# ---- reg_scoreboard ----
==> reg_scoreboard/wires.png <==
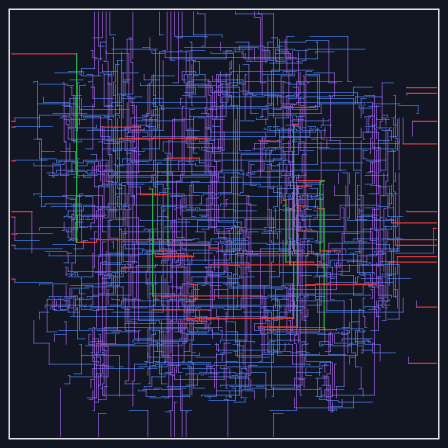
==> src/rtl/reg_scoreboard_pkg.sv <==
// Shared definitions for the register scoreboard: default sizes, FSM state
// encodings and the pending-counter ceiling helper.
package reg_scoreboard_pkg;

    localparam int RS_NUM_RF = 16;
    localparam int RS_IDX_W  = 4;
    localparam int RS_CNT_W  = 2;

    typedef enum logic {
        ST_IDLE    = 1'b0,
        ST_BR_WAIT = 1'b1
    } sb_state_e;

    // Largest value a pending-write counter of width w can hold.
    function automatic int cnt_max(input int w);
        return (1 << w) - 1;
    endfunction

    localparam int RS_CNT_MAX = (1 << RS_CNT_W) - 1;

endpackage

==> src/rtl/reg_scoreboard_sb_counter.sv <==
// Saturating up/down counter of in-flight writes for one register (or CC);
// flags an underflow event when a retire arrives with nothing pending.
module sb_counter
    import reg_scoreboard_pkg::*;
#(
    parameter int CNT_W = RS_CNT_W
) (
    input  logic             i_clk,
    input  logic             i_rst_n,
    input  logic             i_inc,
    input  logic             i_dec,
    output logic [CNT_W-1:0] o_count,
    output logic             o_nonzero,
    output logic             o_underflow
);

    localparam logic [CNT_W-1:0] L_MAX = CNT_W'(cnt_max(CNT_W));

    logic [CNT_W-1:0] r_count;
    logic [CNT_W-1:0] w_count_next;
    logic             w_underflow;

    always_comb begin
        // NOTE: every output of a combinational block gets a default first, so
        // no path leaves it unassigned and no latch is inferred.
        w_count_next = r_count;
        w_underflow  = 1'b0;
        if (i_dec && (r_count == '0)) begin
            // Retire with nothing pending: stays at zero even if an issue
            // lands in the same cycle (+1 -1 nets to no change).
            w_underflow = 1'b1;
        end else if (i_inc && !i_dec) begin
            if (r_count != L_MAX) begin
                w_count_next = r_count + CNT_W'(1);
            end
        end else if (i_dec && !i_inc) begin
            w_count_next = r_count - CNT_W'(1);
        end
    end

    // NOTE: counters are state that must start clean after reset, so they are
    // reset; sequential state uses non-blocking assignments only.
    always_ff @(posedge i_clk or negedge i_rst_n) begin
        if (!i_rst_n) begin
            r_count <= '0;
        end else begin
            r_count <= w_count_next;
        end
    end

    assign o_count     = r_count;
    assign o_nonzero   = (r_count != '0);
    assign o_underflow = w_underflow;

endmodule

==> src/rtl/reg_scoreboard.sv <==
// Issue-hazard controller beside decode: per-register and CC pending-write
// tracking plus a branch-wait FSM. Define SCOREBOARD_WB_BYPASS_EN to let a
// dependent instruction issue in the same cycle as the retiring writeback.
module reg_scoreboard
    import reg_scoreboard_pkg::*;
#(
    parameter int NUM_RF = RS_NUM_RF,
    parameter int IDX_W  = RS_IDX_W,
    parameter int CNT_W  = RS_CNT_W
) (
    input  logic              I_CLOCK,
    input  logic              I_RESET_N,
    input  logic              I_IssueValid,
    input  logic              I_Src1Use,
    input  logic [IDX_W-1:0]  I_Src1Idx,
    input  logic              I_Src2Use,
    input  logic [IDX_W-1:0]  I_Src2Idx,
    input  logic              I_DestUse,
    input  logic [IDX_W-1:0]  I_DestIdx,
    input  logic              I_SetsCC,
    input  logic              I_UsesCC,
    input  logic              I_IsCtrl,
    input  logic              I_BranchResolve,
    input  logic              I_WbEnable,
    input  logic [IDX_W-1:0]  I_WbIdx,
    input  logic              I_WbSetsCC,
    output logic              O_IssueGrant,
    output logic              O_DepStall,
    output logic              O_BranchStall,
    output logic [NUM_RF-1:0] O_PendingMask,
    output logic              O_Underflow
);

    localparam logic [CNT_W-1:0] L_CNT_MAX = CNT_W'(cnt_max(CNT_W));

    logic [CNT_W-1:0]  w_cnt [NUM_RF];
    logic [NUM_RF-1:0] w_inc;
    logic [NUM_RF-1:0] w_dec;
    logic [NUM_RF-1:0] w_nonzero;
    logic [NUM_RF-1:0] w_reg_uf;

    logic [CNT_W-1:0]  w_cc_cnt;
    logic              w_cc_inc;
    logic              w_cc_dec;
    logic              w_cc_nonzero;
    logic              w_cc_uf;

    logic [CNT_W-1:0]  w_src1_cnt;
    logic [CNT_W-1:0]  w_src2_cnt;
    logic [CNT_W-1:0]  w_dest_cnt;

    logic              w_src1_haz;
    logic              w_src2_haz;
    logic              w_cc_haz;
    logic              w_dest_sat;
    logic              w_cc_sat;
    logic              w_any_block;

    logic              w_issue_valid;
    logic              w_grant;
    logic              w_dep_stall;
    logic              w_br_stall;

    sb_state_e         r_state;
    sb_state_e         w_state_next;
    logic              r_underflow;

    // Pending-write counters, one per scalar register.
    for (genvar gi = 0; gi < NUM_RF; gi++) begin : g_rf_cnt
        assign w_inc[gi] = w_grant & I_DestUse & (I_DestIdx == IDX_W'(gi));
        assign w_dec[gi] = I_WbEnable & (I_WbIdx == IDX_W'(gi));

        sb_counter #(.CNT_W(CNT_W)) u_cnt (
            .i_clk       (I_CLOCK),
            .i_rst_n     (I_RESET_N),
            .i_inc       (w_inc[gi]),
            .i_dec       (w_dec[gi]),
            .o_count     (w_cnt[gi]),
            .o_nonzero   (w_nonzero[gi]),
            .o_underflow (w_reg_uf[gi])
        );
    end

    assign w_cc_inc = w_grant & I_SetsCC;
    assign w_cc_dec = I_WbEnable & I_WbSetsCC;

    sb_counter #(.CNT_W(CNT_W)) u_cc_cnt (
        .i_clk       (I_CLOCK),
        .i_rst_n     (I_RESET_N),
        .i_inc       (w_cc_inc),
        .i_dec       (w_cc_dec),
        .o_count     (w_cc_cnt),
        .o_nonzero   (w_cc_nonzero),
        .o_underflow (w_cc_uf)
    );

    // Look up the counters addressed by the decoded instruction.
    always_comb begin
        w_src1_cnt = '0;
        w_src2_cnt = '0;
        w_dest_cnt = '0;
        for (int i = 0; i < NUM_RF; i++) begin
            if (I_Src1Idx == IDX_W'(i)) w_src1_cnt = w_cnt[i];
            if (I_Src2Idx == IDX_W'(i)) w_src2_cnt = w_cnt[i];
            if (I_DestIdx == IDX_W'(i)) w_dest_cnt = w_cnt[i];
        end
    end

`ifdef SCOREBOARD_WB_BYPASS_EN
    logic w_src1_wb;
    logic w_src2_wb;
    logic w_dest_wb;

    assign w_src1_wb = I_WbEnable & (I_WbIdx == I_Src1Idx);
    assign w_src2_wb = I_WbEnable & (I_WbIdx == I_Src2Idx);
    assign w_dest_wb = I_WbEnable & (I_WbIdx == I_DestIdx);

    // A single pending write retiring this cycle no longer blocks its readers.
    assign w_src1_haz = I_Src1Use & (w_src1_cnt != '0)
                      & !((w_src1_cnt == CNT_W'(1)) & w_src1_wb);
    assign w_src2_haz = I_Src2Use & (w_src2_cnt != '0)
                      & !((w_src2_cnt == CNT_W'(1)) & w_src2_wb);
    assign w_cc_haz   = I_UsesCC & w_cc_nonzero
                      & !((w_cc_cnt == CNT_W'(1)) & w_cc_dec);
    assign w_dest_sat = I_DestUse & (w_dest_cnt == L_CNT_MAX) & !w_dest_wb;
    assign w_cc_sat   = I_SetsCC & (w_cc_cnt == L_CNT_MAX) & !w_cc_dec;
`else
    assign w_src1_haz = I_Src1Use & (w_src1_cnt != '0);
    assign w_src2_haz = I_Src2Use & (w_src2_cnt != '0);
    assign w_cc_haz   = I_UsesCC & w_cc_nonzero;
    assign w_dest_sat = I_DestUse & (w_dest_cnt == L_CNT_MAX);
    assign w_cc_sat   = I_SetsCC & (w_cc_cnt == L_CNT_MAX);
`endif

    assign w_any_block = w_src1_haz | w_src2_haz | w_cc_haz | w_dest_sat | w_cc_sat;

    // Reset forces the combinational outputs low even if decode holds valid.
    assign w_issue_valid = I_IssueValid & I_RESET_N;

    always_comb begin
        w_dep_stall  = 1'b0;
        w_br_stall   = 1'b0;
        w_grant      = 1'b0;
        w_state_next = r_state;
        case (r_state)
            ST_IDLE: begin
                w_dep_stall = w_issue_valid & w_any_block;
                w_grant     = w_issue_valid & !w_any_block;
                if (w_grant && I_IsCtrl) begin
                    w_state_next = ST_BR_WAIT;
                end
            end
            ST_BR_WAIT: begin
                // Resolve only reopens issue from the next cycle on.
                w_br_stall = w_issue_valid;
                if (I_BranchResolve) begin
                    w_state_next = ST_IDLE;
                end
            end
            default: begin
                w_state_next = ST_IDLE;
            end
        endcase
    end

    always_ff @(posedge I_CLOCK or negedge I_RESET_N) begin
        if (!I_RESET_N) begin
            r_state     <= ST_IDLE;
            r_underflow <= 1'b0;
        end else begin
            r_state     <= w_state_next;
            r_underflow <= r_underflow | (|w_reg_uf) | w_cc_uf;
        end
    end

    assign O_IssueGrant  = w_grant;
    assign O_DepStall    = w_dep_stall;
    assign O_BranchStall = w_br_stall;
    assign O_PendingMask = w_nonzero;
    assign O_Underflow   = r_underflow;

endmodule

==> config.mk <==
export PLATFORM = sky130hd
export DESIGN_NAME = reg_scoreboard
export DESIGN_NICKNAME = d
export VERILOG_FILES = /design/src/rtl/reg_scoreboard_pkg.sv /design/src/rtl/reg_scoreboard_sb_counter.sv /design/src/rtl/reg_scoreboard.sv
export SDC_FILE = /design/constraint.sdc
export NUM_CORES = 1
export LEC_CHECK = 0
export ABC_AREA = 1
export CAP_MARGIN = 20
export CELL_PAD_IN_SITES_DETAIL_PLACEMENT = 0
export CELL_PAD_IN_SITES_GLOBAL_PLACEMENT = 1
export CORE_MARGIN = 5
export CORE_UTILIZATION = 43
export DETAILED_ROUTE_END_ITERATION = 7
export PLACE_DENSITY = 0.82
export SYNTH_ARGS = -nofsm -noshare
export SYNTH_HDL_FRONTEND = slang
export SYNTH_SLANG_ARGS = --single-unit
==> constraint.sdc <==
create_clock -name I_CLOCK -period 5.2 [get_ports I_CLOCK]
set_clock_uncertainty 0.15 [all_clocks]
set_input_delay 1.56 -clock I_CLOCK [delete_from_list [all_inputs] [get_ports I_CLOCK]]
set_output_delay 1.56 -clock I_CLOCK [all_outputs]
set_load 0.005 [all_outputs]
==> impl_metrics.toml <==
# implementation run metrics
[detailed_routing]
wl_met3_um = 454

[synth]
ys_top_cells_by_count = "nand2_1 (144), inv_1 (86), nor2_1 (73)"
ys_types = 36
yosysWarningCount = 0
ys.flop_type = "dfrtp_1"
yosys.area_share.simple = 0.405

[final_timing]
hold_ws_ps = 324

[power_and_ir_drop]
p_int_mw = 0.909
seq_power_share = 0.365
powerComb_mw = 0.837
leakage_nw = 2.40

[global_routing]
first_global_vias = 3925
grt_usage = 0.222
use_met1 = 0.287
top_usage_layer = "met2"

[final_layout]
post-route-util = 0.567
antennaDiodeCount = 0
seq_cells = 36

[cts]
ctsResizeCount = 59

[min_path]
hold_path_class = "reg -> reg"

[outcome]
status = "completed"

[setup_path]
path_common_cell = "nand2_1"
end_kind = "output pin"

[placement]
dp_slack_ps = -692

[die]
chip_area_mm2 = 0.0107
## Picture notes: reg_scoreboard/wires.png
metal 3: drawn in red, wire length 454 µm. metal 4: drawn in green, wire length 246 µm. metal 1: drawn in blue, wire length 5250 µm. metal 2: drawn in purple, wire length 5520 µm.


# ---- key_event ----
==> key_event/io_placement.png <==
Pins as bars across the die edge, other pins in grey.
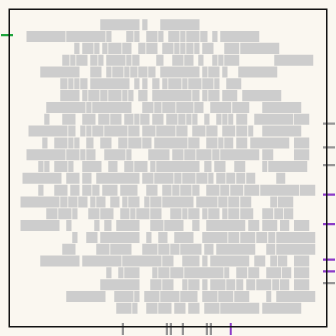
==> key_event/wires.png <==
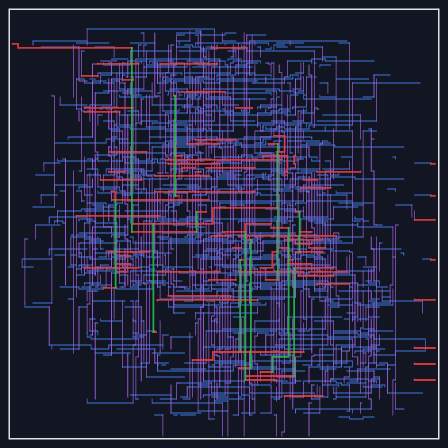
File: config.mk
export PLATFORM = sky130hd
export DESIGN_NAME = key_event
export DESIGN_NICKNAME = d
export VERILOG_FILES = /design/src/rtl/key_pkg.sv /design/src/rtl/key_event.sv
export SDC_FILE = /design/constraint.sdc
export NUM_CORES = 1
export LEC_CHECK = 0
export CAP_MARGIN = 25
export CORE_MARGIN = 2
export CORE_UTILIZATION = 55
export DETAILED_ROUTE_END_ITERATION = 6
export PLACE_DENSITY = 0.87
export SLEW_MARGIN = 20
export SYNTH_ARGS = -nofsm -noshare
export SYNTH_HDL_FRONTEND = slang
export SYNTH_SLANG_ARGS = --single-unit
export TNS_END_PERCENT = 10
File: constraint.sdc
create_clock -name mclk -period 3.2 [get_ports mclk]
set_input_delay 0.8 -clock mclk [delete_from_list [all_inputs] [get_ports mclk]]
set_output_delay 0.8 -clock mclk [all_outputs]
set_load 0.01 [all_outputs]
File: src/rtl/key_pkg.sv
// Shared types and constants for the keypad debounce / auto-repeat stage.
package key_pkg;

    typedef enum logic [2:0] {
        IDLE,
        DEB_P,
        HELD,
        REPEAT,
        DEB_R
    } key_state_t;

    localparam logic [4:0] KEY_NULL = 5'd0;
    localparam logic [4:0] KEY_MAX  = 5'd16;

endpackage

File: src/rtl/key_event.sv
// Debounces the scanned key code and emits one-cycle press, auto-repeat and
// release events; every output comes straight from a register.
module key_event
    import key_pkg::*;
#(
    parameter int unsigned DEBOUNCE_CYCLES = 640000,
    parameter int unsigned REPEAT_DELAY    = 16000000,
    parameter int unsigned REPEAT_PERIOD   = 3200000
) (
    input  logic       mclk,
    input  logic       rst,
    input  logic [4:0] key_code,
    output logic       ev_valid,
    output logic       ev_repeat,
    output logic       ev_release,
    output logic [4:0] ev_code,
    output logic       held
);

    localparam int unsigned MAX_AB = (DEBOUNCE_CYCLES > REPEAT_DELAY) ? DEBOUNCE_CYCLES : REPEAT_DELAY;
    localparam int unsigned MAX_P  = (MAX_AB > REPEAT_PERIOD) ? MAX_AB : REPEAT_PERIOD;
    localparam int unsigned CNT_W  = (MAX_P > 1) ? $clog2(MAX_P) : 1;

    // The sample that opens a debounce window counts as the first stable
    // sample, so the debounce terminal value is one lower than the repeat ones.
    localparam logic [CNT_W-1:0] DEB_LAST = CNT_W'(DEBOUNCE_CYCLES - 2);
    localparam logic [CNT_W-1:0] DLY_LAST = CNT_W'(REPEAT_DELAY - 1);
    localparam logic [CNT_W-1:0] PER_LAST = CNT_W'(REPEAT_PERIOD - 1);

    key_state_t       r_state;
    key_state_t       w_state_nxt;
    logic [CNT_W-1:0] r_cnt;
    logic [CNT_W-1:0] w_cnt_nxt;
    logic [4:0]       r_cand;
    logic [4:0]       w_cand_nxt;
    logic             r_ev_valid;
    logic             r_ev_repeat;
    logic             r_ev_release;
    logic [4:0]       r_ev_code;
    logic             r_held;
    logic             w_valid_nxt;
    logic             w_repeat_nxt;
    logic             w_release_nxt;
    logic [4:0]       w_code_nxt;
    logic             w_held_nxt;
    logic [4:0]       w_key;

    // Codes outside 1..16 are indistinguishable from "no key".
    assign w_key = (key_code != KEY_NULL && key_code <= KEY_MAX) ? key_code : KEY_NULL;

    always_ff @(posedge mclk or posedge rst) begin
        if (rst) begin
            r_state      <= IDLE;
            r_cnt        <= '0;
            r_cand       <= KEY_NULL;
            r_ev_valid   <= 1'b0;
            r_ev_repeat  <= 1'b0;
            r_ev_release <= 1'b0;
            r_ev_code    <= KEY_NULL;
            r_held       <= 1'b0;
        end else begin
            r_state      <= w_state_nxt;
            r_cnt        <= w_cnt_nxt;
            r_cand       <= w_cand_nxt;
            r_ev_valid   <= w_valid_nxt;
            r_ev_repeat  <= w_repeat_nxt;
            r_ev_release <= w_release_nxt;
            r_ev_code    <= w_code_nxt;
            r_held       <= w_held_nxt;
        end
    end

    always_comb begin
        w_state_nxt   = r_state;
        w_cnt_nxt     = r_cnt;
        w_cand_nxt    = r_cand;
        w_valid_nxt   = 1'b0;
        w_repeat_nxt  = 1'b0;
        w_release_nxt = 1'b0;
        w_code_nxt    = r_ev_code;

        case (r_state)
            IDLE: begin
                if (w_key != KEY_NULL) begin
                    w_cand_nxt  = w_key;
                    w_cnt_nxt   = '0;
                    w_state_nxt = DEB_P;
                end
            end
            DEB_P: begin
                if (w_key == r_cand) begin
                    if (r_cnt == DEB_LAST) begin
                        w_valid_nxt = 1'b1;
                        w_code_nxt  = r_cand;
                        w_cnt_nxt   = '0;
                        w_state_nxt = HELD;
                    end else begin
                        w_cnt_nxt = r_cnt + CNT_W'(1);
                    end
                end else if (w_key == KEY_NULL) begin
                    w_cnt_nxt   = '0;
                    w_state_nxt = IDLE;
                end else begin
                    w_cand_nxt = w_key;
                    w_cnt_nxt  = '0;
                end
            end
            HELD, REPEAT: begin
                if (w_key == r_cand) begin
                    if (r_cnt == ((r_state == HELD) ? DLY_LAST : PER_LAST)) begin
                        w_valid_nxt  = 1'b1;
                        w_repeat_nxt = 1'b1;
                        w_code_nxt   = r_cand;
                        w_cnt_nxt    = '0;
                        w_state_nxt  = REPEAT;
                    end else begin
                        w_cnt_nxt = r_cnt + CNT_W'(1);
                    end
                end else begin
                    w_cnt_nxt   = '0;
                    w_state_nxt = DEB_R;
                end
            end
            DEB_R: begin
                // A different key also counts as release; it is pressed afresh from IDLE.
                if (w_key != r_cand) begin
                    if (r_cnt == DEB_LAST) begin
                        w_release_nxt = 1'b1;
                        w_code_nxt    = r_cand;
                        w_cnt_nxt     = '0;
                        w_cand_nxt    = KEY_NULL;
                        w_state_nxt   = IDLE;
                    end else begin
                        w_cnt_nxt = r_cnt + CNT_W'(1);
                    end
                end else begin
                    w_cnt_nxt   = '0;
                    w_state_nxt = HELD;
                end
            end
            default: begin
                w_cnt_nxt   = '0;
                w_cand_nxt  = KEY_NULL;
                w_state_nxt = IDLE;
            end
        endcase

        w_held_nxt = (w_state_nxt == HELD) || (w_state_nxt == REPEAT) || (w_state_nxt == DEB_R);
    end

    assign ev_valid   = r_ev_valid;
    assign ev_repeat  = r_ev_repeat;
    assign ev_release = r_ev_release;
    assign ev_code    = r_ev_code;
    assign held       = r_held;

endmodule

==> impl_metrics.toml <==
# implementation run metrics
[setup_path]
r2r-end = "r_cnt[14]"
crit_arrival_ps = 3200
critPathRequiredTime_ps = 3370
reg2reg_depth = 7
startpoint = "r_cnt[12]"

[synth]
syn_avg_cell_area_um2 = 8.84
top_cell_area_share = 0.395
syn_nets = 304
ys_top_cells_by_count = "dfrtp_1 (41), nand2_1 (41), nor2_1 (30)"
ys_ff = 41
ys_sh_xor = 0.0539
synthTopCellsByArea = "dfrtp_1 (39%), nand2_1 (5.9%), o211ai_1 (4.6%)"
edf_count = 0

[min_path]
hold_path_class = "reg -> reg"
min_to = "ev_code[3]"

[power_and_ir_drop]
top_power_group = "sequential cells"
p_seq_mw = 0.565
powerClk_mw = 0.335

[final_layout]
comb_share = 0.491
mostFrequentLayoutCells = "dfrtp_1 (41), nand2_1 (40), buf_4 (38)"
final-clk-cell-share = 0.0252
seq_area_frac = 0.312
drive_gt1_frac = 0.210
seq_cells = 41
nonClkBufAreaFrac = 0.138
fillers = 342
area_dominant_class = "multi-input combinational cells"
nClkBuffers = 6

[detailed_routing]
drt-met1-wl_mm = 3.02
highest_layer = "met4"
drt_wl_total_mm = 7.13
wl_met2_mm = 3.37

[placement]
dp_cells = 392

[outcome]
status = "completed"

[final_timing]
slew_viol_final = 0
final-hold-violation-count = 0
layout_min_cycle_time_ps = 3030
worst_pin_slew_ps = 778

[cts]
clock-sinks = 41
ctsResizeCount = 4
ctsHoldBuffers = 0
cts_setup_buffers = 0

[global_routing]
grt_usage = 0.273

[die]
coreArea_mm2 = 0.00463
Notes on key_event/io_placement.png above:
mclk: drawn in green, pins 1, direction input, edge west. ev_code: drawn in purple, pins 5, direction output, edge 4 east, 1 south.
All pins by edge: 8 east, 7 south, 1 west.

Notes on key_event/wires.png above:
metal 3: drawn in red, wire length 512 µm. metal 1: drawn in blue, wire length 3020 µm. metal 4: drawn in green, wire length 223 µm. metal 2: drawn in purple, wire length 3370 µm.


# ---- cpu_dm_regs ----
==> cpu_dm_regs/flops_by_reg.png <==
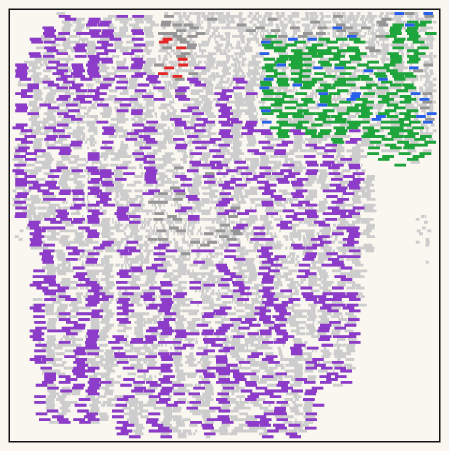
==> cpu_dm_regs/io_placement.png <==
Pins as bars across the die edge, other pins in grey.
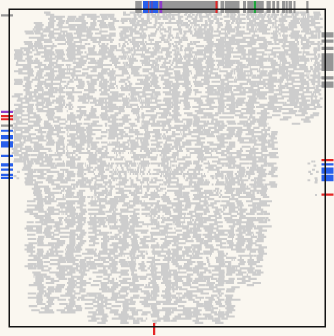
**config.mk**
```make
export PLATFORM = sky130hd
export DESIGN_NAME = cpu_dm_regs
export DESIGN_NICKNAME = d
export VERILOG_FILES = /design/src/rtl/cpu_dm_regs.sv
export SDC_FILE = /design/constraint.sdc
export NUM_CORES = 2
export LEC_CHECK = 0
export CAP_MARGIN = 20
export CORE_AREA = 2 2 406 408
export DETAILED_ROUTE_END_ITERATION = 8
export DIE_AREA = 0 0 408 410
export GPL_ROUTABILITY_DRIVEN = 0
export PLACE_DENSITY = 0.66
export SYNTH_ARGS = -nofsm -noshare
export SYNTH_HDL_FRONTEND = slang
export SYNTH_SLANG_ARGS = --single-unit
```
**constraint.sdc**
```tcl
create_clock -name cpu_clk -period 9.5 [get_ports cpu_clk]
set_clock_uncertainty 0.2 [all_clocks]
set_input_delay 0.95 -clock cpu_clk [delete_from_list [all_inputs] [get_ports cpu_clk]]
set_output_delay 0.95 -clock cpu_clk [all_outputs]
set_load 0.03 [all_outputs]
```
**src/rtl/cpu_dm_regs.sv**
```systemverilog
// CPU register unit: CR accumulator with nesting stack, APB write-data latch, and a
// byte-banked data memory front end with bit read-modify-write and alignment checks.
module cpu_dm_regs #(
  parameter int unsigned LANES       = 4,
  parameter int unsigned DM_ADDR_W   = 10,
  parameter int unsigned STACK_DEPTH = 8,
  localparam int unsigned DATA_W     = 8 * LANES
) (
  input  logic                 cpu_clk,
  input  logic                 cpu_reset,
  input  logic                 cr_en,
  input  logic                 cr_sel,
  input  logic [DATA_W-1:0]    prdata,
  input  logic [DATA_W-1:0]    alu_out_cr,
  input  logic                 apb_en,
  input  logic                 cr_push,
  input  logic                 cr_pop,
  output logic [DATA_W-1:0]    cr_out,
  output logic [DATA_W-1:0]    pwdata,
  output logic [4:0]           stk_lvl,
  output logic                 stk_ovf,
  output logic                 stk_unf,
  input  logic                 dm_req,
  input  logic                 dm_wr,
  input  logic [DM_ADDR_W-1:0] dm_addr,
  input  logic [2:0]           dm_type,
  input  logic                 dm_sext,
  input  logic [DATA_W-1:0]    dm_wdata,
  output logic                 dm_ready,
  output logic                 dm_rvalid,
  output logic [DATA_W-1:0]    dm_rdata,
  output logic                 dm_err
);
  localparam int unsigned LANE_W = $clog2(LANES);
  localparam int unsigned ROW_W  = DM_ADDR_W - 3 - LANE_W;
  localparam int unsigned ROWS   = 1 << ROW_W;
  localparam int unsigned STK_W  = $clog2(STACK_DEPTH);

  typedef enum logic [1:0] {StIdle, StRmwRd, StRmwWr} state_e;

  // ---------------- CR, stack, APB write data ----------------
  logic [DATA_W-1:0] cr_q, pw_q;
  logic [DATA_W-1:0] stack [STACK_DEPTH];
  logic [4:0]        lvl_q, lvl_dec;
  logic              ovf_q, unf_q, do_push, do_pop;

  assign do_push = cr_push & ~cr_pop;
  assign do_pop  = cr_pop & ~cr_push;
  assign lvl_dec = lvl_q - 5'd1;

  always_ff @(posedge cpu_clk or posedge cpu_reset) begin
    if (cpu_reset) begin
      cr_q  <= '0;
      pw_q  <= '0;
      lvl_q <= '0;
      ovf_q <= 1'b0;
      unf_q <= 1'b0;
    end else begin
      if (apb_en) pw_q <= cr_q;
      // An underflowing pop still blocks cr_en: pop has priority even when it fails.
      if (do_pop) begin
        if (lvl_q != 5'd0) begin
          cr_q  <= stack[lvl_dec[STK_W-1:0]];
          lvl_q <= lvl_dec;
        end else begin
          unf_q <= 1'b1;
        end
      end else if (cr_en) begin
        cr_q <= cr_sel ? prdata : alu_out_cr;
      end
      if (do_push) begin
        if (lvl_q < 5'(STACK_DEPTH)) lvl_q <= lvl_q + 5'd1;
        else                         ovf_q <= 1'b1;
      end
    end
  end

  always_ff @(posedge cpu_clk) begin
    if (do_push && lvl_q < 5'(STACK_DEPTH)) stack[lvl_q[STK_W-1:0]] <= cr_q;
  end

  assign cr_out  = cr_q;
  assign pwdata  = pw_q;
  assign stk_lvl = lvl_q;
  assign stk_ovf = ovf_q;
  assign stk_unf = unf_q;

  // ---------------- Data memory front end ----------------
  logic [7:0]        mem [LANES][ROWS];
  logic [LANE_W-1:0] lane;
  logic [ROW_W-1:0]  row;
  logic [2:0]        bidx;
  int                nbytes;
  logic              legal, accept, sbit;
  logic [DATA_W-1:0] rd_raw, rd_ext;

  state_e            state_q;
  logic              ready_q, rvalid_q, err_q;
  logic [DATA_W-1:0] rdata_q;
  logic [LANE_W-1:0] rmw_lane_q;
  logic [ROW_W-1:0]  rmw_row_q;
  logic [2:0]        rmw_bit_q;
  logic              rmw_wbit_q;
  logic [7:0]        rmw_byte_q;

  logic [LANES-1:0]  mem_we;
  logic [7:0]        mem_wd [LANES];
  logic [ROW_W-1:0]  mem_row;

  assign lane   = dm_addr[3+LANE_W-1:3];
  assign row    = dm_addr[DM_ADDR_W-1:3+LANE_W];
  assign bidx   = dm_addr[2:0];
  assign accept = dm_req & ready_q;

  always_comb begin
    nbytes = 1;
    legal  = 1'b1;
    case (dm_type)
      3'd0, 3'd1: nbytes = 1;
      3'd2: begin nbytes = 2; legal = ~lane[0]; end
      3'd3: begin nbytes = 4; legal = (lane[1:0] == 2'd0); end
      3'd4: begin nbytes = 8; legal = (LANES == 8) && (lane == '0); end
      default: legal = 1'b0;
    endcase
  end

  // Gather the accessed bytes LSB-aligned, then zero- or sign-fill above the access width.
  always_comb begin
    rd_raw = '0;
    sbit   = 1'b0;
    for (int k = 0; k < int'(LANES); k++) begin
      if (k < nbytes && int'(lane) + k < int'(LANES)) begin
        rd_raw[8*k +: 8] = mem[int'(lane) + k][row];
      end
      if (k == nbytes - 1) sbit = rd_raw[8*k + 7];
    end
    rd_ext = rd_raw;
    if (dm_sext) begin
      for (int b = 0; b < int'(DATA_W); b++) begin
        if (b >= 8 * nbytes) rd_ext[b] = sbit;
      end
    end
    if (dm_type == 3'd0) begin
      rd_ext    = '0;
      rd_ext[0] = rd_raw[bidx];
    end
  end

  always_comb begin
    mem_we  = '0;
    mem_row = row;
    for (int l = 0; l < int'(LANES); l++) mem_wd[l] = '0;
    if (state_q == StRmwWr) begin
      mem_row             = rmw_row_q;
      mem_we[rmw_lane_q]  = 1'b1;
      mem_wd[rmw_lane_q]  = rmw_byte_q;
    end else if (accept && dm_wr && legal && dm_type != 3'd0) begin
      for (int l = 0; l < int'(LANES); l++) begin
        if (l >= int'(lane) && l < int'(lane) + nbytes) begin
          mem_we[l] = 1'b1;
          mem_wd[l] = dm_wdata[8*(l - int'(lane)) +: 8];
        end
      end
    end
  end

  always_ff @(posedge cpu_clk) begin
    for (int l = 0; l < int'(LANES); l++) begin
      if (mem_we[l]) mem[l][mem_row] <= mem_wd[l];
    end
  end

  always_ff @(posedge cpu_clk or posedge cpu_reset) begin
    if (cpu_reset) begin
      state_q    <= StIdle;
      ready_q    <= 1'b1;
      rvalid_q   <= 1'b0;
      err_q      <= 1'b0;
      rdata_q    <= '0;
      rmw_lane_q <= '0;
      rmw_row_q  <= '0;
      rmw_bit_q  <= '0;
      rmw_wbit_q <= 1'b0;
      rmw_byte_q <= '0;
    end else begin
      rvalid_q <= 1'b0;
      err_q    <= 1'b0;
      unique case (state_q)
        StIdle: begin
          if (accept) begin
            if (!legal) begin
              err_q <= 1'b1;
            end else if (!dm_wr) begin
              rvalid_q <= 1'b1;
              rdata_q  <= rd_ext;
            end else if (dm_type == 3'd0) begin
              // Write bit is captured here so the requester may change dm_wdata.
              rmw_lane_q <= lane;
              rmw_row_q  <= row;
              rmw_bit_q  <= bidx;
              rmw_wbit_q <= dm_wdata[0];
              rmw_byte_q <= rd_raw[7:0];
              ready_q    <= 1'b0;
              state_q    <= StRmwRd;
            end
          end
        end
        StRmwRd: begin
          rmw_byte_q[rmw_bit_q] <= rmw_wbit_q;
          state_q               <= StRmwWr;
        end
        StRmwWr: begin
          ready_q <= 1'b1;
          state_q <= StIdle;
        end
        default: begin
          ready_q <= 1'b1;
          state_q <= StIdle;
        end
      endcase
    end
  end

  assign dm_ready  = ready_q;
  assign dm_rvalid = rvalid_q;
  assign dm_rdata  = rdata_q;
  assign dm_err    = err_q;

endmodule

```
==> impl_metrics.toml <==
# implementation run metrics
[placement]
placed_cell_area_mm2 = 0.0860

[synth]
muxShareOfSynthArea = 0.394
ys_sh_aoi = 0.0317
seq_area_frac_synth = 0.514
synthTopCellsByArea = "edfxtp_1 (48%), mux4_2 (36%), dfrtp_1 (3.9%)"
yosys-stat-area_mm2 = 0.0809
yosysMostFrequentCell = "mux4_2"

[min_path]
whs_path_depth = 1
min_to = "stk_ovf"

[setup_path]
r2r-end = "mem[0][113]"
cp_max_fo = 47
cp-endpoint = "dm_rdata[19]"
r2r_start = "dm_ready"
crit_slowest_cell = "ha_4"
critPathTopFamily = "multiplexers"

[final_layout]
mi_logic_area_mm2 = 0.0377
antennaDiodeCount = 10
final-clk-cell-share = 0.0574
nonClkBufAreaFrac = 0.0434

[outcome]
status = "completed"

[final_timing]
finalSetupViolCount = 0

[detailed_routing]
wl_met2_mm = 125
wl_met3_mm = 44.5
drt_wl_total_mm = 284

[power_and_ir_drop]
p_int_mw = 12.3
vdd_ir_drop_max_v = 0.000315
p_seq_mw = 7.41
netSwitchingPower_mw = 4.90
seq_power_share = 0.432

[flow_run]
warnings = 62

[cts]
cts_buffers = 153
## Picture notes: cpu_dm_regs/flops_by_reg.png
stack: drawn in green, sequential cells 256, where north-east. rmw_byte_q: drawn in red, sequential cells 8. cr_out: drawn in blue, sequential cells 32, where north-east. mem: drawn in purple, sequential cells 1024, where spread over the die.

## Picture notes: cpu_dm_regs/io_placement.png
dm_rdata: drawn in blue, pins 32, direction output, edge 14 west, 10 east, 8 north. dm_type: drawn in purple, pins 3, direction input, edge 2 north, 1 west. cr_sel: drawn in green, pins 1, direction input, edge north. dm_addr: drawn in red, pins 10, direction input, edge 4 north, 3 west, 2 east, 1 south.
All pins by edge: 162 north, 42 east, 20 west, 1 south.


# ---- fetch_sequencer ----
## src/rtl/fetch_sequencer.sv

```systemverilog
// Instruction fetch sequencer: reads two bytes from byte-wide memory into the
// 16-bit IR (low byte first) while stepping the PC, with hold and timeout.
module fetch_sequencer #(
  parameter int unsigned FETCH_TIMEOUT = 8
) (
  input  logic       Clock,
  input  logic       Reset,
  input  logic       Start,
  input  logic       Mem_Ready,
  input  logic       Hold,
  output logic       Mem_RD,
  output logic [2:0] PC_FunSel,
  output logic       PC_E,
  output logic [2:0] IR_FunSel,
  output logic       IR_E,
  output logic       Busy,
  output logic       Done,
  output logic       Fault
);

  localparam logic [2:0] FS_INC     = 3'b001;
  localparam logic [2:0] FS_LOAD_LO = 3'b101;
  localparam logic [2:0] FS_LOAD_HI = 3'b110;
  localparam logic [3:0] TMO_LAST   = 4'(FETCH_TIMEOUT - 1);

  typedef enum logic [2:0] {
    S_IDLE      = 3'd0,
    S_LOW_WAIT  = 3'd1,
    S_HIGH_WAIT = 3'd2,
    S_DONE      = 3'd3,
    S_FAULT     = 3'd4
  } state_t;

  state_t     state_reg, state_next;
  logic [3:0] tmo_reg, tmo_next;

  always_ff @(posedge Clock) begin
    if (Reset) begin
      state_reg <= S_IDLE;
      tmo_reg   <= 4'd0;
    end else begin
      state_reg <= state_next;
      tmo_reg   <= tmo_next;
    end
  end

  always_comb begin
    state_next = state_reg;
    tmo_next   = tmo_reg;
    Mem_RD     = 1'b0;
    PC_FunSel  = 3'b000;
    PC_E       = 1'b0;
    IR_FunSel  = 3'b000;
    IR_E       = 1'b0;
    Busy       = 1'b0;
    Done       = 1'b0;
    Fault      = 1'b0;

    case (state_reg)
      S_IDLE: begin
        if (Start) begin
          state_next = S_LOW_WAIT;
          tmo_next   = 4'd0;
        end
      end

      S_LOW_WAIT, S_HIGH_WAIT: begin
        Busy = 1'b1;
        // Hold freezes both the state and the timeout counter.
        if (!Hold) begin
          Mem_RD = 1'b1;
          if (Mem_Ready) begin
            IR_E       = 1'b1;
            IR_FunSel  = (state_reg == S_LOW_WAIT) ? FS_LOAD_LO : FS_LOAD_HI;
            PC_E       = 1'b1;
            PC_FunSel  = FS_INC;
            state_next = (state_reg == S_LOW_WAIT) ? S_HIGH_WAIT : S_DONE;
            tmo_next   = 4'd0;
          end else if (tmo_reg == TMO_LAST) begin
            state_next = S_FAULT;
            tmo_next   = 4'd0;
          end else begin
            tmo_next = tmo_reg + 4'd1;
          end
        end
      end

      S_DONE: begin
        Busy       = 1'b1;
        Done       = 1'b1;
        state_next = S_IDLE;
      end

      S_FAULT: begin
        Fault = 1'b1;
        if (Start) begin
          state_next = S_LOW_WAIT;
          tmo_next   = 4'd0;
        end
      end

      default: begin
        state_next = S_IDLE;
        tmo_next   = 4'd0;
      end
    endcase

    // Reset wins: nothing reaches the register block on the reset edge.
    if (Reset) begin
      Mem_RD    = 1'b0;
      PC_FunSel = 3'b000;
      PC_E      = 1'b0;
      IR_FunSel = 3'b000;
      IR_E      = 1'b0;
      Busy      = 1'b0;
      Done      = 1'b0;
      Fault     = 1'b0;
    end
  end

endmodule

```

## config.mk

```make
export PLATFORM = sky130hd
export DESIGN_NAME = fetch_sequencer
export DESIGN_NICKNAME = d
export VERILOG_FILES = /design/src/rtl/fetch_sequencer.sv
export SDC_FILE = /design/constraint.sdc
export NUM_CORES = 1
export LEC_CHECK = 0
export ABC_AREA = 1
export CORE_MARGIN = 8
export CORE_UTILIZATION = 44
export DETAILED_ROUTE_END_ITERATION = 7
export PLACE_DENSITY_LB_ADDON = 0.2
export SYNTH_ARGS = -nofsm -noshare
export SYNTH_HDL_FRONTEND = slang
export SYNTH_SLANG_ARGS = --single-unit
```

## constraint.sdc

```tcl
create_clock -name Clock -period 1.45 [get_ports Clock]
set_clock_uncertainty 0.1 [all_clocks]
set_input_delay 0.2175 -clock Clock [delete_from_list [all_inputs] [get_ports Clock]]
set_output_delay 0.2175 -clock Clock [all_outputs]
set_load 0.005 [all_outputs]
```

==> fetch_sequencer/flops_by_reg.png <==
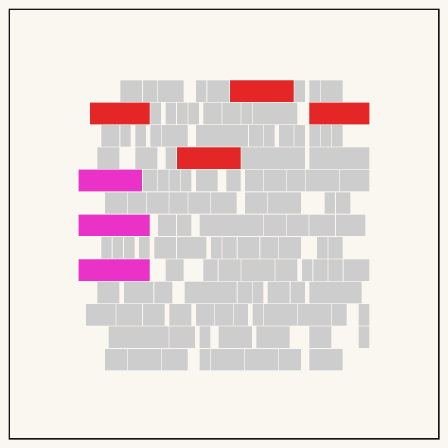
state_reg: drawn in magenta, sequential cells 3. tmo_reg: drawn in red, sequential cells 4, where north.

==> fetch_sequencer/logic_types.png <==
Scale bar: 20 µm.
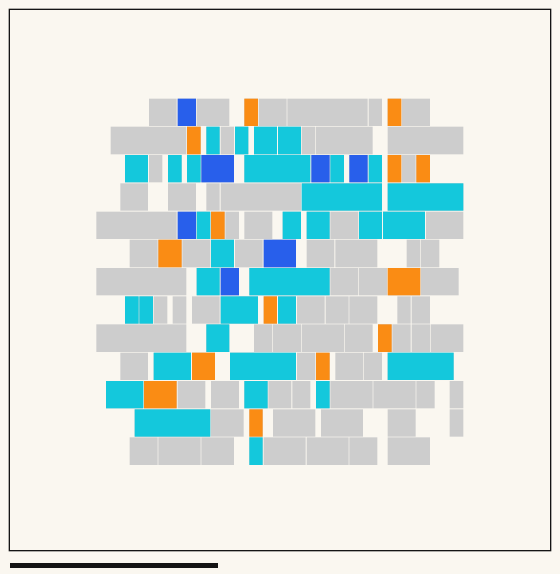
inv cells: drawn in orange, cells 14, most used inv_1. aoi and oai cells: drawn in blue, cells 7, most used a21oi_1. nand cells: drawn in cyan, cells 33, most used nand2_1.

==> fetch_sequencer/wires.png <==
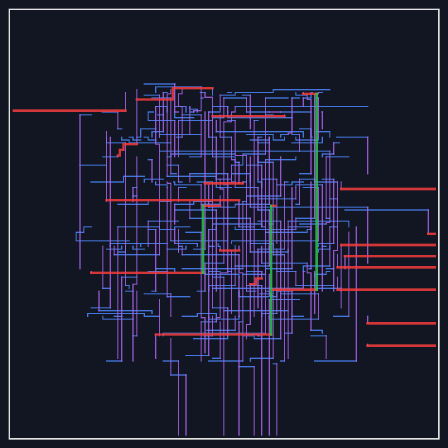
metal 4: drawn in green, wire length 47.6 µm. metal 1: drawn in blue, wire length 729 µm. metal 3: drawn in red, wire length 173 µm. metal 2: drawn in purple, wire length 1060 µm.

==> impl_metrics.toml <==
# implementation run metrics
[final_layout]
largest_reg_flops = 4
comb_share = 0.417
mi_logic_area_um2 = 434

[setup_path]
crit_arrival_ps = 1420
reg2reg_depth = 11

[final_timing]
finalWorstSetupSlack_ps = -286
finalSetupViolCount = 9

[global_routing]
grt_usage = 0.144
use_met2 = 0.238

[detailed_routing]
drt_wl_total_mm = 2.01

[synth]
synthTopCellsByArea = "dfxtp_1 (25%), nand2_1 (12%), nor2_1 (7.2%)"
synthCells = 84
ys_types = 23

[die]
fp_util = 0.456

[outcome]
violations = "setup timing"
status = "finished with violations"

[min_path]
whs_path_depth = 2

[cts]
ctsHoldBuffers = 0
clock-sinks = 7

[flow_run]
maxCapViolations = 0

[power_and_ir_drop]
p_seq_mw = 0.294

# ---- reset_pulse_bank ----
==> config.mk <==
export PLATFORM = sky130hd
export DESIGN_NAME = reset_pulse_bank
export DESIGN_NICKNAME = d
export VERILOG_FILES = /design/src/rtl/reset_pulse_bank.sv
export SDC_FILE = /design/constraint.sdc
export NUM_CORES = 1
export LEC_CHECK = 0
export CAP_MARGIN = 0
export CORE_MARGIN = 3
export CORE_UTILIZATION = 50
export CTS_CLUSTER_SIZE = 24
export DETAILED_ROUTE_END_ITERATION = 10
export PLACE_DENSITY_LB_ADDON = 0.3
export SKIP_CTS_REPAIR_TIMING = 1
export SLEW_MARGIN = 20
export SYNTH_ARGS = -nofsm -noshare
export SYNTH_HDL_FRONTEND = slang
export SYNTH_SLANG_ARGS = --single-unit
==> constraint.sdc <==
create_clock -name piul1Clock -period 2.05 [get_ports piul1Clock]
set_input_delay 0.41 -clock piul1Clock [delete_from_list [all_inputs] [get_ports piul1Clock]]
set_output_delay 0.41 -clock piul1Clock [all_outputs]
set_load 0.05 [all_outputs]
==> src/rtl/reset_pulse_bank.sv <==
// rtl/reset_pulse_bank.sv - multi-channel synchronised edge-to-pulse generator for reset requests
//
// Purpose: each channel synchronises an asynchronous request level, detects the
// configured edge and emits a fixed-length pulse (with optional retrigger and
// channel-0 dominance). Triggers that cannot be honoured set a sticky overrun flag.
//
// Ports:
//   piul1Clock      single clock
//   piul1Reset      synchronous active-high reset
//   piulSigIn       asynchronous request levels, one per channel
//   piulEnable      per-channel trigger enable
//   piulClearOvr    per-channel overrun-flag clear
//   poulPulse       active-high pulse per channel
//   poulPulse_n     inverse of poulPulse
//   poulOverrun     sticky dropped-trigger flag per channel
//   poul1AnyActive  OR of poulPulse
module reset_pulse_bank #(
   parameter int CHANNELS    = 3,
   parameter int SYNC_STAGES = 2,
   parameter int PULSE_LEN   = 8,
   parameter int EDGE_TYPE   = 1,
   parameter int RETRIGGER   = 0,
   parameter int DOMINANT    = 0
) (
   input  logic                piul1Clock,
   input  logic                piul1Reset,
   input  logic [CHANNELS-1:0] piulSigIn,
   input  logic [CHANNELS-1:0] piulEnable,
   input  logic [CHANNELS-1:0] piulClearOvr,
   output logic [CHANNELS-1:0] poulPulse,
   output logic [CHANNELS-1:0] poulPulse_n,
   output logic [CHANNELS-1:0] poulOverrun,
   output logic                poul1AnyActive
);

   localparam int CW = $clog2(PULSE_LEN + 1);
   localparam int AW = $clog2(SYNC_STAGES + 2);
   localparam logic [CW-1:0] RELOAD   = CW'(PULSE_LEN - 1);
   localparam logic [AW-1:0] ARM_INIT = AW'(SYNC_STAGES + 1);

   typedef enum logic {IDLE, ACTIVE} state_t;

   state_t              state [CHANNELS];
   logic [CW-1:0]       cnt   [CHANNELS];
   logic [CHANNELS-1:0] sync_q [SYNC_STAGES];
   logic [CHANNELS-1:0] hist_q;
   logic [CHANNELS-1:0] pulse_q;
   logic [CHANNELS-1:0] ovr_q;
   logic [AW-1:0]       arm_cnt;

   logic [CHANNELS-1:0] edge_hit;
   logic [CHANNELS-1:0] trig_raw;
   logic [CHANNELS-1:0] trig;
   logic [CHANNELS-1:0] kill;
   logic [CHANNELS-1:0] ovr_set;
   logic                armed;

   always_comb begin
      armed = (arm_cnt == '0);
      if (EDGE_TYPE == 0)
         edge_hit = ~sync_q[SYNC_STAGES-1] & hist_q;
      else if (EDGE_TYPE == 1)
         edge_hit = sync_q[SYNC_STAGES-1] & ~hist_q;
      else
         edge_hit = sync_q[SYNC_STAGES-1] ^ hist_q;
      trig_raw = armed ? (edge_hit & piulEnable) : '0;
      trig = trig_raw;
      kill = '0;
      // Channel 0 pre-empts: its trigger knocks out the others, and while it
      // is busy (or starting) their triggers vanish without counting as overrun.
      if (DOMINANT != 0) begin
         for (int i = 1; i < CHANNELS; i++) begin
            kill[i] = trig_raw[0];
            if (trig_raw[0] || pulse_q[0])
               trig[i] = 1'b0;
         end
      end
      ovr_set = trig & pulse_q & ~kill & {CHANNELS{RETRIGGER == 0}};
   end

   always_ff @(posedge piul1Clock) begin
      if (piul1Reset) begin
         arm_cnt <= ARM_INIT;
         hist_q  <= '0;
         pulse_q <= '0;
         ovr_q   <= '0;
         for (int s = 0; s < SYNC_STAGES; s++)
            sync_q[s] <= '0;
         for (int i = 0; i < CHANNELS; i++) begin
            state[i] <= IDLE;
            cnt[i]   <= '0;
         end
      end else begin
         // History keeps tracking the synced level while disarmed so levels
         // present at reset release never look like edges.
         if (arm_cnt != '0)
            arm_cnt <= arm_cnt - AW'(1);
         sync_q[0] <= piulSigIn;
         for (int s = 1; s < SYNC_STAGES; s++)
            sync_q[s] <= sync_q[s-1];
         hist_q <= sync_q[SYNC_STAGES-1];
         // A simultaneous set wins over clear.
         ovr_q <= (ovr_q & ~piulClearOvr) | ovr_set;
         for (int i = 0; i < CHANNELS; i++) begin
            unique case (state[i])
               IDLE: begin
                  if (trig[i]) begin
                     state[i]   <= ACTIVE;
                     cnt[i]     <= RELOAD;
                     pulse_q[i] <= 1'b1;
                  end
               end
               ACTIVE: begin
                  if (kill[i]) begin
                     state[i]   <= IDLE;
                     cnt[i]     <= '0;
                     pulse_q[i] <= 1'b0;
                  end else if (trig[i] && (RETRIGGER != 0)) begin
                     cnt[i] <= RELOAD;
                  end else if (cnt[i] == '0) begin
                     state[i]   <= IDLE;
                     pulse_q[i] <= 1'b0;
                  end else begin
                     cnt[i] <= cnt[i] - CW'(1);
                  end
               end
            endcase
         end
      end
   end

   assign poulPulse      = pulse_q;
   assign poulPulse_n    = ~pulse_q;
   assign poulOverrun    = ovr_q;
   assign poul1AnyActive = |pulse_q;

endmodule

==> impl_metrics.toml <==
# implementation run metrics
[final_layout]
area_dominant_class = "registers"
final-clk-cell-share = 0.0342
flop_area_um2 = 781

[global_routing]
grt_usage = 0.162
top_usage_layer = "met2"
grt_max_degree = 11

[setup_path]
path_cells = "inv_1 -> clkdlybuf4s50_1"
critPathKind = "reg -> out"
r2r-end = "cnt[2][2]"

[synth]
top_cell_area_share = 0.288
ys_types = 30

[final_timing]
final.setup.tns_ps = 0
fin_skew_ps = 4.90
finalSetupViolCount = 0

[power_and_ir_drop]
switching_share = 0.246
powerClk_mw = 0.366
top_power_group = "sequential cells"
seq_power_share = 0.576

[cts]
clk_pin_slew_ps = 90

[min_path]
hold_path_class = "reg -> reg"

[die]
die_x_um = 60.0

[outcome]
status = "completed"

[flow_run]
maxCapViolations = 0
==> reset_pulse_bank/wires.png <==
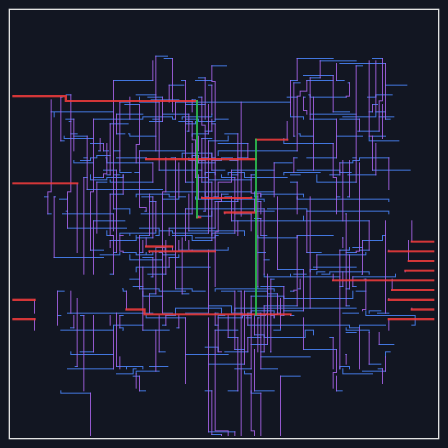
metal 3: drawn in red, wire length 161 µm. metal 2: drawn in purple, wire length 1250 µm. metal 1: drawn in blue, wire length 1070 µm. metal 4: drawn in green, wire length 40.8 µm.

==> reset_pulse_bank/flops_by_reg.png <==
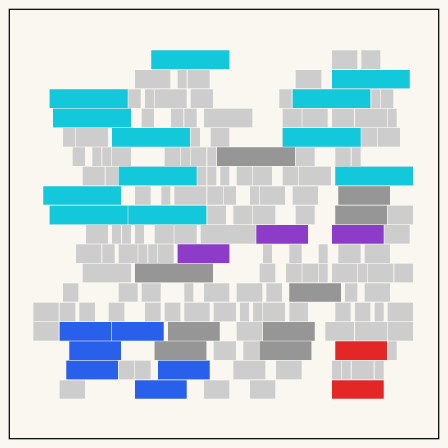
poulPulse: drawn in purple, sequential cells 3. arm_cnt: drawn in red, sequential cells 2. cnt: drawn in cyan, sequential cells 12. sync_q: drawn in blue, sequential cells 6, where south-west.


# ---- multiplier_fp_param_flat ----
==> multiplier_fp_param_flat/wires.png <==
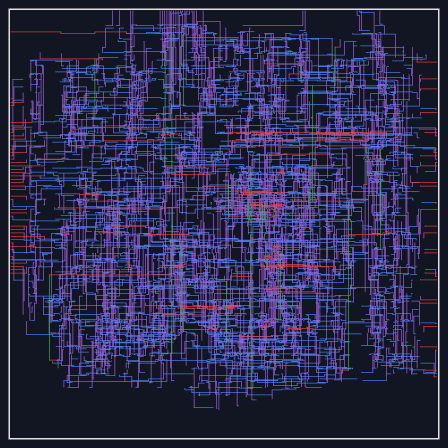
==> multiplier_fp_param_flat/clocks.png <==
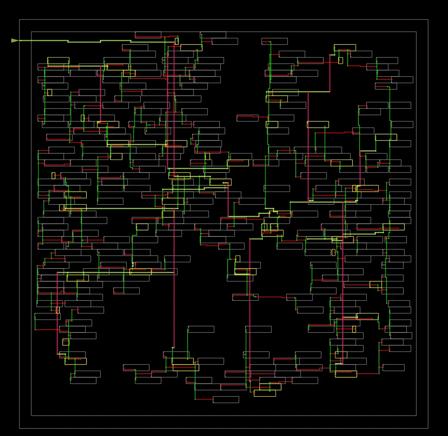
==> multiplier_fp_param_flat/logic_types.png <==
Scale bar: 50 µm.
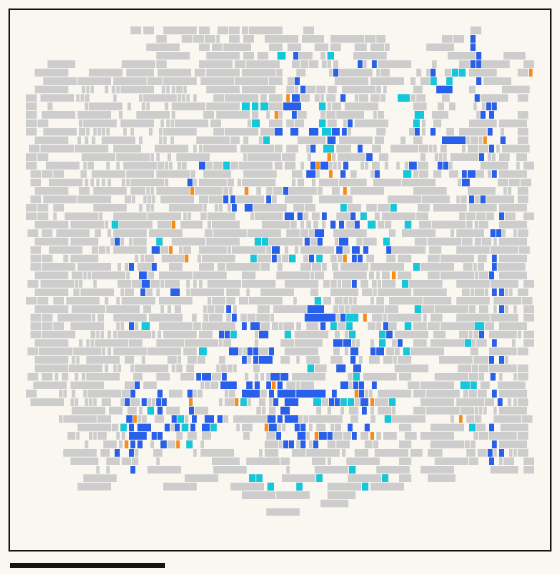
File: src/rtl/fp_pkg.sv
// Shared types and helpers for the parametrised floating-point datapath blocks.
package fp_pkg;

  typedef enum logic [2:0] {
    ST_IDLE,
    ST_UNPACK,
    ST_MULT,
    ST_NORM,
    ST_ROUND,
    ST_DONE
  } fp_mul_state_t;

  typedef enum logic [1:0] {
    FP_ZERO,
    FP_NORM,
    FP_INF,
    FP_NAN
  } fp_class_t;

  localparam int FLG_INV = 3;
  localparam int FLG_OVF = 2;
  localparam int FLG_UDF = 1;
  localparam int FLG_INX = 0;

  // Wide enough for any format this family is instantiated with; callers truncate.
  localparam int FP_MAX_W = 128;

  function automatic int fp_bias(input int exp_w);
    return (1 << (exp_w - 1)) - 1;
  endfunction

  function automatic logic [FP_MAX_W-1:0] fp_qnan(input int exp_w, input int man_w);
    logic [FP_MAX_W-1:0] q;
    q = FP_MAX_W'(1) << (man_w - 1);
    for (int i = 0; i < exp_w; i++) begin
      q = q | (FP_MAX_W'(1) << (man_w + i));
    end
    return q;
  endfunction

endpackage

File: src/rtl/multiplier_fp_param_if.sv
// Start/ready/busy handshake and operand/result bus of the FP multiplier.
interface multiplier_fp_param_if #(
  parameter int EXP_W = 8,
  parameter int MAN_W = 23
);
  localparam int W = 1 + EXP_W + MAN_W;

  logic         start;
  logic [W-1:0] A;
  logic [W-1:0] B;
  logic         busy;
  logic         ready;
  logic [W-1:0] Y;
  logic [3:0]   flags;

  modport master (output start, A, B, input busy, ready, Y, flags);
  modport slave  (input start, A, B, output busy, ready, Y, flags);
endinterface

File: src/rtl/fp_unpack.sv
// Splits an FP word into sign, exponent and significand and classifies it;
// denormals are flushed to zero.
module fp_unpack
  import fp_pkg::*;
#(
  parameter int EXP_W = 8,
  parameter int MAN_W = 23
) (
  input  logic [EXP_W+MAN_W:0] op,
  output logic                 sign,
  output logic [EXP_W-1:0]     exp,
  output logic [MAN_W:0]       sig,
  output fp_class_t            cls
);

  logic [MAN_W-1:0] man;

  assign sign = op[EXP_W+MAN_W];
  assign exp  = op[EXP_W+MAN_W-1:MAN_W];
  assign man  = op[MAN_W-1:0];

  always_comb begin
    cls = FP_NORM;
    if (exp == '0) begin
      cls = FP_ZERO;
    end else if (exp == '1) begin
      cls = (man == '0) ? FP_INF : FP_NAN;
    end
  end

  assign sig = {(cls == FP_NORM), man};

endmodule

File: src/rtl/multiplier_fp_param.sv
// Iterative shift-add floating-point multiplier with round-to-nearest-even,
// exception flags and a fast path for special operands.
module multiplier_fp_param
  import fp_pkg::*;
#(
  parameter int EXP_W = 8,
  parameter int MAN_W = 23
) (
  input logic                  clk,
  input logic                  rst,
  multiplier_fp_param_if.slave bus
);

  localparam int W     = 1 + EXP_W + MAN_W;
  localparam int P     = MAN_W + 1;
  localparam int CNT_W = $clog2(P + 1);

  localparam logic [CNT_W-1:0]        CNT_LAST = CNT_W'(P - 1);
  localparam logic signed [EXP_W+1:0] BIAS     = (EXP_W + 2)'(fp_bias(EXP_W));
  localparam logic signed [EXP_W+1:0] EXP_MAX  = (EXP_W + 2)'((1 << EXP_W) - 1);
  localparam logic signed [EXP_W+1:0] EXP_ONE  = (EXP_W + 2)'(1);
  localparam logic signed [EXP_W+1:0] EXP_ZERO = '0;
  localparam logic [W-1:0]            QNAN     = W'(fp_qnan(EXP_W, MAN_W));
  localparam logic [2*P-1:0]          LOW_MASK = {(2 * P){1'b1}} >> (P + 3);

  function automatic logic rne_up(input logic lsb, input logic g, input logic r, input logic s);
    return g & (r | s | lsb);
  endfunction

  function automatic logic [W+3:0] saturate(input logic sgn,
                                            input logic signed [EXP_W+1:0] e,
                                            input logic [MAN_W-1:0] m,
                                            input logic inx);
    logic [3:0]   f;
    logic [W-1:0] y;
    f          = '0;
    f[FLG_INX] = inx;
    if (e >= EXP_MAX) begin
      y          = {sgn, {EXP_W{1'b1}}, {MAN_W{1'b0}}};
      f[FLG_OVF] = 1'b1;
      f[FLG_INX] = 1'b1;
    end else if (e <= EXP_ZERO) begin
      y          = {sgn, {(W - 1){1'b0}}};
      f[FLG_UDF] = 1'b1;
      f[FLG_INX] = 1'b1;
    end else begin
      y = {sgn, e[EXP_W-1:0], m};
    end
    return {f, y};
  endfunction

  fp_mul_state_t state;
  logic [CNT_W-1:0] cnt;

  logic [W-1:0]              a_q, b_q;
  logic                      sa, sb;
  logic [EXP_W-1:0]          ea, eb;
  logic [P-1:0]              siga, sigb;
  fp_class_t                 ca, cb;
  logic [2*P-1:0]            mcand, acc, nrm;
  logic [P-1:0]              mplier;
  logic signed [EXP_W+1:0]   exp_s, rexp;
  logic                      sign_n, lost, g, r, s;
  logic [MAN_W-1:0]          man_n;
  logic [MAN_W:0]            msum;
  logic                      spec_hit;
  logic [W-1:0]              spec_y, res_y, round_y;
  logic [3:0]                spec_f, res_f, round_f;

  fp_unpack #(.EXP_W(EXP_W), .MAN_W(MAN_W)) u_unpack_a (
    .op(a_q), .sign(sa), .exp(ea), .sig(siga), .cls(ca)
  );

  fp_unpack #(.EXP_W(EXP_W), .MAN_W(MAN_W)) u_unpack_b (
    .op(b_q), .sign(sb), .exp(eb), .sig(sigb), .cls(cb)
  );

  // NaN dominates, then inf*0, then inf, then zero; anything else is a real multiply.
  always_comb begin
    spec_hit = 1'b1;
    spec_y   = '0;
    spec_f   = '0;
    if (ca == FP_NAN || cb == FP_NAN) begin
      spec_y = QNAN;
    end else if ((ca == FP_INF && cb == FP_ZERO) || (ca == FP_ZERO && cb == FP_INF)) begin
      spec_y          = QNAN;
      spec_f[FLG_INV] = 1'b1;
    end else if (ca == FP_INF || cb == FP_INF) begin
      spec_y = {sa ^ sb, {EXP_W{1'b1}}, {MAN_W{1'b0}}};
    end else if (ca == FP_ZERO || cb == FP_ZERO) begin
      spec_y = {sa ^ sb, {(W - 1){1'b0}}};
    end else begin
      spec_hit = 1'b0;
    end
  end

  // The shifted-out bit on a [2,4) product must still feed sticky.
  always_comb begin
    nrm  = acc;
    lost = 1'b0;
    if (acc[2*P-1]) begin
      nrm  = acc >> 1;
      lost = acc[0];
    end
  end

  always_comb begin
    msum = {1'b0, man_n} + {{MAN_W{1'b0}}, rne_up(man_n[0], g, r, s)};
    rexp = exp_s + signed'({{(EXP_W + 1){1'b0}}, msum[MAN_W]});
    {round_f, round_y} = saturate(sign_n, rexp, msum[MAN_W-1:0], g | r | s);
  end

  // Datapath registers carry no reset; they are always loaded before use.
  always_ff @(posedge clk) begin
    case (state)
      ST_IDLE: begin
        if (bus.start) begin
          a_q <= bus.A;
          b_q <= bus.B;
        end
      end
      ST_UNPACK: begin
        mcand  <= {{P{1'b0}}, siga};
        mplier <= sigb;
        acc    <= '0;
        exp_s  <= signed'({2'b00, ea}) + signed'({2'b00, eb}) - BIAS;
        sign_n <= sa ^ sb;
        res_y  <= spec_y;
        res_f  <= spec_f;
      end
      ST_MULT: begin
        if (mplier[0]) acc <= acc + mcand;
        mcand  <= mcand << 1;
        mplier <= mplier >> 1;
      end
      ST_NORM: begin
        man_n <= nrm[2*P-3:P-1];
        g     <= nrm[P-2];
        r     <= nrm[P-3];
        s     <= lost | (|(nrm & LOW_MASK));
        if (acc[2*P-1]) exp_s <= exp_s + EXP_ONE;
      end
      default: ;
    endcase
  end

  // Control FSM; ROUND publishes directly, specials publish on their first DONE cycle.
  always_ff @(posedge clk or posedge rst) begin
    if (rst) begin
      state     <= ST_IDLE;
      cnt       <= '0;
      bus.busy  <= 1'b0;
      bus.ready <= 1'b0;
      bus.Y     <= '0;
      bus.flags <= '0;
    end else begin
      case (state)
        ST_IDLE: begin
          if (bus.start) begin
            state    <= ST_UNPACK;
            bus.busy <= 1'b1;
          end
        end
        ST_UNPACK: begin
          cnt   <= '0;
          state <= spec_hit ? ST_DONE : ST_MULT;
        end
        ST_MULT: begin
          cnt <= cnt + 1'b1;
          if (cnt == CNT_LAST) state <= ST_NORM;
        end
        ST_NORM: state <= ST_ROUND;
        ST_ROUND: begin
          bus.Y     <= round_y;
          bus.flags <= round_f;
          bus.ready <= 1'b1;
          state     <= ST_DONE;
        end
        ST_DONE: begin
          if (!bus.ready) begin
            bus.Y     <= res_y;
            bus.flags <= res_f;
            bus.ready <= 1'b1;
          end else begin
            bus.ready <= 1'b0;
            bus.busy  <= 1'b0;
            state     <= ST_IDLE;
          end
        end
        default: state <= ST_IDLE;
      endcase
    end
  end

endmodule

File: src/flat_wrapper.sv
// flat-port wrapper written by rule: the top's interface ports become plain ports
module multiplier_fp_param_flat import fp_pkg::*;
#(
  parameter int EXP_W = 8,
  parameter int MAN_W = 23
)
  (clk, rst, bus_start, bus_A, bus_B, bus_busy, bus_ready, bus_Y, bus_flags);
  multiplier_fp_param_if #(.EXP_W(EXP_W), .MAN_W(MAN_W)) bus_i ();
  input logic clk;
  input logic rst;
  input wire logic [$bits(bus_i.start)-1:0] bus_start;
  input wire logic [$bits(bus_i.A)-1:0] bus_A;
  input wire logic [$bits(bus_i.B)-1:0] bus_B;
  output wire logic [$bits(bus_i.busy)-1:0] bus_busy;
  output wire logic [$bits(bus_i.ready)-1:0] bus_ready;
  output wire logic [$bits(bus_i.Y)-1:0] bus_Y;
  output wire logic [$bits(bus_i.flags)-1:0] bus_flags;
  assign bus_i.start = bus_start;
  assign bus_i.A = bus_A;
  assign bus_i.B = bus_B;
  assign bus_busy = bus_i.busy;
  assign bus_ready = bus_i.ready;
  assign bus_Y = bus_i.Y;
  assign bus_flags = bus_i.flags;
  multiplier_fp_param #(.EXP_W(EXP_W), .MAN_W(MAN_W)) u_core (.clk(clk), .rst(rst), .bus(bus_i));
endmodule
File: config.mk
export PLATFORM = sky130hd
export DESIGN_NAME = multiplier_fp_param_flat
export DESIGN_NICKNAME = d
export VERILOG_FILES = /design/src/rtl/fp_pkg.sv /design/src/rtl/multiplier_fp_param_if.sv /design/src/rtl/fp_unpack.sv /design/src/rtl/multiplier_fp_param.sv /design/src/flat_wrapper.sv
export SDC_FILE = /design/constraint.sdc
export NUM_CORES = 1
export LEC_CHECK = 0
export CAP_MARGIN = 20
export CORE_MARGIN = 5
export CORE_UTILIZATION = 54
export DETAILED_ROUTE_END_ITERATION = 6
export HOLD_SLACK_MARGIN = 0.08
export PLACE_DENSITY = 0.78
export SETUP_SLACK_MARGIN = 0.15
export SKIP_CTS_REPAIR_TIMING = 1
export SYNTH_ARGS = -nofsm -noshare
export SYNTH_HDL_FRONTEND = slang
export SYNTH_SLANG_ARGS = --single-unit
File: constraint.sdc
create_clock -name clk -period 4.1 [get_ports clk]
set_input_delay 0.41 -clock clk [delete_from_list [all_inputs] [get_ports clk]]
set_output_delay 0.41 -clock clk [all_outputs]
set_load 0.01 [all_outputs]
==> impl_metrics.toml <==
# implementation run metrics
[power_and_ir_drop]
p_seq_mw = 5.42
p_total_mw = 15.3
switching_share = 0.406

[final_layout]
lay_top_count = "nand2_1"
reg_top3 = "u_core.acc (48), u_core.mcand (48)"
nMultiInputCombCells = 996
mostFrequentLayoutCells = "nand2_1 (241), edfxtp_1 (225), clkdlybuf4s50_1 (104)"
nonClkBufAreaFrac = 0.0716
seq_cells = 271
mi_logic_area_mm2 = 0.00629

[synth]
syn_avg_cell_area_um2 = 10.7
edf_count = 225
yosys.area_share.simple = 0.182
ys_sh_adder = 0.0554
async_reset_ff_frac = 0.170

[outcome]
status = "completed"

[detailed_routing]
drt.antenna.violating_nets = 0

[cts]
cts_buffer_depth = 3
cts_buffers = 29
root_buffer = "clkbuf_16"

[die]
rows = 60

[min_path]
min_to = "u_core.b_q[3]"
hp-start = "bus_B[3]"

[final_timing]
fmax_mhz = 276

[setup_path]
cp_max_fo = 23
reg2reg_depth = 15

[placement]
dp_cells = 1755

[global_routing]
grt_pass1_wl_mm = 50.4
## Picture notes: multiplier_fp_param_flat/wires.png
metal 3: drawn in red, wire length 1790 µm. metal 2: drawn in purple, wire length 14600 µm. metal 1: drawn in blue, wire length 13400 µm. metal 4: drawn in green, wire length 705 µm.

## Picture notes: multiplier_fp_param_flat/clocks.png
clock buf count: 45
Sink Count: 271
Insertion Delay late pin: 550 ps

## Picture notes: multiplier_fp_param_flat/logic_types.png
inv cells: drawn in orange, cells 28, most used inv_1. and/or cells: drawn in cyan, cells 76, most used and2_1. aoi and oai cells: drawn in blue, cells 217, most used a21oi_1.


# ---- cycpuf_eval_ctrl ----
===== src/rtl/cycpuf_pkg.sv =====
// ============================================================================
// Module  : cycpuf_pkg
// Purpose : Shared types and helpers for the cyclic RO PUF evaluation control.
// Revision: 1.0
// ============================================================================
`default_nettype none

package cycpuf_pkg;

  localparam int unsigned CHAL_W_DEF    = 14;
  localparam int unsigned SAMPLE_CYCLES = 2;

  typedef enum logic [2:0] {
    ST_IDLE   = 3'd0,
    ST_CLEAR  = 3'd1,
    ST_RUN    = 3'd2,
    ST_SAMPLE = 3'd3,
    ST_DONE   = 3'd4
  } state_t;

  // Bits needed to hold values 0..n-1 (never less than one bit).
  function automatic int unsigned width_for(input int unsigned n);
    return (n <= 1) ? 1 : $clog2(n);
  endfunction

endpackage

`default_nettype wire


===== src/rtl/cycpuf_resp_sync.sv =====
// ============================================================================
// Module  : cycpuf_resp_sync
// Purpose : Two-flop synchroniser for the asynchronous PUF response bit.
// Revision: 1.0
// ============================================================================
`default_nettype none

module cycpuf_resp_sync (
  input  logic clk,
  input  logic rst_n,
  input  logic i_async,
  output logic o_sync
);

  logic r_meta;
  logic r_sync;

  always_ff @(posedge clk or negedge rst_n) begin
    if (!rst_n) begin
      r_meta <= 1'b0;
      r_sync <= 1'b0;
    end else begin
      r_meta <= i_async;
      r_sync <= r_meta;
    end
  end

  assign o_sync = r_sync;

endmodule

`default_nettype wire


===== src/rtl/cycpuf_eval_ctrl.sv =====
// ============================================================================
// Module  : cycpuf_eval_ctrl
// Purpose : Runs NUM_EVALS timed PUF evaluations per challenge and votes.
// Revision: 1.0
// ============================================================================
`default_nettype none

module cycpuf_eval_ctrl
  import cycpuf_pkg::*;
#(
  parameter int unsigned CHAL_W        = CHAL_W_DEF,
  parameter int unsigned RST_CYCLES    = 4,
  parameter int unsigned SETTLE_CYCLES = 64,
  parameter int unsigned NUM_EVALS     = 7,
  parameter int unsigned CNT_W         = width_for(NUM_EVALS + 1)
) (
  input  logic              clk,
  input  logic              rst_n,
  input  logic [CHAL_W-1:0] i_chal,
  input  logic              i_chal_valid,
  output logic              o_chal_ready,
  input  logic              i_abort,
  output logic [CHAL_W-1:0] o_puf_chal,
  output logic              o_puf_enable,
  output logic              o_puf_reset,
  input  logic              i_puf_resp,
  output logic              o_resp_valid,
  input  logic              i_resp_ready,
  output logic              o_resp_bit,
  output logic              o_resp_stable,
  output logic [CNT_W-1:0]  o_ones_count,
  output logic              o_busy
);

  localparam int unsigned TMR_MAX0 = (RST_CYCLES > SETTLE_CYCLES) ? RST_CYCLES : SETTLE_CYCLES;
  localparam int unsigned TMR_MAX  = (TMR_MAX0 > SAMPLE_CYCLES) ? TMR_MAX0 : SAMPLE_CYCLES;
  localparam int unsigned TMR_W    = width_for(TMR_MAX);

  localparam logic [TMR_W-1:0] RST_LOAD    = TMR_W'(RST_CYCLES - 1);
  localparam logic [TMR_W-1:0] SETTLE_LOAD = TMR_W'(SETTLE_CYCLES - 1);
  localparam logic [TMR_W-1:0] SAMPLE_LOAD = TMR_W'(SAMPLE_CYCLES - 1);
  localparam logic [CNT_W-1:0] CNT_EVALS   = CNT_W'(NUM_EVALS);
  localparam logic [CNT_W-1:0] CNT_HALF    = CNT_W'(NUM_EVALS / 2);

  if (NUM_EVALS < 1 || (NUM_EVALS % 2) == 0) begin : g_bad_num_evals
    $error("cycpuf_eval_ctrl: NUM_EVALS must be odd and at least 1");
  end
  if (RST_CYCLES < 1 || SETTLE_CYCLES < 1) begin : g_bad_timing
    $error("cycpuf_eval_ctrl: RST_CYCLES and SETTLE_CYCLES must be at least 1");
  end

  state_t              r_state;
  state_t              w_state_nxt;
  logic [TMR_W-1:0]    r_timer;
  logic [TMR_W-1:0]    w_timer_nxt;
  logic [CNT_W-1:0]    r_idx;
  logic [CNT_W-1:0]    r_ones;
  logic [CNT_W-1:0]    w_idx_inc;
  logic [CNT_W-1:0]    w_ones_inc;
  logic [CHAL_W-1:0]   r_chal;
  logic                r_resp_bit;
  logic                r_resp_stable;
  logic                w_sync;
  logic                w_accept;
  logic                w_abort;
  logic                w_sample_done;

  cycpuf_resp_sync u_resp_sync (
    .clk     (clk),
    .rst_n   (rst_n),
    .i_async (i_puf_resp),
    .o_sync  (w_sync)
  );

  assign w_idx_inc  = r_idx + CNT_W'(1);
  assign w_ones_inc = r_ones + CNT_W'(w_sync);

  always_ff @(posedge clk or negedge rst_n) begin
    if (!rst_n) begin
      r_state <= ST_IDLE;
    end else begin
      r_state <= w_state_nxt;
    end
  end

  always_comb begin
    w_state_nxt   = r_state;
    w_accept      = 1'b0;
    w_sample_done = 1'b0;
    w_abort       = i_abort && (r_state != ST_IDLE);
    o_chal_ready  = 1'b0;
    o_puf_enable  = 1'b0;
    o_puf_reset   = 1'b1;
    o_resp_valid  = 1'b0;
    o_busy        = 1'b1;

    case (r_state)
      ST_IDLE: begin
        o_chal_ready = 1'b1;
        o_busy       = 1'b0;
        if (i_chal_valid) begin
          w_accept    = 1'b1;
          w_state_nxt = ST_CLEAR;
        end
      end
      ST_CLEAR: begin
        if (r_timer == '0) w_state_nxt = ST_RUN;
      end
      ST_RUN: begin
        o_puf_reset  = 1'b0;
        o_puf_enable = 1'b1;
        if (r_timer == '0) w_state_nxt = ST_SAMPLE;
      end
      ST_SAMPLE: begin
        o_puf_reset  = 1'b0;
        o_puf_enable = 1'b1;
        if (r_timer == '0) begin
          w_sample_done = 1'b1;
          w_state_nxt   = (w_idx_inc < CNT_EVALS) ? ST_CLEAR : ST_DONE;
        end
      end
      ST_DONE: begin
        o_resp_valid = 1'b1;
        if (i_resp_ready) w_state_nxt = ST_IDLE;
      end
      default: w_state_nxt = ST_IDLE;
    endcase

    if (w_abort) begin
      w_state_nxt   = ST_IDLE;
      w_sample_done = 1'b0;
    end

    // Each phase preloads its own length on entry and counts down to zero.
    w_timer_nxt = r_timer;
    if (w_state_nxt != r_state) begin
      case (w_state_nxt)
        ST_CLEAR:  w_timer_nxt = RST_LOAD;
        ST_RUN:    w_timer_nxt = SETTLE_LOAD;
        ST_SAMPLE: w_timer_nxt = SAMPLE_LOAD;
        default:   w_timer_nxt = '0;
      endcase
    end else if (r_timer != '0) begin
      w_timer_nxt = r_timer - TMR_W'(1);
    end
  end

  always_ff @(posedge clk or negedge rst_n) begin
    if (!rst_n) begin
      r_timer       <= '0;
      r_idx         <= '0;
      r_ones        <= '0;
      r_chal        <= '0;
      r_resp_bit    <= 1'b0;
      r_resp_stable <= 1'b0;
    end else begin
      r_timer <= w_timer_nxt;
      if (w_accept) r_chal <= i_chal;
      if (w_accept || w_abort) begin
        r_ones <= '0;
        r_idx  <= '0;
      end else if (w_sample_done) begin
        r_ones <= w_ones_inc;
        r_idx  <= w_idx_inc;
        if (w_state_nxt == ST_DONE) begin
          r_resp_bit    <= (w_ones_inc > CNT_HALF);
          r_resp_stable <= (w_ones_inc == '0) || (w_ones_inc == CNT_EVALS);
        end
      end
    end
  end

  assign o_puf_chal    = r_chal;
  assign o_ones_count  = r_ones;
  assign o_resp_bit    = r_resp_bit;
  assign o_resp_stable = r_resp_stable;

endmodule

`default_nettype wire


===== config.mk =====
export PLATFORM = sky130hd
export DESIGN_NAME = cycpuf_eval_ctrl
export DESIGN_NICKNAME = d
export VERILOG_FILES = /design/src/rtl/cycpuf_pkg.sv /design/src/rtl/cycpuf_resp_sync.sv /design/src/rtl/cycpuf_eval_ctrl.sv
export SDC_FILE = /design/constraint.sdc
export NUM_CORES = 1
export LEC_CHECK = 0
export CAP_MARGIN = 25
export CORE_ASPECT_RATIO = 1.25
export CORE_UTILIZATION = 40
export CTS_CLUSTER_SIZE = 12
export DETAILED_ROUTE_END_ITERATION = 7
export GPL_TIMING_DRIVEN = 0
export HOLD_SLACK_MARGIN = 0.15
export MAX_ROUTING_LAYER = met4
export PLACE_DENSITY = 0.7
export SYNTH_ARGS = -nofsm -noshare
export SYNTH_HDL_FRONTEND = slang
export SYNTH_SLANG_ARGS = --single-unit

===== constraint.sdc =====
create_clock -name clk -period 2.35 [get_ports clk]
set_clock_uncertainty 0.05 [all_clocks]
set_input_delay 0.705 -clock clk [delete_from_list [all_inputs] [get_ports clk]]
set_output_delay 0.705 -clock clk [all_outputs]
set_load 0.005 [all_outputs]

==> cycpuf_eval_ctrl/wires.png <==
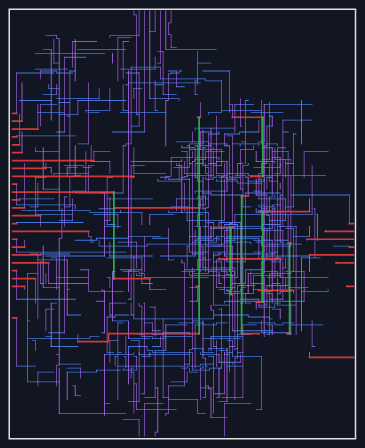
metal 2: drawn in purple, wire length 1890 µm. metal 4: drawn in green, wire length 129 µm. metal 3: drawn in red, wire length 231 µm. metal 1: drawn in blue, wire length 1480 µm.

==> impl_metrics.toml <==
# implementation run metrics
[power_and_ir_drop]
power_density_mw_per_mm2 = 1120
comb_power_share = 0.481

[final_timing]
slew_headroom = 0.522

[die]
fp_util = 0.427
io_pins = 44
rows = 25

[placement]
dp_slack_ps = -294
dp_cells = 255

[final_layout]
lay_top_count = "clkdlybuf4s50_1"
fin_cells = 268
final_area_mm2 = 0.00230
mostFrequentLayoutCells = "clkdlybuf4s50_1 (37), dfrtp_1 (31), nand2_1 (20)"
seq_area_frac = 0.361
syn2layout_area_growth_pct = 38.7
largest_reg_flops = 14

[setup_path]
cp_max_fo = 10
cp-endpoint = "o_puf_chal[13]"
critical_path.max_stage_delay_ps = 550
r2r_start = "r_timer[0]"
critPathTopFamily = "buffers and inverters"
cp.depth = 5

[synth]
ys_types = 39
synth.largest_area_cell = "dfrtp_1"
yosys-stat-area_mm2 = 0.00166
async_reset_ff_frac = 1.00
synth_stat.cells = 159
logic_family = "simple AND/OR/NAND/NOR gates"

[flow_run]
maxCapViolations = 0

[global_routing]
use_met1 = 0.218
top_usage_layer = "met2"
use_met2 = 0.340
first_global_vias = 1445

[detailed_routing]
drt_pass1_iterations = 4
route.detailed.drc = 0

[cts]
cts_setup_buffers = 6
ctsHtreeMaxLevel = 2

[min_path]
hp-start = "u_resp_sync.r_meta"

[outcome]
status = "completed"

# ---- ps2_rx ----
==> ps2_rx/wires.png <==
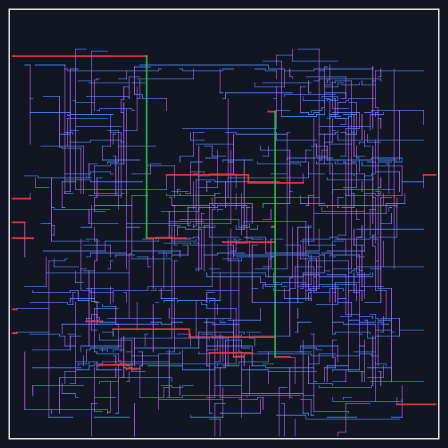
### src/rtl/ps2_pkg.sv
// Shared PS/2 receive types: FSM states, frame layout and parity helper.
package ps2_pkg;

  localparam int unsigned PS2_FRAME_BITS = 11;
  localparam int unsigned PS2_DATA_BITS  = 8;
  localparam logic [7:0]  PS2_BREAK_CODE = 8'hF0;

  typedef enum logic [1:0] {
    IDLE  = 2'd0,
    SHIFT = 2'd1,
    CHECK = 2'd2
  } ps2_state_e;

  // Frame as it sits in the receive register once the stop bit has arrived.
  typedef struct packed {
    logic                     stop;
    logic                     parity;
    logic [PS2_DATA_BITS-1:0] data;
    logic                     start;
  } ps2_frame_t;

  // Odd parity over data plus parity bit.
  function automatic logic ps2_parity_ok(input ps2_frame_t f);
    return ^{f.parity, f.data};
  endfunction

endpackage

### src/rtl/ps2_filter.sv
// PS/2 clock conditioning: 2-flop synchroniser, FILTER_LEN-sample level filter,
// and a one-cycle pulse on each filtered 1->0 transition.
module ps2_filter #(
  parameter int unsigned FILTER_LEN = 8
) (
  input  logic clk,
  input  logic reset_n,
  input  logic ps2c,
  output logic fall_edge
);

  logic [1:0]            sync;
  logic [FILTER_LEN-1:0] shreg;
  logic                  filt_clk;
  logic                  filt_nx;

  // Level only moves when the whole window agrees; anything shorter is a glitch.
  always_comb begin
    filt_nx = filt_clk;
    if (&shreg) begin
      filt_nx = 1'b1;
    end else if (~|shreg) begin
      filt_nx = 1'b0;
    end
  end

  always_ff @(posedge clk or negedge reset_n) begin
    if (!reset_n) begin
      sync      <= 2'b11;
      shreg     <= '1;
      filt_clk  <= 1'b1;
      fall_edge <= 1'b0;
    end else begin
      sync      <= {sync[0], ps2c};
      shreg     <= {shreg[FILTER_LEN-2:0], sync[1]};
      filt_clk  <= filt_nx;
      fall_edge <= filt_clk & ~filt_nx;
    end
  end

endmodule

### src/rtl/ps2_rx.sv
// PS/2 device-to-host receiver: deframes start / 8 data LSB-first / odd parity / stop
// frames on the filtered clock and reports each byte or error with a one-cycle tick.
module ps2_rx
  import ps2_pkg::*;
#(
  parameter int unsigned FILTER_LEN     = 8,
  parameter int unsigned TIMEOUT_CYCLES = 100000
) (
  input  logic                     clk,
  input  logic                     reset_n,
  input  logic                     ps2c,
  input  logic                     ps2d,
  input  logic                     rx_en,
  output logic [PS2_DATA_BITS-1:0] scan_code,
  output logic                     scan_done_tick,
  output logic                     parity_err,
  output logic                     frame_err
);

  localparam int unsigned TO_W  = (TIMEOUT_CYCLES > 2) ? $clog2(TIMEOUT_CYCLES) : 1;
  localparam int unsigned CNT_W = $clog2(PS2_FRAME_BITS);
  localparam logic [TO_W-1:0]  TO_LAST  = TO_W'(TIMEOUT_CYCLES - 1);
  localparam logic [CNT_W-1:0] CNT_LOAD = CNT_W'(PS2_FRAME_BITS - 1);
  localparam int unsigned RX_W = PS2_FRAME_BITS - 1;

  logic                     fall_edge;
  logic [1:0]               d_sync;
  logic                     d;
  ps2_state_e               state, state_nx;
  logic [RX_W-1:0]          rx_bits, rx_bits_nx;
  logic [CNT_W-1:0]         bit_cnt, bit_cnt_nx;
  logic [TO_W-1:0]          to_cnt, to_cnt_nx;
  logic [PS2_DATA_BITS-1:0] code_nx;
  logic                     done_nx, perr_nx, ferr_nx;
  ps2_frame_t               frame_c;

  ps2_filter #(
    .FILTER_LEN (FILTER_LEN)
  ) u_clk_filter (
    .clk       (clk),
    .reset_n   (reset_n),
    .ps2c      (ps2c),
    .fall_edge (fall_edge)
  );

  always_ff @(posedge clk or negedge reset_n) begin
    if (!reset_n) begin
      d_sync <= 2'b11;
    end else begin
      d_sync <= {d_sync[0], ps2d};
    end
  end

  assign d = d_sync[1];

  // Ten held bits plus the live data line form the full 11-bit frame on the stop edge,
  // so the verdict can be registered in the same edge and appear one cycle later.
  assign frame_c = ps2_frame_t'({d, rx_bits});

  always_comb begin
    state_nx   = state;
    rx_bits_nx = rx_bits;
    bit_cnt_nx = bit_cnt;
    to_cnt_nx  = to_cnt;
    code_nx    = scan_code;
    done_nx    = 1'b0;
    perr_nx    = 1'b0;
    ferr_nx    = 1'b0;

    unique case (state)
      IDLE: begin
        if (fall_edge && rx_en && !d) begin
          rx_bits_nx = {d, rx_bits[RX_W-1:1]};
          bit_cnt_nx = CNT_LOAD;
          to_cnt_nx  = '0;
          state_nx   = SHIFT;
        end
      end

      SHIFT: begin
        if (fall_edge) begin
          rx_bits_nx = {d, rx_bits[RX_W-1:1]};
          bit_cnt_nx = bit_cnt - CNT_W'(1);
          to_cnt_nx  = '0;
          if (bit_cnt == CNT_W'(1)) begin
            state_nx = CHECK;
            if (!frame_c.stop || frame_c.start) begin
              ferr_nx = 1'b1;
            end else if (!ps2_parity_ok(frame_c)) begin
              perr_nx = 1'b1;
            end else begin
              code_nx = frame_c.data;
              done_nx = 1'b1;
            end
          end
        end else if (to_cnt == TO_LAST) begin
          ferr_nx  = 1'b1;
          state_nx = IDLE;
        end else begin
          to_cnt_nx = to_cnt + TO_W'(1);
        end
      end

      CHECK: begin
        state_nx = IDLE;
      end

      default: begin
        state_nx = IDLE;
      end
    endcase
  end

  always_ff @(posedge clk or negedge reset_n) begin
    if (!reset_n) begin
      state          <= IDLE;
      rx_bits        <= '0;
      bit_cnt        <= '0;
      to_cnt         <= '0;
      scan_code      <= '0;
      scan_done_tick <= 1'b0;
      parity_err     <= 1'b0;
      frame_err      <= 1'b0;
    end else begin
      state          <= state_nx;
      rx_bits        <= rx_bits_nx;
      bit_cnt        <= bit_cnt_nx;
      to_cnt         <= to_cnt_nx;
      scan_code      <= code_nx;
      scan_done_tick <= done_nx;
      parity_err     <= perr_nx;
      frame_err      <= ferr_nx;
    end
  end

endmodule

### config.mk
export PLATFORM = sky130hd
export DESIGN_NAME = ps2_rx
export DESIGN_NICKNAME = d
export VERILOG_FILES = /design/src/rtl/ps2_pkg.sv /design/src/rtl/ps2_filter.sv /design/src/rtl/ps2_rx.sv
export SDC_FILE = /design/constraint.sdc
export NUM_CORES = 1
export LEC_CHECK = 0
export CORE_MARGIN = 2
export CORE_UTILIZATION = 52
export DETAILED_ROUTE_END_ITERATION = 10
export GPL_TIMING_DRIVEN = 0
export HOLD_SLACK_MARGIN = 0.1
export PLACE_DENSITY = 0.71
export SLEW_MARGIN = 20
export SYNTH_ARGS = -nofsm -noshare
export SYNTH_HDL_FRONTEND = slang
export SYNTH_HIERARCHICAL = 1
export SYNTH_SLANG_ARGS = --single-unit
export TNS_END_PERCENT = 1
### constraint.sdc
create_clock -name clk -period 5.6 [get_ports clk]
set_input_delay 0.56 -clock clk [delete_from_list [all_inputs] [get_ports clk]]
set_output_delay 0.56 -clock clk [all_outputs]
set_load 0.05 [all_outputs]
==> impl_metrics.toml <==
# implementation run metrics
[outcome]
status = "completed"

[synth]
yosys-stat-area_mm2 = 0.00251
synthCells = 224
ys.flop_type = "dfrtp_1"
logic_family = "simple AND/OR/NAND/NOR gates"
ys_sh_aoi = 0.0498
yosys.area_share.simple = 0.213
synthTopCellsByArea = "dfrtp_1 (45%), dfstp_2 (14%), nand2_1 (6.6%)"
synth_stat.cells = 224
synth.largest_area_cell = "dfrtp_1"

[final_layout]
antennaDiodeCount = 0
comb_share = 0.352
mi_logic_area_mm2 = 0.00102
lay_top_count = "dfrtp_1"
fin_cells = 309
seq_area_frac = 0.508
mostFrequentLayoutCells = "dfrtp_1 (45), nand2_1 (44), clkdlybuf4s50_1 (14)"
final_area_mm2 = 0.00289
seq_cells = 58

[final_timing]
fin_skew_ps = 7.34
slew_headroom = 0.519
rsz0062_at_grt = "no"

[die]
die_h_um = 73.5
rows = 25
tap-cell-count = 54
fp_util = 0.536

[power_and_ir_drop]
seq_power_share = 0.561
top_power_group = "sequential cells"
comb_power_share = 0.066
powerComb_mw = 0.0571

[setup_path]
crit_slowest_cell = "clkdlybuf4s50_1"
cp-endpoint = "to_cnt[7]"
critPathTopFamily = "simple AND/OR/NAND/NOR gates"
critical_path.max_stage_delay_ps = 470
startpoint = "rx_en"
r2r_start = "bit_cnt[1]"
reg2reg_depth = 7

[placement]
dp_slack_ps = 3080

[detailed_routing]
drt_wl_total_mm = 4.36
drt_pass1_iterations = 4
vias_per_cell = 5.38
drt-met1-wl_mm = 2.24
vias = 1663
wl_per_cell_um = 14.1

[cts]
root_buffer = "clkbuf_8"
cts_setup_buffers = 0
cts_buffers = 9

[global_routing]
antenna_found_initial = 0
top_usage_layer = "met1"
## Picture notes: ps2_rx/wires.png
metal 3: drawn in red, wire length 135 µm. metal 2: drawn in purple, wire length 1920 µm. metal 1: drawn in blue, wire length 2240 µm. metal 4: drawn in green, wire length 73.4 µm.


# ---- neuron_requantize ----
$ cat config.mk
export PLATFORM = sky130hd
export DESIGN_NAME = neuron_requantize
export DESIGN_NICKNAME = d
export VERILOG_FILES = /design/src/rtl/nn_int_pkg.sv /design/src/rtl/sync_fifo.sv /design/src/rtl/neuron_requantize.sv
export SDC_FILE = /design/constraint.sdc
export NUM_CORES = 1
export LEC_CHECK = 0
export ABC_CLOCK_PERIOD_IN_PS = 4300
export CAP_MARGIN = 5
export CORE_MARGIN = 1.5
export CORE_UTILIZATION = 35
export DETAILED_ROUTE_END_ITERATION = 7
export DONT_BUFFER_PORTS = 1
export HOLD_SLACK_MARGIN = 0.1
export SLEW_MARGIN = 20
export SYNTH_ARGS = -nofsm -noshare
export SYNTH_HDL_FRONTEND = slang
export SYNTH_HIERARCHICAL = 1
export SYNTH_SLANG_ARGS = --single-unit
$ cat constraint.sdc
create_clock -name clk -period 4.3 [get_ports clk]
set_input_delay 0.43 -clock clk [delete_from_list [all_inputs] [get_ports clk]]
set_output_delay 0.43 -clock clk [all_outputs]
set_load 0.02 [all_outputs]
$ cat src/rtl/nn_int_pkg.sv
// Shared integer-NN types and the requantization helper.
// Widths, activation entry type, ReLU/round/shift/saturate function.
package nn_int_pkg;

  localparam int ACC_W   = 16;
  localparam int ACT_W   = 8;
  localparam int BIAS_W  = 16;
  localparam int ACT_MAX = 255;

  // Bias-added accumulator: 16-bit unsigned plus 16-bit signed.
  localparam int SUM_W   = ACC_W + 2;
  localparam int RND_W   = SUM_W + 1;

  typedef struct packed {
    logic             last;
    logic [ACT_W-1:0] act;
  } act_entry_t;

  function automatic logic [ACT_W-1:0] requant(
    input logic signed [SUM_W-1:0] acc,
    input int                      shift
  );
    logic [RND_W-1:0] mag;
    logic [RND_W-1:0] rnd;
    logic [RND_W-1:0] r;
    logic [ACT_W-1:0] res;
    mag = {2'b00, acc[SUM_W-2:0]};
    rnd = '0;
    if (shift > 0)
      rnd = RND_W'(1) << (shift - 1);
    r = (mag + rnd) >> shift;
    if (acc[SUM_W-1])
      res = '0;
    else if (r > RND_W'(ACT_MAX))
      res = ACT_W'(ACT_MAX);
    else
      res = r[ACT_W-1:0];
    return res;
  endfunction

endpackage

$ cat src/rtl/sync_fifo.sv
// Show-ahead synchronous FIFO with exact occupancy count.
// Ports: push/din in, pop in, dout head (0 when empty), count/full/empty.
module sync_fifo
  import nn_int_pkg::*;
#(
  parameter int W     = $bits(act_entry_t),
  parameter int DEPTH = 8
) (
  input  logic                     clk,
  input  logic                     rst_n,
  input  logic                     push,
  input  logic [W-1:0]             din,
  input  logic                     pop,
  output logic [W-1:0]             dout,
  output logic [$clog2(DEPTH):0]   count,
  output logic                     full,
  output logic                     empty
);

  localparam int AW = $clog2(DEPTH);

  logic [W-1:0]  mem [DEPTH];
  logic [AW-1:0] wr_ptr;
  logic [AW-1:0] rd_ptr;
  logic          do_push;
  logic          do_pop;

  assign empty   = (count == '0);
  assign full    = (count == (AW+1)'(DEPTH));
  assign do_pop  = pop & ~empty;
  // A full FIFO still accepts a push when a pop frees a slot.
  assign do_push = push & (~full | do_pop);
  assign dout    = empty ? '0 : mem[rd_ptr];

  always_ff @(posedge clk) begin
    if (do_push)
      mem[wr_ptr] <= din;
  end

  always_ff @(posedge clk or negedge rst_n) begin
    if (!rst_n) begin
      wr_ptr <= '0;
      rd_ptr <= '0;
      count  <= '0;
    end else begin
      if (do_push)
        wr_ptr <= wr_ptr + AW'(1);
      if (do_pop)
        rd_ptr <= rd_ptr + AW'(1);
      unique case ({do_push, do_pop})
        2'b10:   count <= count + (AW+1)'(1);
        2'b01:   count <= count - (AW+1)'(1);
        default: count <= count;
      endcase
    end
  end

endmodule

$ cat src/rtl/neuron_requantize.sv
// Bias add, ReLU, round/shift, saturate; buffers 8-bit activations.
// Ports: in_valid/in_data from MAC, bias table write, out stream, overflow.
module neuron_requantize
  import nn_int_pkg::*;
#(
  parameter int NEURONS = 4,
  parameter int SHIFT   = 4,
  parameter int DEPTH   = 8
) (
  input  logic                       clk,
  input  logic                       rst_n,
  input  logic                       in_valid,
  input  logic [ACC_W-1:0]           in_data,
  input  logic                       layer_start,
  input  logic                       bias_we,
  input  logic [$clog2(NEURONS)-1:0] bias_addr,
  input  logic [BIAS_W-1:0]          bias_data,
  output logic                       out_valid,
  input  logic                       out_ready,
  output logic [ACT_W-1:0]           out_data,
  output logic                       out_last,
  output logic                       overflow,
  output logic [$clog2(DEPTH):0]     fifo_count
);

  localparam int IW = $clog2(NEURONS);
  localparam logic [IW-1:0] LAST_IDX = IW'(NEURONS - 1);

  logic [IW-1:0]             idx;
  logic [IW-1:0]             sample_idx;
  logic signed [BIAS_W-1:0]  bias [NEURONS];
  logic signed [BIAS_W-1:0]  bias_sel;
  logic signed [SUM_W-1:0]   acc_next;

  logic                      s1_valid;
  logic                      s1_last;
  logic signed [SUM_W-1:0]   s1_acc;
  logic                      s2_valid;
  act_entry_t                s2_entry;

  act_entry_t                head;
  logic                      fifo_full;
  logic                      fifo_empty;
  logic                      pop;

  // layer_start rebases the sample in the same cycle.
  assign sample_idx = layer_start ? '0 : idx;
  // Array read sees the pre-write value on a same-cycle write.
  assign bias_sel   = bias[sample_idx];
  assign acc_next   = $signed({2'b00, in_data})
                    + {{(SUM_W-BIAS_W){bias_sel[BIAS_W-1]}},
                       bias_sel};

  always_ff @(posedge clk or negedge rst_n) begin
    if (!rst_n) begin
      idx <= '0;
    end else if (layer_start && in_valid) begin
      idx <= (NEURONS > 1) ? IW'(1) : '0;
    end else if (layer_start) begin
      idx <= '0;
    end else if (in_valid) begin
      idx <= (idx == LAST_IDX) ? '0 : idx + IW'(1);
    end
  end

  always_ff @(posedge clk or negedge rst_n) begin
    if (!rst_n) begin
      for (int i = 0; i < NEURONS; i++)
        bias[i] <= '0;
    end else if (bias_we) begin
      bias[bias_addr] <= bias_data;
    end
  end

  always_ff @(posedge clk or negedge rst_n) begin
    if (!rst_n) begin
      s1_valid <= 1'b0;
      s1_last  <= 1'b0;
      s1_acc   <= '0;
    end else begin
      s1_valid <= in_valid;
      if (in_valid) begin
        s1_acc  <= acc_next;
        s1_last <= (sample_idx == LAST_IDX);
      end
    end
  end

  always_ff @(posedge clk or negedge rst_n) begin
    if (!rst_n) begin
      s2_valid <= 1'b0;
      s2_entry <= '0;
    end else begin
      s2_valid <= s1_valid;
      if (s1_valid) begin
        s2_entry.last <= s1_last;
        s2_entry.act  <= requant(s1_acc, SHIFT);
      end
    end
  end

  sync_fifo #(
    .W     ($bits(act_entry_t)),
    .DEPTH (DEPTH)
  ) u_fifo (
    .clk   (clk),
    .rst_n (rst_n),
    .push  (s2_valid),
    .din   (s2_entry),
    .pop   (pop),
    .dout  (head),
    .count (fifo_count),
    .full  (fifo_full),
    .empty (fifo_empty)
  );

  assign out_valid = ~fifo_empty;
  assign pop       = out_valid & out_ready;
  assign out_data  = head.act;
  assign out_last  = head.last;

  always_ff @(posedge clk or negedge rst_n) begin
    if (!rst_n)
      overflow <= 1'b0;
    else if (s2_valid && fifo_full && !pop)
      overflow <= 1'b1;
  end

endmodule

==> neuron_requantize/io_placement.png <==
Pins as bars across the die edge, other pins in grey.
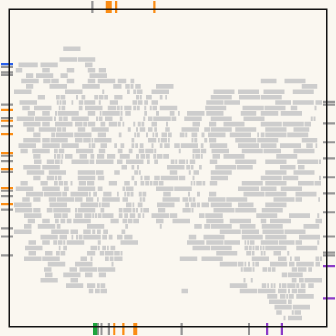
bias_addr: drawn in green, pins 2, direction input, edge south. fifo_count: drawn in purple, pins 4, direction output, edge 2 south, 2 east. in_data: drawn in orange, pins 16, direction input, edge 7 west, 5 north, 4 south. clk: drawn in blue, pins 1, direction input, edge west.
All pins by edge: 23 west, 13 south, 13 east, 6 north.

==> neuron_requantize/clocks.png <==
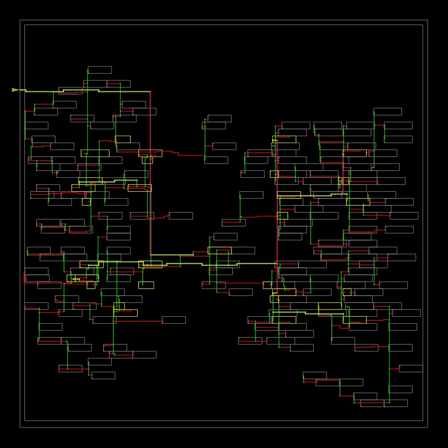
registers: 176
P_clk: 1.54 mW
total CTS buffers: 17
Insertion Delay late pin: 430 ps
clock buf count: 18

==> impl_metrics.toml <==
# implementation run metrics
[placement]
dp.final_hpwl_mm = 11.9

[min_path]
min_to = "idx[0]"
whs_path_depth = 1

[synth]
synthCells = 667
muxShareOfSynthArea = 0.175
yosys-stat-area_mm2 = 0.00859
syn_avg_cell_area_um2 = 12.9

[cts]
cts_buffer_depth = 2
clk_pin_slew_ps = 80

[power_and_ir_drop]
comb_power_share = 0.288
p_int_mw = 3.81
power_density_mw_per_mm2 = 603
top_power_group = "sequential cells"

[final_layout]
antennaDiodeCount = 0
area_dominant_class = "registers"
drive_gt1_frac = 0.225
final_area_mm2 = 0.00956
mi_logic_area_mm2 = 0.00362
nMultiInputCombCells = 445

[setup_path]
path_cells = "or3_1 -> nor2_2 -> nor2b_1 -> o21ai_2 -> or2b_1 -> inv_1 -> ha_1 -> a211oi_1 -> o2111ai_1 -> o21a_1 -> o221ai_1"
critPathRequiredTime_ps = 4650

[final_timing]
finalSetupViolCount = 0

[detailed_routing]
drt_wl_total_mm = 17.2
wl_met2_mm = 8.38

[die]
rows = 57
tap-cell-count = 324
die_x_um = 160

[outcome]
status = "completed"
==> neuron_requantize/logic_types.png <==
Scale bar: 50 µm.
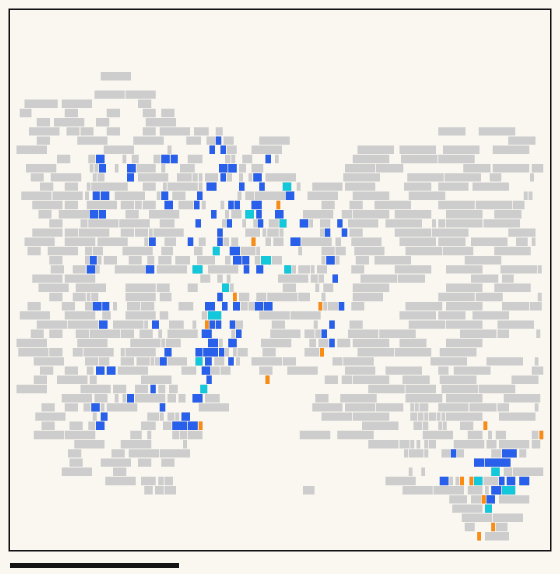
inv cells: drawn in orange, cells 15, most used inv_1. and/or cells: drawn in cyan, cells 15, most used and3_1. aoi and oai cells: drawn in blue, cells 106, most used a21oi_1.


# ---- instr_fetch_flat ----
--- config.mk ---
export PLATFORM = sky130hd
export DESIGN_NAME = instr_fetch_flat
export DESIGN_NICKNAME = d
export VERILOG_FILES = /design/src/rtl/instr_fetch_if.sv /design/src/rtl/instr_fetch.sv /design/src/flat_wrapper.sv
export SDC_FILE = /design/constraint.sdc
export NUM_CORES = 1
export LEC_CHECK = 0
export CORE_ASPECT_RATIO = 0.5
export CORE_MARGIN = 4
export CORE_UTILIZATION = 33
export DETAILED_ROUTE_END_ITERATION = 6
export HOLD_SLACK_MARGIN = 0.03
export PLACE_DENSITY = 0.64
export SLEW_MARGIN = 15
export SYNTH_ARGS = -nofsm -noshare
export SYNTH_HDL_FRONTEND = slang
export SYNTH_SLANG_ARGS = --single-unit
--- constraint.sdc ---
create_clock -name CLK -period 4.85 [get_ports CLK]
set_input_delay 0.485 -clock CLK [delete_from_list [all_inputs] [get_ports CLK]]
set_output_delay 0.485 -clock CLK [all_outputs]
set_load 0.02 [all_outputs]
--- src/rtl/instr_fetch_if.sv ---
// rtl/instr_fetch_if.sv - redirect, ROM read and instruction handshake bundle for instr_fetch
interface instr_fetch_if #(
  parameter int PC_W = 16
);

  // redirect from control
  logic            pcLoad;
  logic [PC_W-1:0] pcLoadAddr;

  // program ROM port (16-bit words, 1-cycle read latency)
  logic [PC_W:0]   romAddr;
  logic            romRead;
  logic [15:0]     romData;

  // assembled instruction towards control
  logic [31:0]     controlWord;
  logic [PC_W-1:0] cwPc;
  logic            cwValid;
  logic            cwReady;

  // fetch stage side
  modport master (
    input  pcLoad, pcLoadAddr, romData, cwReady,
    output romAddr, romRead, controlWord, cwPc, cwValid
  );

  // environment side: control unit plus program ROM
  modport slave (
    output pcLoad, pcLoadAddr, romData, cwReady,
    input  romAddr, romRead, controlWord, cwPc, cwValid
  );

endinterface

--- src/rtl/instr_fetch.sv ---
// rtl/instr_fetch.sv - two-word ROM fetch, 32-bit instruction assembly and instruction queue
module instr_fetch #(
  parameter int PC_W  = 16,
  parameter int DEPTH = 2
) (
  input  logic          CLK,
  input  logic          RST,
  instr_fetch_if.master bus
);

  localparam int PTR_W = $clog2(DEPTH);
  localparam int CNT_W = $clog2(DEPTH + 1);
  localparam logic [CNT_W-1:0] FULL_CNT  = CNT_W'(DEPTH);
  localparam logic [CNT_W-1:0] LAST_FREE = CNT_W'(DEPTH - 1);

  typedef enum logic [1:0] {
    ISSUE_LO,
    ISSUE_HI,
    CAPTURE
  } state_t;

  state_t          state_q, state_d;
  logic [PC_W-1:0] fetch_pc_q, fetch_pc_d;
  logic [PC_W-1:0] next_pc;
  logic [15:0]     lo_q, lo_d;
  logic [PC_W:0]   rom_addr_q, rom_addr_d;
  logic [PC_W:0]   addr_c;
  logic            rd_c;
  logic            push;
  logic            pop;

  logic [31:0]     cw_mem_q [DEPTH];
  logic [PC_W-1:0] pc_mem_q [DEPTH];
  logic [PTR_W-1:0] head_q, head_d;
  logic [PTR_W-1:0] tail_q, tail_d;
  logic [CNT_W-1:0] count_q, count_d;

  logic            full;
  logic            room_for_next;

  assign full          = (count_q == FULL_CNT);
  // In CAPTURE the instruction being pushed already holds a slot, so a
  // further read may only start if one more slot stays free after the push.
  assign room_for_next = (count_q < LAST_FREE);
  assign next_pc       = fetch_pc_q + PC_W'(1);

  // Fetch FSM next state, ROM request and instruction assembly
  always_comb begin
    state_d    = state_q;
    fetch_pc_d = fetch_pc_q;
    lo_d       = lo_q;
    rd_c       = 1'b0;
    addr_c     = rom_addr_q;
    push       = 1'b0;

    case (state_q)
      ISSUE_LO: begin
        // pending is zero here, so free space is simply "not full"
        if (!full) begin
          rd_c    = 1'b1;
          addr_c  = {fetch_pc_q, 1'b0};
          state_d = ISSUE_HI;
        end
      end
      ISSUE_HI: begin
        rd_c    = 1'b1;
        addr_c  = {fetch_pc_q, 1'b1};
        lo_d    = bus.romData;
        state_d = CAPTURE;
      end
      CAPTURE: begin
        push       = 1'b1;
        fetch_pc_d = next_pc;
        // overlap the next low-word read with this capture when room allows
        if (room_for_next) begin
          rd_c    = 1'b1;
          addr_c  = {next_pc, 1'b0};
          state_d = ISSUE_HI;
        end else begin
          state_d = ISSUE_LO;
        end
      end
      default: begin
        state_d = ISSUE_LO;
      end
    endcase

    // A redirect overrides everything: drop the in-flight instruction and
    // restart at the target; data returning next cycle is ignored by ISSUE_LO.
    if (bus.pcLoad) begin
      state_d    = ISSUE_LO;
      fetch_pc_d = bus.pcLoadAddr;
      push       = 1'b0;
    end
  end

  // ROM address is held at its last issued value while no read is made
  always_comb begin
    rom_addr_d = rom_addr_q;
    if (rd_c) begin
      rom_addr_d = addr_c;
    end
  end

  assign bus.romRead = rd_c & ~RST;
  assign bus.romAddr = bus.romRead ? addr_c : rom_addr_q;

  // Fetch FSM and ROM-side registers
  always_ff @(posedge CLK) begin
    if (RST) begin
      state_q    <= ISSUE_LO;
      fetch_pc_q <= '0;
      lo_q       <= '0;
      rom_addr_q <= '0;
    end else begin
      state_q    <= state_d;
      fetch_pc_q <= fetch_pc_d;
      lo_q       <= lo_d;
      rom_addr_q <= rom_addr_d;
    end
  end

  assign pop = bus.cwValid & bus.cwReady;

  // Queue pointer and occupancy update; a redirect flushes and voids any pop
  always_comb begin
    head_d  = head_q;
    tail_d  = tail_q;
    count_d = count_q;
    if (bus.pcLoad) begin
      head_d  = '0;
      tail_d  = '0;
      count_d = '0;
    end else begin
      if (push) begin
        tail_d = tail_q + PTR_W'(1);
      end
      if (pop) begin
        head_d = head_q + PTR_W'(1);
      end
      case ({push, pop})
        2'b10:   count_d = count_q + CNT_W'(1);
        2'b01:   count_d = count_q - CNT_W'(1);
        default: count_d = count_q;
      endcase
    end
  end

  // Queue pointers and occupancy
  always_ff @(posedge CLK) begin
    if (RST) begin
      head_q  <= '0;
      tail_q  <= '0;
      count_q <= '0;
    end else begin
      head_q  <= head_d;
      tail_q  <= tail_d;
      count_q <= count_d;
    end
  end

  // Queue storage; the high word is taken straight from the ROM in CAPTURE
  always_ff @(posedge CLK) begin
    if (push) begin
      cw_mem_q[tail_q] <= {bus.romData, lo_q};
      pc_mem_q[tail_q] <= fetch_pc_q;
    end
  end

  // Head entry is masked to zero while empty so flushed entries never show
  assign bus.cwValid     = (count_q != '0);
  assign bus.controlWord = bus.cwValid ? cw_mem_q[head_q] : '0;
  assign bus.cwPc        = bus.cwValid ? pc_mem_q[head_q] : '0;

endmodule

--- src/flat_wrapper.sv ---
// flat-port wrapper written by rule: the top's interface ports become plain ports
module instr_fetch_flat 
#(
  parameter int PC_W  = 16,
  parameter int DEPTH = 2
)
  (CLK, RST, bus_pcLoad, bus_pcLoadAddr, bus_romData, bus_cwReady, bus_romAddr, bus_romRead, bus_controlWord, bus_cwPc, bus_cwValid);
  instr_fetch_if #(.PC_W(PC_W)) bus_i ();
  input  logic CLK;
  input  logic RST;
  input wire logic [$bits(bus_i.pcLoad)-1:0] bus_pcLoad;
  input wire logic [$bits(bus_i.pcLoadAddr)-1:0] bus_pcLoadAddr;
  input wire logic [$bits(bus_i.romData)-1:0] bus_romData;
  input wire logic [$bits(bus_i.cwReady)-1:0] bus_cwReady;
  output wire logic [$bits(bus_i.romAddr)-1:0] bus_romAddr;
  output wire logic [$bits(bus_i.romRead)-1:0] bus_romRead;
  output wire logic [$bits(bus_i.controlWord)-1:0] bus_controlWord;
  output wire logic [$bits(bus_i.cwPc)-1:0] bus_cwPc;
  output wire logic [$bits(bus_i.cwValid)-1:0] bus_cwValid;
  assign bus_i.pcLoad = bus_pcLoad;
  assign bus_i.pcLoadAddr = bus_pcLoadAddr;
  assign bus_i.romData = bus_romData;
  assign bus_i.cwReady = bus_cwReady;
  assign bus_romAddr = bus_i.romAddr;
  assign bus_romRead = bus_i.romRead;
  assign bus_controlWord = bus_i.controlWord;
  assign bus_cwPc = bus_i.cwPc;
  assign bus_cwValid = bus_i.cwValid;
  instr_fetch #(.PC_W(PC_W), .DEPTH(DEPTH)) u_core (.CLK(CLK), .RST(RST), .bus(bus_i));
endmodule
==> instr_fetch_flat/clocks.png <==
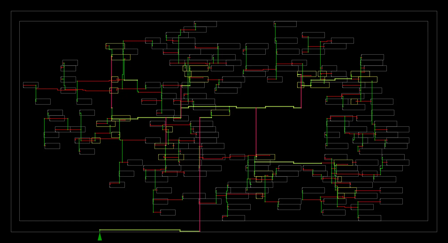
clk_skew: 14.7 ps
P_clk: 1.27 mW
total CTS buffers: 17

==> instr_fetch_flat/flops_by_reg.png <==
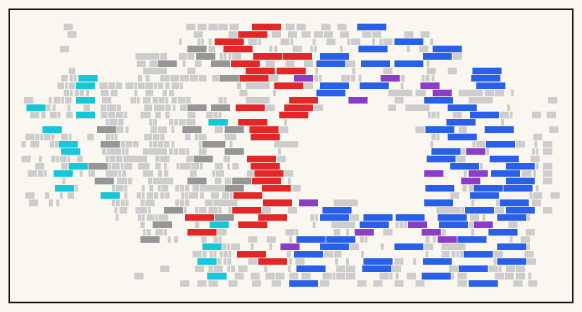
u_core.rom_addr_q: drawn in cyan, sequential cells 17. u_core.pc_mem_q: drawn in red, sequential cells 32. u_core.cw_mem_q: drawn in blue, sequential cells 64. u_core.lo_q: drawn in purple, sequential cells 16.
Another 23 sequential cells are not coloured.

==> impl_metrics.toml <==
# implementation run metrics
[outcome]
status = "completed"

[final_timing]
slew_headroom = 0.286
finalSetupViolCount = 0
finalWorstSetupSlack_ps = 663
slew_viol_final = 0

[final_layout]
post-route-util = 0.430
nonClkBufAreaFrac = 0.126
syn2layout_area_growth_pct = 26.8
nClkBuffers = 17
drive_gt1_frac = 0.0822
seq_cells = 152
lay_top_count = "clkdlybuf4s50_1"
antennaDiodeCount = 0

[power_and_ir_drop]
p_seq_mw = 1.44
leakage_nw = 2.73
top_power_group = "sequential cells"
switching_share = 0.254
comb_power_share = 0.072

[min_path]
hp-start = "u_core.lo_q[8]"
hold_path_class = "reg -> reg"

[die]
die_h_um = 108
die_x_um = 209

[detailed_routing]
route.detailed.drc = 0
vias = 4725

[setup_path]
critPathKind = "reg -> out"
start_kind = "flip-flop"

[placement]
dp_cells = 940

[global_routing]
grt_max_degree = 53

[synth]
yosysMostFrequentCell = "edfxtp_1"
ys_types = 51
ys_top_cells_by_count = "edfxtp_1 (96), nor2_1 (94), nand2_1 (75)"
syn_avg_cell_area_um2 = 10.9
muxShareOfSynthArea = 0.0768
yosysWarningCount = 0

[cts]
ctsResizeCount = 0

# ---- alu_seq_flat ----
==> alu_seq_flat/wires.png <==
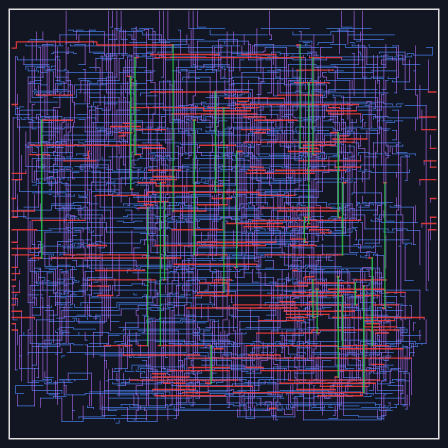
==> alu_seq_flat/logic_types.png <==
Scale bar: 20 µm.
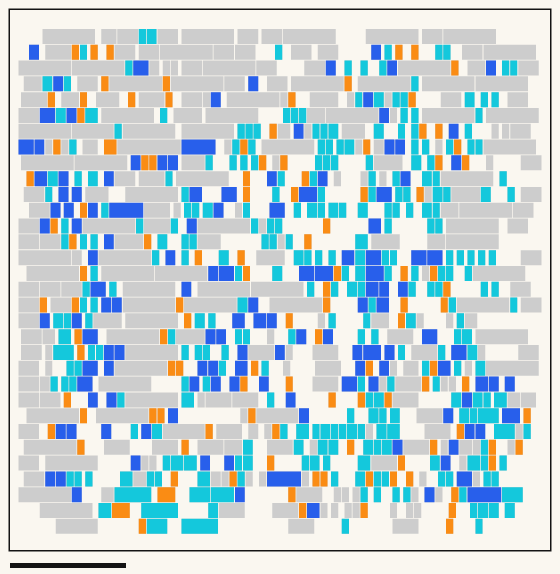
<file path="src/rtl/alu_pkg.sv">
// Shared definitions for the ALU command sequencer: native ALU ops, extended
// command encodings, sequencer states and command decode helpers.
package alu_pkg;

    localparam logic [2:0] OP_ADD = 3'd0;
    localparam logic [2:0] OP_SUB = 3'd1;
    localparam logic [2:0] OP_AND = 3'd2;
    localparam logic [2:0] OP_OR  = 3'd3;
    localparam logic [2:0] OP_XOR = 3'd4;
    localparam logic [2:0] OP_NOT = 3'd5;
    localparam logic [2:0] OP_SHL = 3'd6;
    localparam logic [2:0] OP_SHR = 3'd7;

    localparam logic [3:0] CMD_SHLN   = 4'd8;
    localparam logic [3:0] CMD_SHRN   = 4'd9;
    localparam logic [3:0] CMD_MUL    = 4'd10;
    localparam logic [3:0] CMD_ILL_LO = 4'd11;

    typedef enum logic [1:0] {IDLE, ITER, DONE} state_t;

    typedef enum logic [1:0] {K_NATIVE, K_SHIFT, K_MUL, K_ILL} kind_t;

    function automatic kind_t decode_kind(input logic [3:0] cmd, input logic mul_en);
        kind_t k;
        if (cmd < CMD_SHLN)                         k = K_NATIVE;
        else if (cmd == CMD_SHLN || cmd == CMD_SHRN) k = K_SHIFT;
        else if (cmd == CMD_MUL && mul_en)           k = K_MUL;
        else                                         k = K_ILL;
        return k;
    endfunction

    // ALU op used on every pass of a command.
    function automatic logic [2:0] decode_op(input logic [3:0] cmd);
        logic [2:0] op;
        if (cmd < CMD_SHLN)       op = cmd[2:0];
        else if (cmd == CMD_SHLN) op = OP_SHL;
        else if (cmd == CMD_SHRN) op = OP_SHR;
        else                      op = OP_ADD;
        return op;
    endfunction

    function automatic logic [3:0] pass_count(input kind_t kind, input logic [2:0] k);
        logic [3:0] n;
        case (kind)
            K_SHIFT: n = (k > 3'd1) ? {1'b0, k} : 4'd1;
            K_MUL:   n = 4'd8;
            default: n = 4'd1;
        endcase
        return n;
    endfunction

endpackage

</file>
<file path="src/rtl/alu_seq_if.sv">
// Command and result handshakes between the execute stage and the ALU sequencer.
interface alu_seq_if;
    logic       in_valid;
    logic       in_ready;
    logic [3:0] cmd;
    logic [7:0] a;
    logic [7:0] b;
    logic       out_valid;
    logic       out_ready;
    logic [7:0] res_lo;
    logic [7:0] res_hi;
    logic       zero;
    logic       carry;
    logic       negative;
    logic       overflow;
    logic       err;
    logic       busy;

    modport master (
        output in_valid, cmd, a, b, out_ready,
        input  in_ready, out_valid, res_lo, res_hi, zero, carry, negative, overflow, err, busy
    );

    modport slave (
        input  in_valid, cmd, a, b, out_ready,
        output in_ready, out_valid, res_lo, res_hi, zero, carry, negative, overflow, err, busy
    );
endinterface

</file>
<file path="src/rtl/alu.sv">
// Combinational 8-bit ALU. SUB reports borrow (a < b) on carry; logic ops
// clear carry and overflow; single-bit shifts report the bit shifted out.
module alu
    import alu_pkg::*;
(
    input  logic [7:0] a,
    input  logic [7:0] b,
    input  logic [2:0] op,
    output logic [7:0] y,
    output logic       zero,
    output logic       carry,
    output logic       negative,
    output logic       overflow
);
    always_comb begin
        y        = 8'h00;
        carry    = 1'b0;
        overflow = 1'b0;
        case (op)
            OP_ADD: begin
                {carry, y} = {1'b0, a} + {1'b0, b};
                overflow   = (a[7] == b[7]) && (y[7] != a[7]);
            end
            OP_SUB: begin
                {carry, y} = {1'b0, a} - {1'b0, b};
                overflow   = (a[7] != b[7]) && (y[7] != a[7]);
            end
            OP_AND: y = a & b;
            OP_OR:  y = a | b;
            OP_XOR: y = a ^ b;
            OP_NOT: y = ~a;
            OP_SHL: {carry, y} = {a, 1'b0};
            OP_SHR: {y, carry} = {1'b0, a};
            default: ;
        endcase
        zero     = (y == 8'h00);
        negative = y[7];
    end
endmodule

</file>
<file path="src/rtl/alu_seq.sv">
// Multi-cycle command sequencer around a single shared ALU: native ops,
// multi-bit shifts and a shift-add 8x8 unsigned multiply.
module alu_seq
    import alu_pkg::*;
#(
    parameter bit MUL_EN = 1'b1
) (
    input logic      clk,
    input logic      rst,
    alu_seq_if.slave bus
);
    state_t     state;
    kind_t      kind;
    kind_t      kind_in;
    logic [2:0] op;
    logic [3:0] cnt;
    logic [7:0] a_r, b_r, w_r, p_r;

    logic [7:0] alu_a, alu_b, alu_y;
    logic       alu_z, alu_c, alu_n, alu_v;

    logic       sh_skip, sh_c, mul_c;
    logic [7:0] sh_y, mul_p, p_nx, m_nx;

    // w_r is the shift working value, or the multiplier M during MUL.
    always_comb begin
        alu_a = a_r;
        alu_b = b_r;
        case (kind)
            K_SHIFT: alu_a = w_r;
            K_MUL: begin
                alu_a = p_r;
                alu_b = a_r;
            end
            default: ;
        endcase
    end

    alu u_alu (
        .a        (alu_a),
        .b        (alu_b),
        .op       (op),
        .y        (alu_y),
        .zero     (alu_z),
        .carry    (alu_c),
        .negative (alu_n),
        .overflow (alu_v)
    );

    assign kind_in = decode_kind(bus.cmd, MUL_EN);

    assign sh_skip = (b_r[2:0] == 3'd0);
    assign sh_y    = sh_skip ? w_r : alu_y;
    assign sh_c    = !sh_skip && alu_c;

    assign mul_c = w_r[0] & alu_c;
    assign mul_p = w_r[0] ? alu_y : p_r;
    assign p_nx  = {mul_c, mul_p[7:1]};
    assign m_nx  = {mul_p[0], w_r[7:1]};

    assign bus.in_ready = (state == IDLE);
    assign bus.busy     = (state != IDLE);

    always_ff @(posedge clk or posedge rst) begin
        if (rst) begin
            state        <= IDLE;
            kind         <= K_NATIVE;
            op           <= OP_ADD;
            cnt          <= 4'd0;
            a_r          <= 8'h00;
            b_r          <= 8'h00;
            w_r          <= 8'h00;
            p_r          <= 8'h00;
            bus.out_valid <= 1'b0;
            bus.res_lo   <= 8'h00;
            bus.res_hi   <= 8'h00;
            bus.zero     <= 1'b0;
            bus.carry    <= 1'b0;
            bus.negative <= 1'b0;
            bus.overflow <= 1'b0;
            bus.err      <= 1'b0;
        end else begin
            case (state)
                IDLE: if (bus.in_valid) begin
                    kind  <= kind_in;
                    op    <= decode_op(bus.cmd);
                    cnt   <= pass_count(kind_in, bus.b[2:0]);
                    a_r   <= bus.a;
                    b_r   <= bus.b;
                    w_r   <= (kind_in == K_MUL) ? bus.b : bus.a;
                    p_r   <= 8'h00;
                    state <= ITER;
                end
                ITER: begin
                    cnt <= cnt - 4'd1;
                    case (kind)
                        K_SHIFT: w_r <= sh_y;
                        K_MUL: begin
                            p_r <= p_nx;
                            w_r <= m_nx;
                        end
                        default: ;
                    endcase
                    if (cnt == 4'd1) begin
                        state         <= DONE;
                        bus.out_valid <= 1'b1;
                        bus.res_hi    <= 8'h00;
                        bus.overflow  <= 1'b0;
                        bus.err       <= 1'b0;
                        case (kind)
                            K_NATIVE: begin
                                bus.res_lo   <= alu_y;
                                bus.zero     <= alu_z;
                                bus.carry    <= alu_c;
                                bus.negative <= alu_n;
                                bus.overflow <= alu_v;
                            end
                            K_SHIFT: begin
                                bus.res_lo   <= sh_y;
                                bus.zero     <= (sh_y == 8'h00);
                                bus.carry    <= sh_c;
                                bus.negative <= sh_y[7];
                            end
                            K_MUL: begin
                                bus.res_lo   <= m_nx;
                                bus.res_hi   <= p_nx;
                                bus.zero     <= ({p_nx, m_nx} == 16'h0000);
                                bus.carry    <= (p_nx != 8'h00);
                                bus.negative <= p_nx[7];
                            end
                            default: begin
                                bus.res_lo   <= 8'h00;
                                bus.zero     <= 1'b1;
                                bus.carry    <= 1'b0;
                                bus.negative <= 1'b0;
                                bus.err      <= 1'b1;
                            end
                        endcase
                    end
                end
                DONE: if (bus.out_ready) begin
                    state         <= IDLE;
                    bus.out_valid <= 1'b0;
                end
                default: state <= IDLE;
            endcase
        end
    end
endmodule
</file>
<file path="src/flat_wrapper.sv">
// flat-port wrapper written by rule: the top's interface ports become plain ports
module alu_seq_flat import alu_pkg::*;
#(
    parameter bit MUL_EN = 1'b1
)
  (clk, rst, bus_in_valid, bus_cmd, bus_a, bus_b, bus_out_ready, bus_in_ready, bus_out_valid, bus_res_lo, bus_res_hi, bus_zero, bus_carry, bus_negative, bus_overflow, bus_err, bus_busy);
  alu_seq_if bus_i ();
  input logic clk;
  input logic rst;
  input wire logic [$bits(bus_i.in_valid)-1:0] bus_in_valid;
  input wire logic [$bits(bus_i.cmd)-1:0] bus_cmd;
  input wire logic [$bits(bus_i.a)-1:0] bus_a;
  input wire logic [$bits(bus_i.b)-1:0] bus_b;
  input wire logic [$bits(bus_i.out_ready)-1:0] bus_out_ready;
  output wire logic [$bits(bus_i.in_ready)-1:0] bus_in_ready;
  output wire logic [$bits(bus_i.out_valid)-1:0] bus_out_valid;
  output wire logic [$bits(bus_i.res_lo)-1:0] bus_res_lo;
  output wire logic [$bits(bus_i.res_hi)-1:0] bus_res_hi;
  output wire logic [$bits(bus_i.zero)-1:0] bus_zero;
  output wire logic [$bits(bus_i.carry)-1:0] bus_carry;
  output wire logic [$bits(bus_i.negative)-1:0] bus_negative;
  output wire logic [$bits(bus_i.overflow)-1:0] bus_overflow;
  output wire logic [$bits(bus_i.err)-1:0] bus_err;
  output wire logic [$bits(bus_i.busy)-1:0] bus_busy;
  assign bus_i.in_valid = bus_in_valid;
  assign bus_i.cmd = bus_cmd;
  assign bus_i.a = bus_a;
  assign bus_i.b = bus_b;
  assign bus_i.out_ready = bus_out_ready;
  assign bus_in_ready = bus_i.in_ready;
  assign bus_out_valid = bus_i.out_valid;
  assign bus_res_lo = bus_i.res_lo;
  assign bus_res_hi = bus_i.res_hi;
  assign bus_zero = bus_i.zero;
  assign bus_carry = bus_i.carry;
  assign bus_negative = bus_i.negative;
  assign bus_overflow = bus_i.overflow;
  assign bus_err = bus_i.err;
  assign bus_busy = bus_i.busy;
  alu_seq #(.MUL_EN(MUL_EN)) u_core (.clk(clk), .rst(rst), .bus(bus_i));
endmodule
</file>
<file path="config.mk">
export PLATFORM = sky130hd
export DESIGN_NAME = alu_seq_flat
export DESIGN_NICKNAME = d
export VERILOG_FILES = /design/src/rtl/alu_pkg.sv /design/src/rtl/alu_seq_if.sv /design/src/rtl/alu.sv /design/src/rtl/alu_seq.sv /design/src/flat_wrapper.sv
export SDC_FILE = /design/constraint.sdc
export NUM_CORES = 1
export LEC_CHECK = 0
export ABC_AREA = 1
export ABC_CLOCK_PERIOD_IN_PS = 11500
export CORE_UTILIZATION = 64
export DETAILED_ROUTE_END_ITERATION = 6
export HOLD_SLACK_MARGIN = 0.12
export MAX_ROUTING_LAYER = met4
export PLACE_DENSITY = 0.93
export SYNTH_ARGS = -nofsm -noshare
export SYNTH_HDL_FRONTEND = slang
export SYNTH_HIERARCHICAL = 1
export SYNTH_SLANG_ARGS = --single-unit
</file>
<file path="constraint.sdc">
create_clock -name clk -period 11.5 [get_ports clk]
set_clock_uncertainty 0.15 [all_clocks]
set_input_delay 2.3 -clock clk [delete_from_list [all_inputs] [get_ports clk]]
set_output_delay 2.3 -clock clk [all_outputs]
set_load 0.005 [all_outputs]
</file>
==> impl_metrics.toml <==
# implementation run metrics
[setup_path]
critPathKind = "reg -> reg"
r2r_start = "u_core/kind[0]"
reg2reg_depth = 24
startpoint = "u_core/kind[0]"
critical_path.max_stage_delay_ps = 760
cp-endpoint = "u_core/bus.carry"
crit_arrival_ps = 4940
r2r-end = "u_core/bus.carry"

[min_path]
min_to = "u_core/bus.res_lo[0]"

[final_layout]
antennaDiodeCount = 0
final-clk-cell-share = 0.0328
nMultiInputCombCells = 561
mi_logic_area_mm2 = 0.00305
nNonClkBuffers = 48
seq_area_frac = 0.275
fillers = 616
comb_share = 0.517
mostFrequentLayoutCells = "nand2_1 (213), inv_1 (93), nor2_1 (69)"
flop_area_mm2 = 0.00163

[placement]
dp_cells = 888
dp_slack_ps = 6770
portBuffers = 47

[synth]
ys_types = 47
ys_sh_xor = 0.00496
synth_stat.cells = 767
yosysWarningCount = 6
syn_avg_cell_area_um2 = 6.90
synth.largest_area_cell = "dfrtp_1"
edf_count = 0
top_cell_area_share = 0.307
ys_sh_adder = 0.0785
logic_family = "simple AND/OR/NAND/NOR gates"

[final_timing]
slew_viol_final = 0
layout_min_cycle_time_ps = 4850
slew_headroom = 0.401
fmax_mhz = 206
rsz0062_at_grt = "no"
period_used_share = 0.422

[detailed_routing]
route.detailed.drc = 0
drt-met1-wl_mm = 6.55
wl_per_cell_um = 17.1

[global_routing]
met3_usage = 0.0846
grt_usage = 0.398
first_global_vias = 5254
grt-ovfl-total = 0
use_met1 = 0.529
grt_pass1_wl_mm = 25.7
grt_max_degree = 66

[die]
coreArea_mm2 = 0.00785
die_x_um = 93.0
io_pins = 48
die_h_um = 93.0

[cts]
ctsHoldBuffers = 0
cts_buffers = 9
clk-insertion-delay-late_ps = 350
cts_setup_buffers = 0

[outcome]
status = "completed"
Notes on alu_seq_flat/wires.png above:
metal 3: drawn in red, wire length 1610 µm. metal 4: drawn in green, wire length 556 µm. metal 1: drawn in blue, wire length 6550 µm. metal 2: drawn in purple, wire length 6740 µm.

Notes on alu_seq_flat/logic_types.png above:
aoi and oai cells: drawn in blue, cells 134, most used o21ai_0. nand cells: drawn in cyan, cells 294, most used nand2_1, where spread over the die. inv cells: drawn in orange, cells 112, most used inv_1, where spread over the die.



==> layout pictures side by side <==
The clock network.
image #1
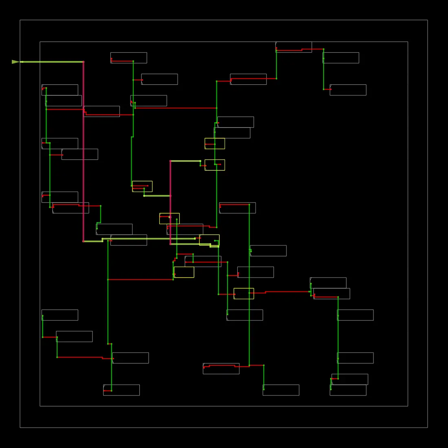
image #2
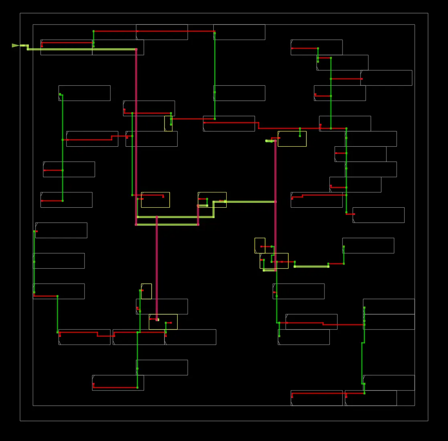
image #3
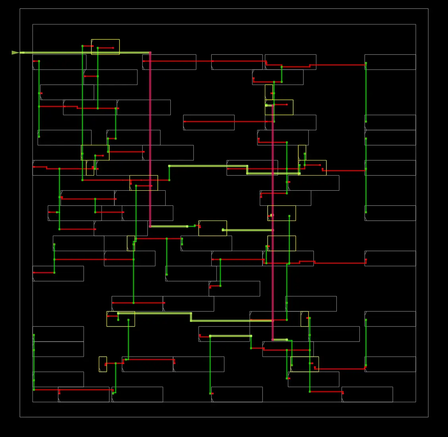
image #4
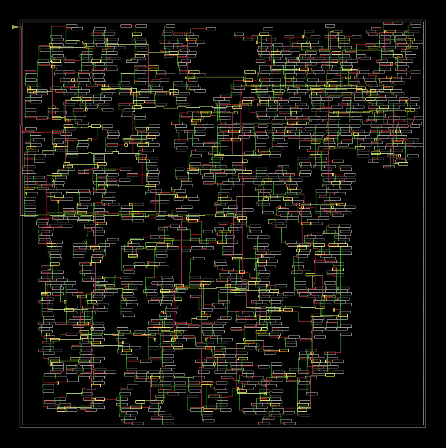
image #5
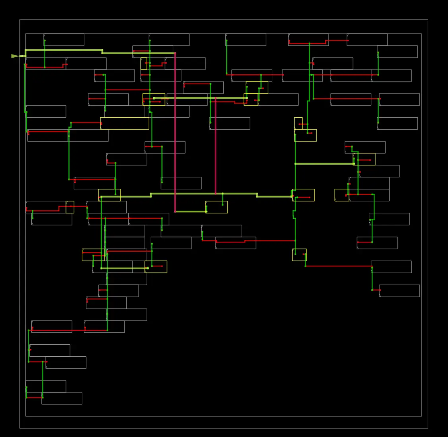
image #6
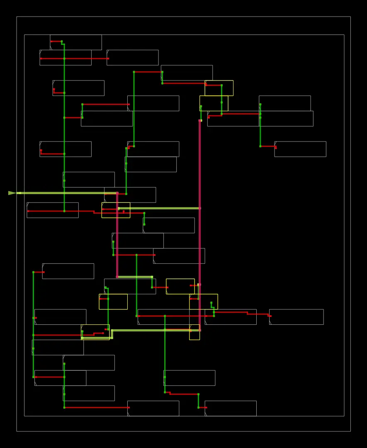
- most sequential cells: image #4
| picture | from |
|---|---|
| image #5 | alu_seq_flat |
| image #2 | key_event |
| image #6 | cycpuf_eval_ctrl |
| image #4 | cpu_dm_regs |
| image #1 | reg_scoreboard |
| image #3 | ps2_rx |


==> layout pictures side by side <==
Logic cells by family.
Plate I
Scale bar: 20 µm.
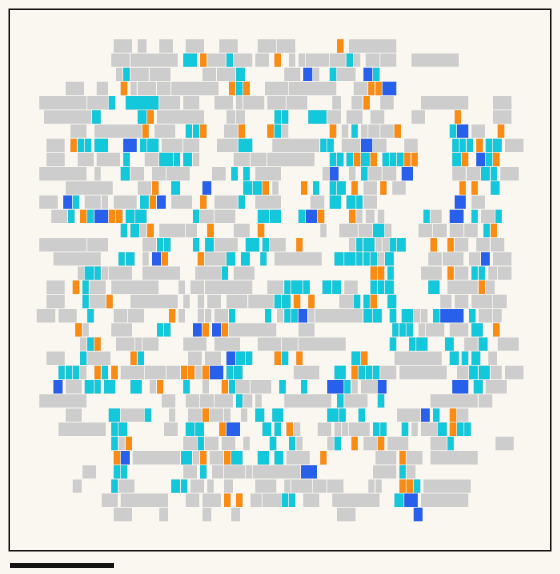
Plate II
Scale bar: 20 µm.
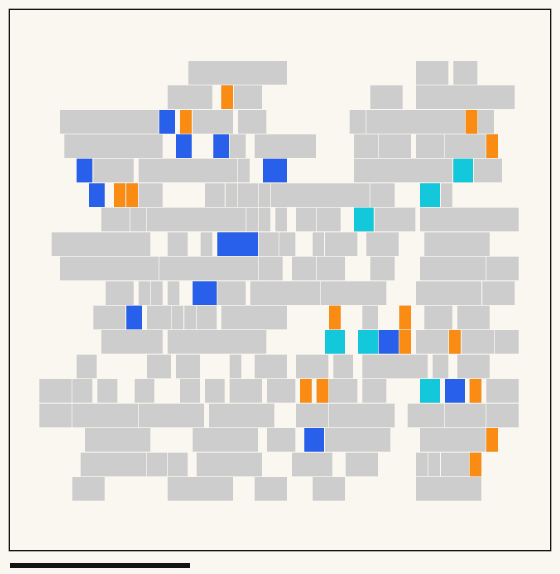
Plate III
Scale bar: 20 µm.
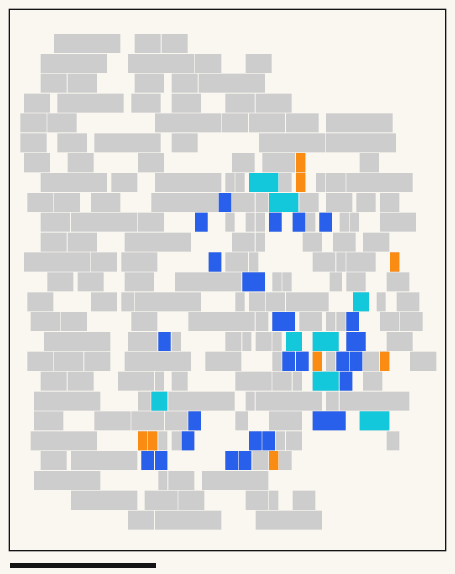
Plate IV
Scale bar: 100 µm.
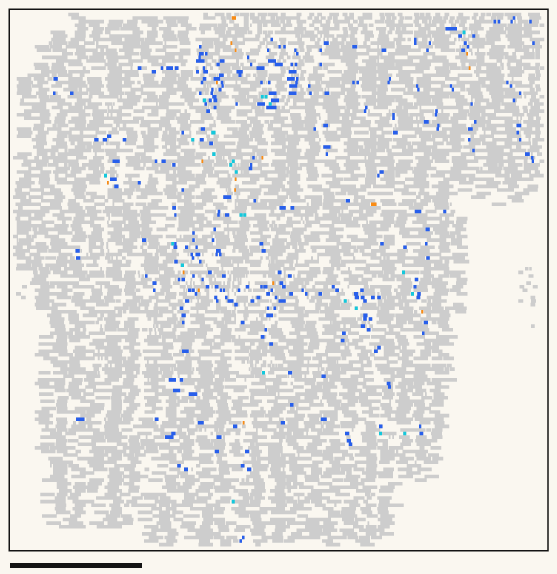
Plate V
Scale bar: 50 µm.
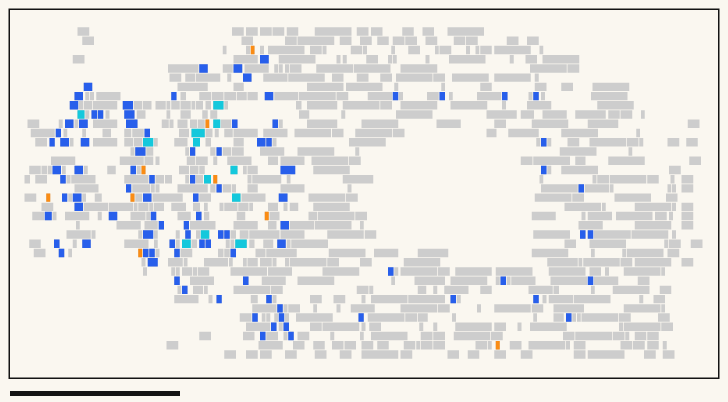
Plate VI
Scale bar: 20 µm.
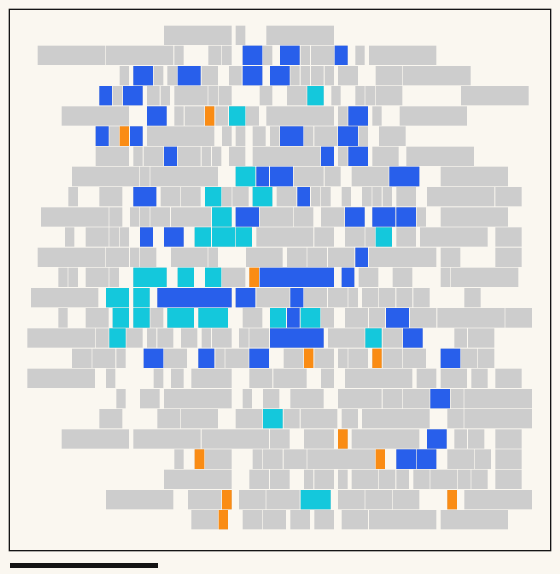
reg_scoreboard is Plate I.
instr_fetch_flat is Plate V.
cycpuf_eval_ctrl is Plate III.
cpu_dm_regs is Plate IV.
key_event is Plate VI.
reset_pulse_bank is Plate II.
Of these, most cells: Plate IV

Key to Plate VI:
inv cells: drawn in orange, cells 11, most used inv_1. aoi and oai cells: drawn in blue, cells 47, most used o211ai_1. and/or cells: drawn in cyan, cells 25, most used and3_1.

Power figures rest on the tool's default switching activity, not on a simulated workload.
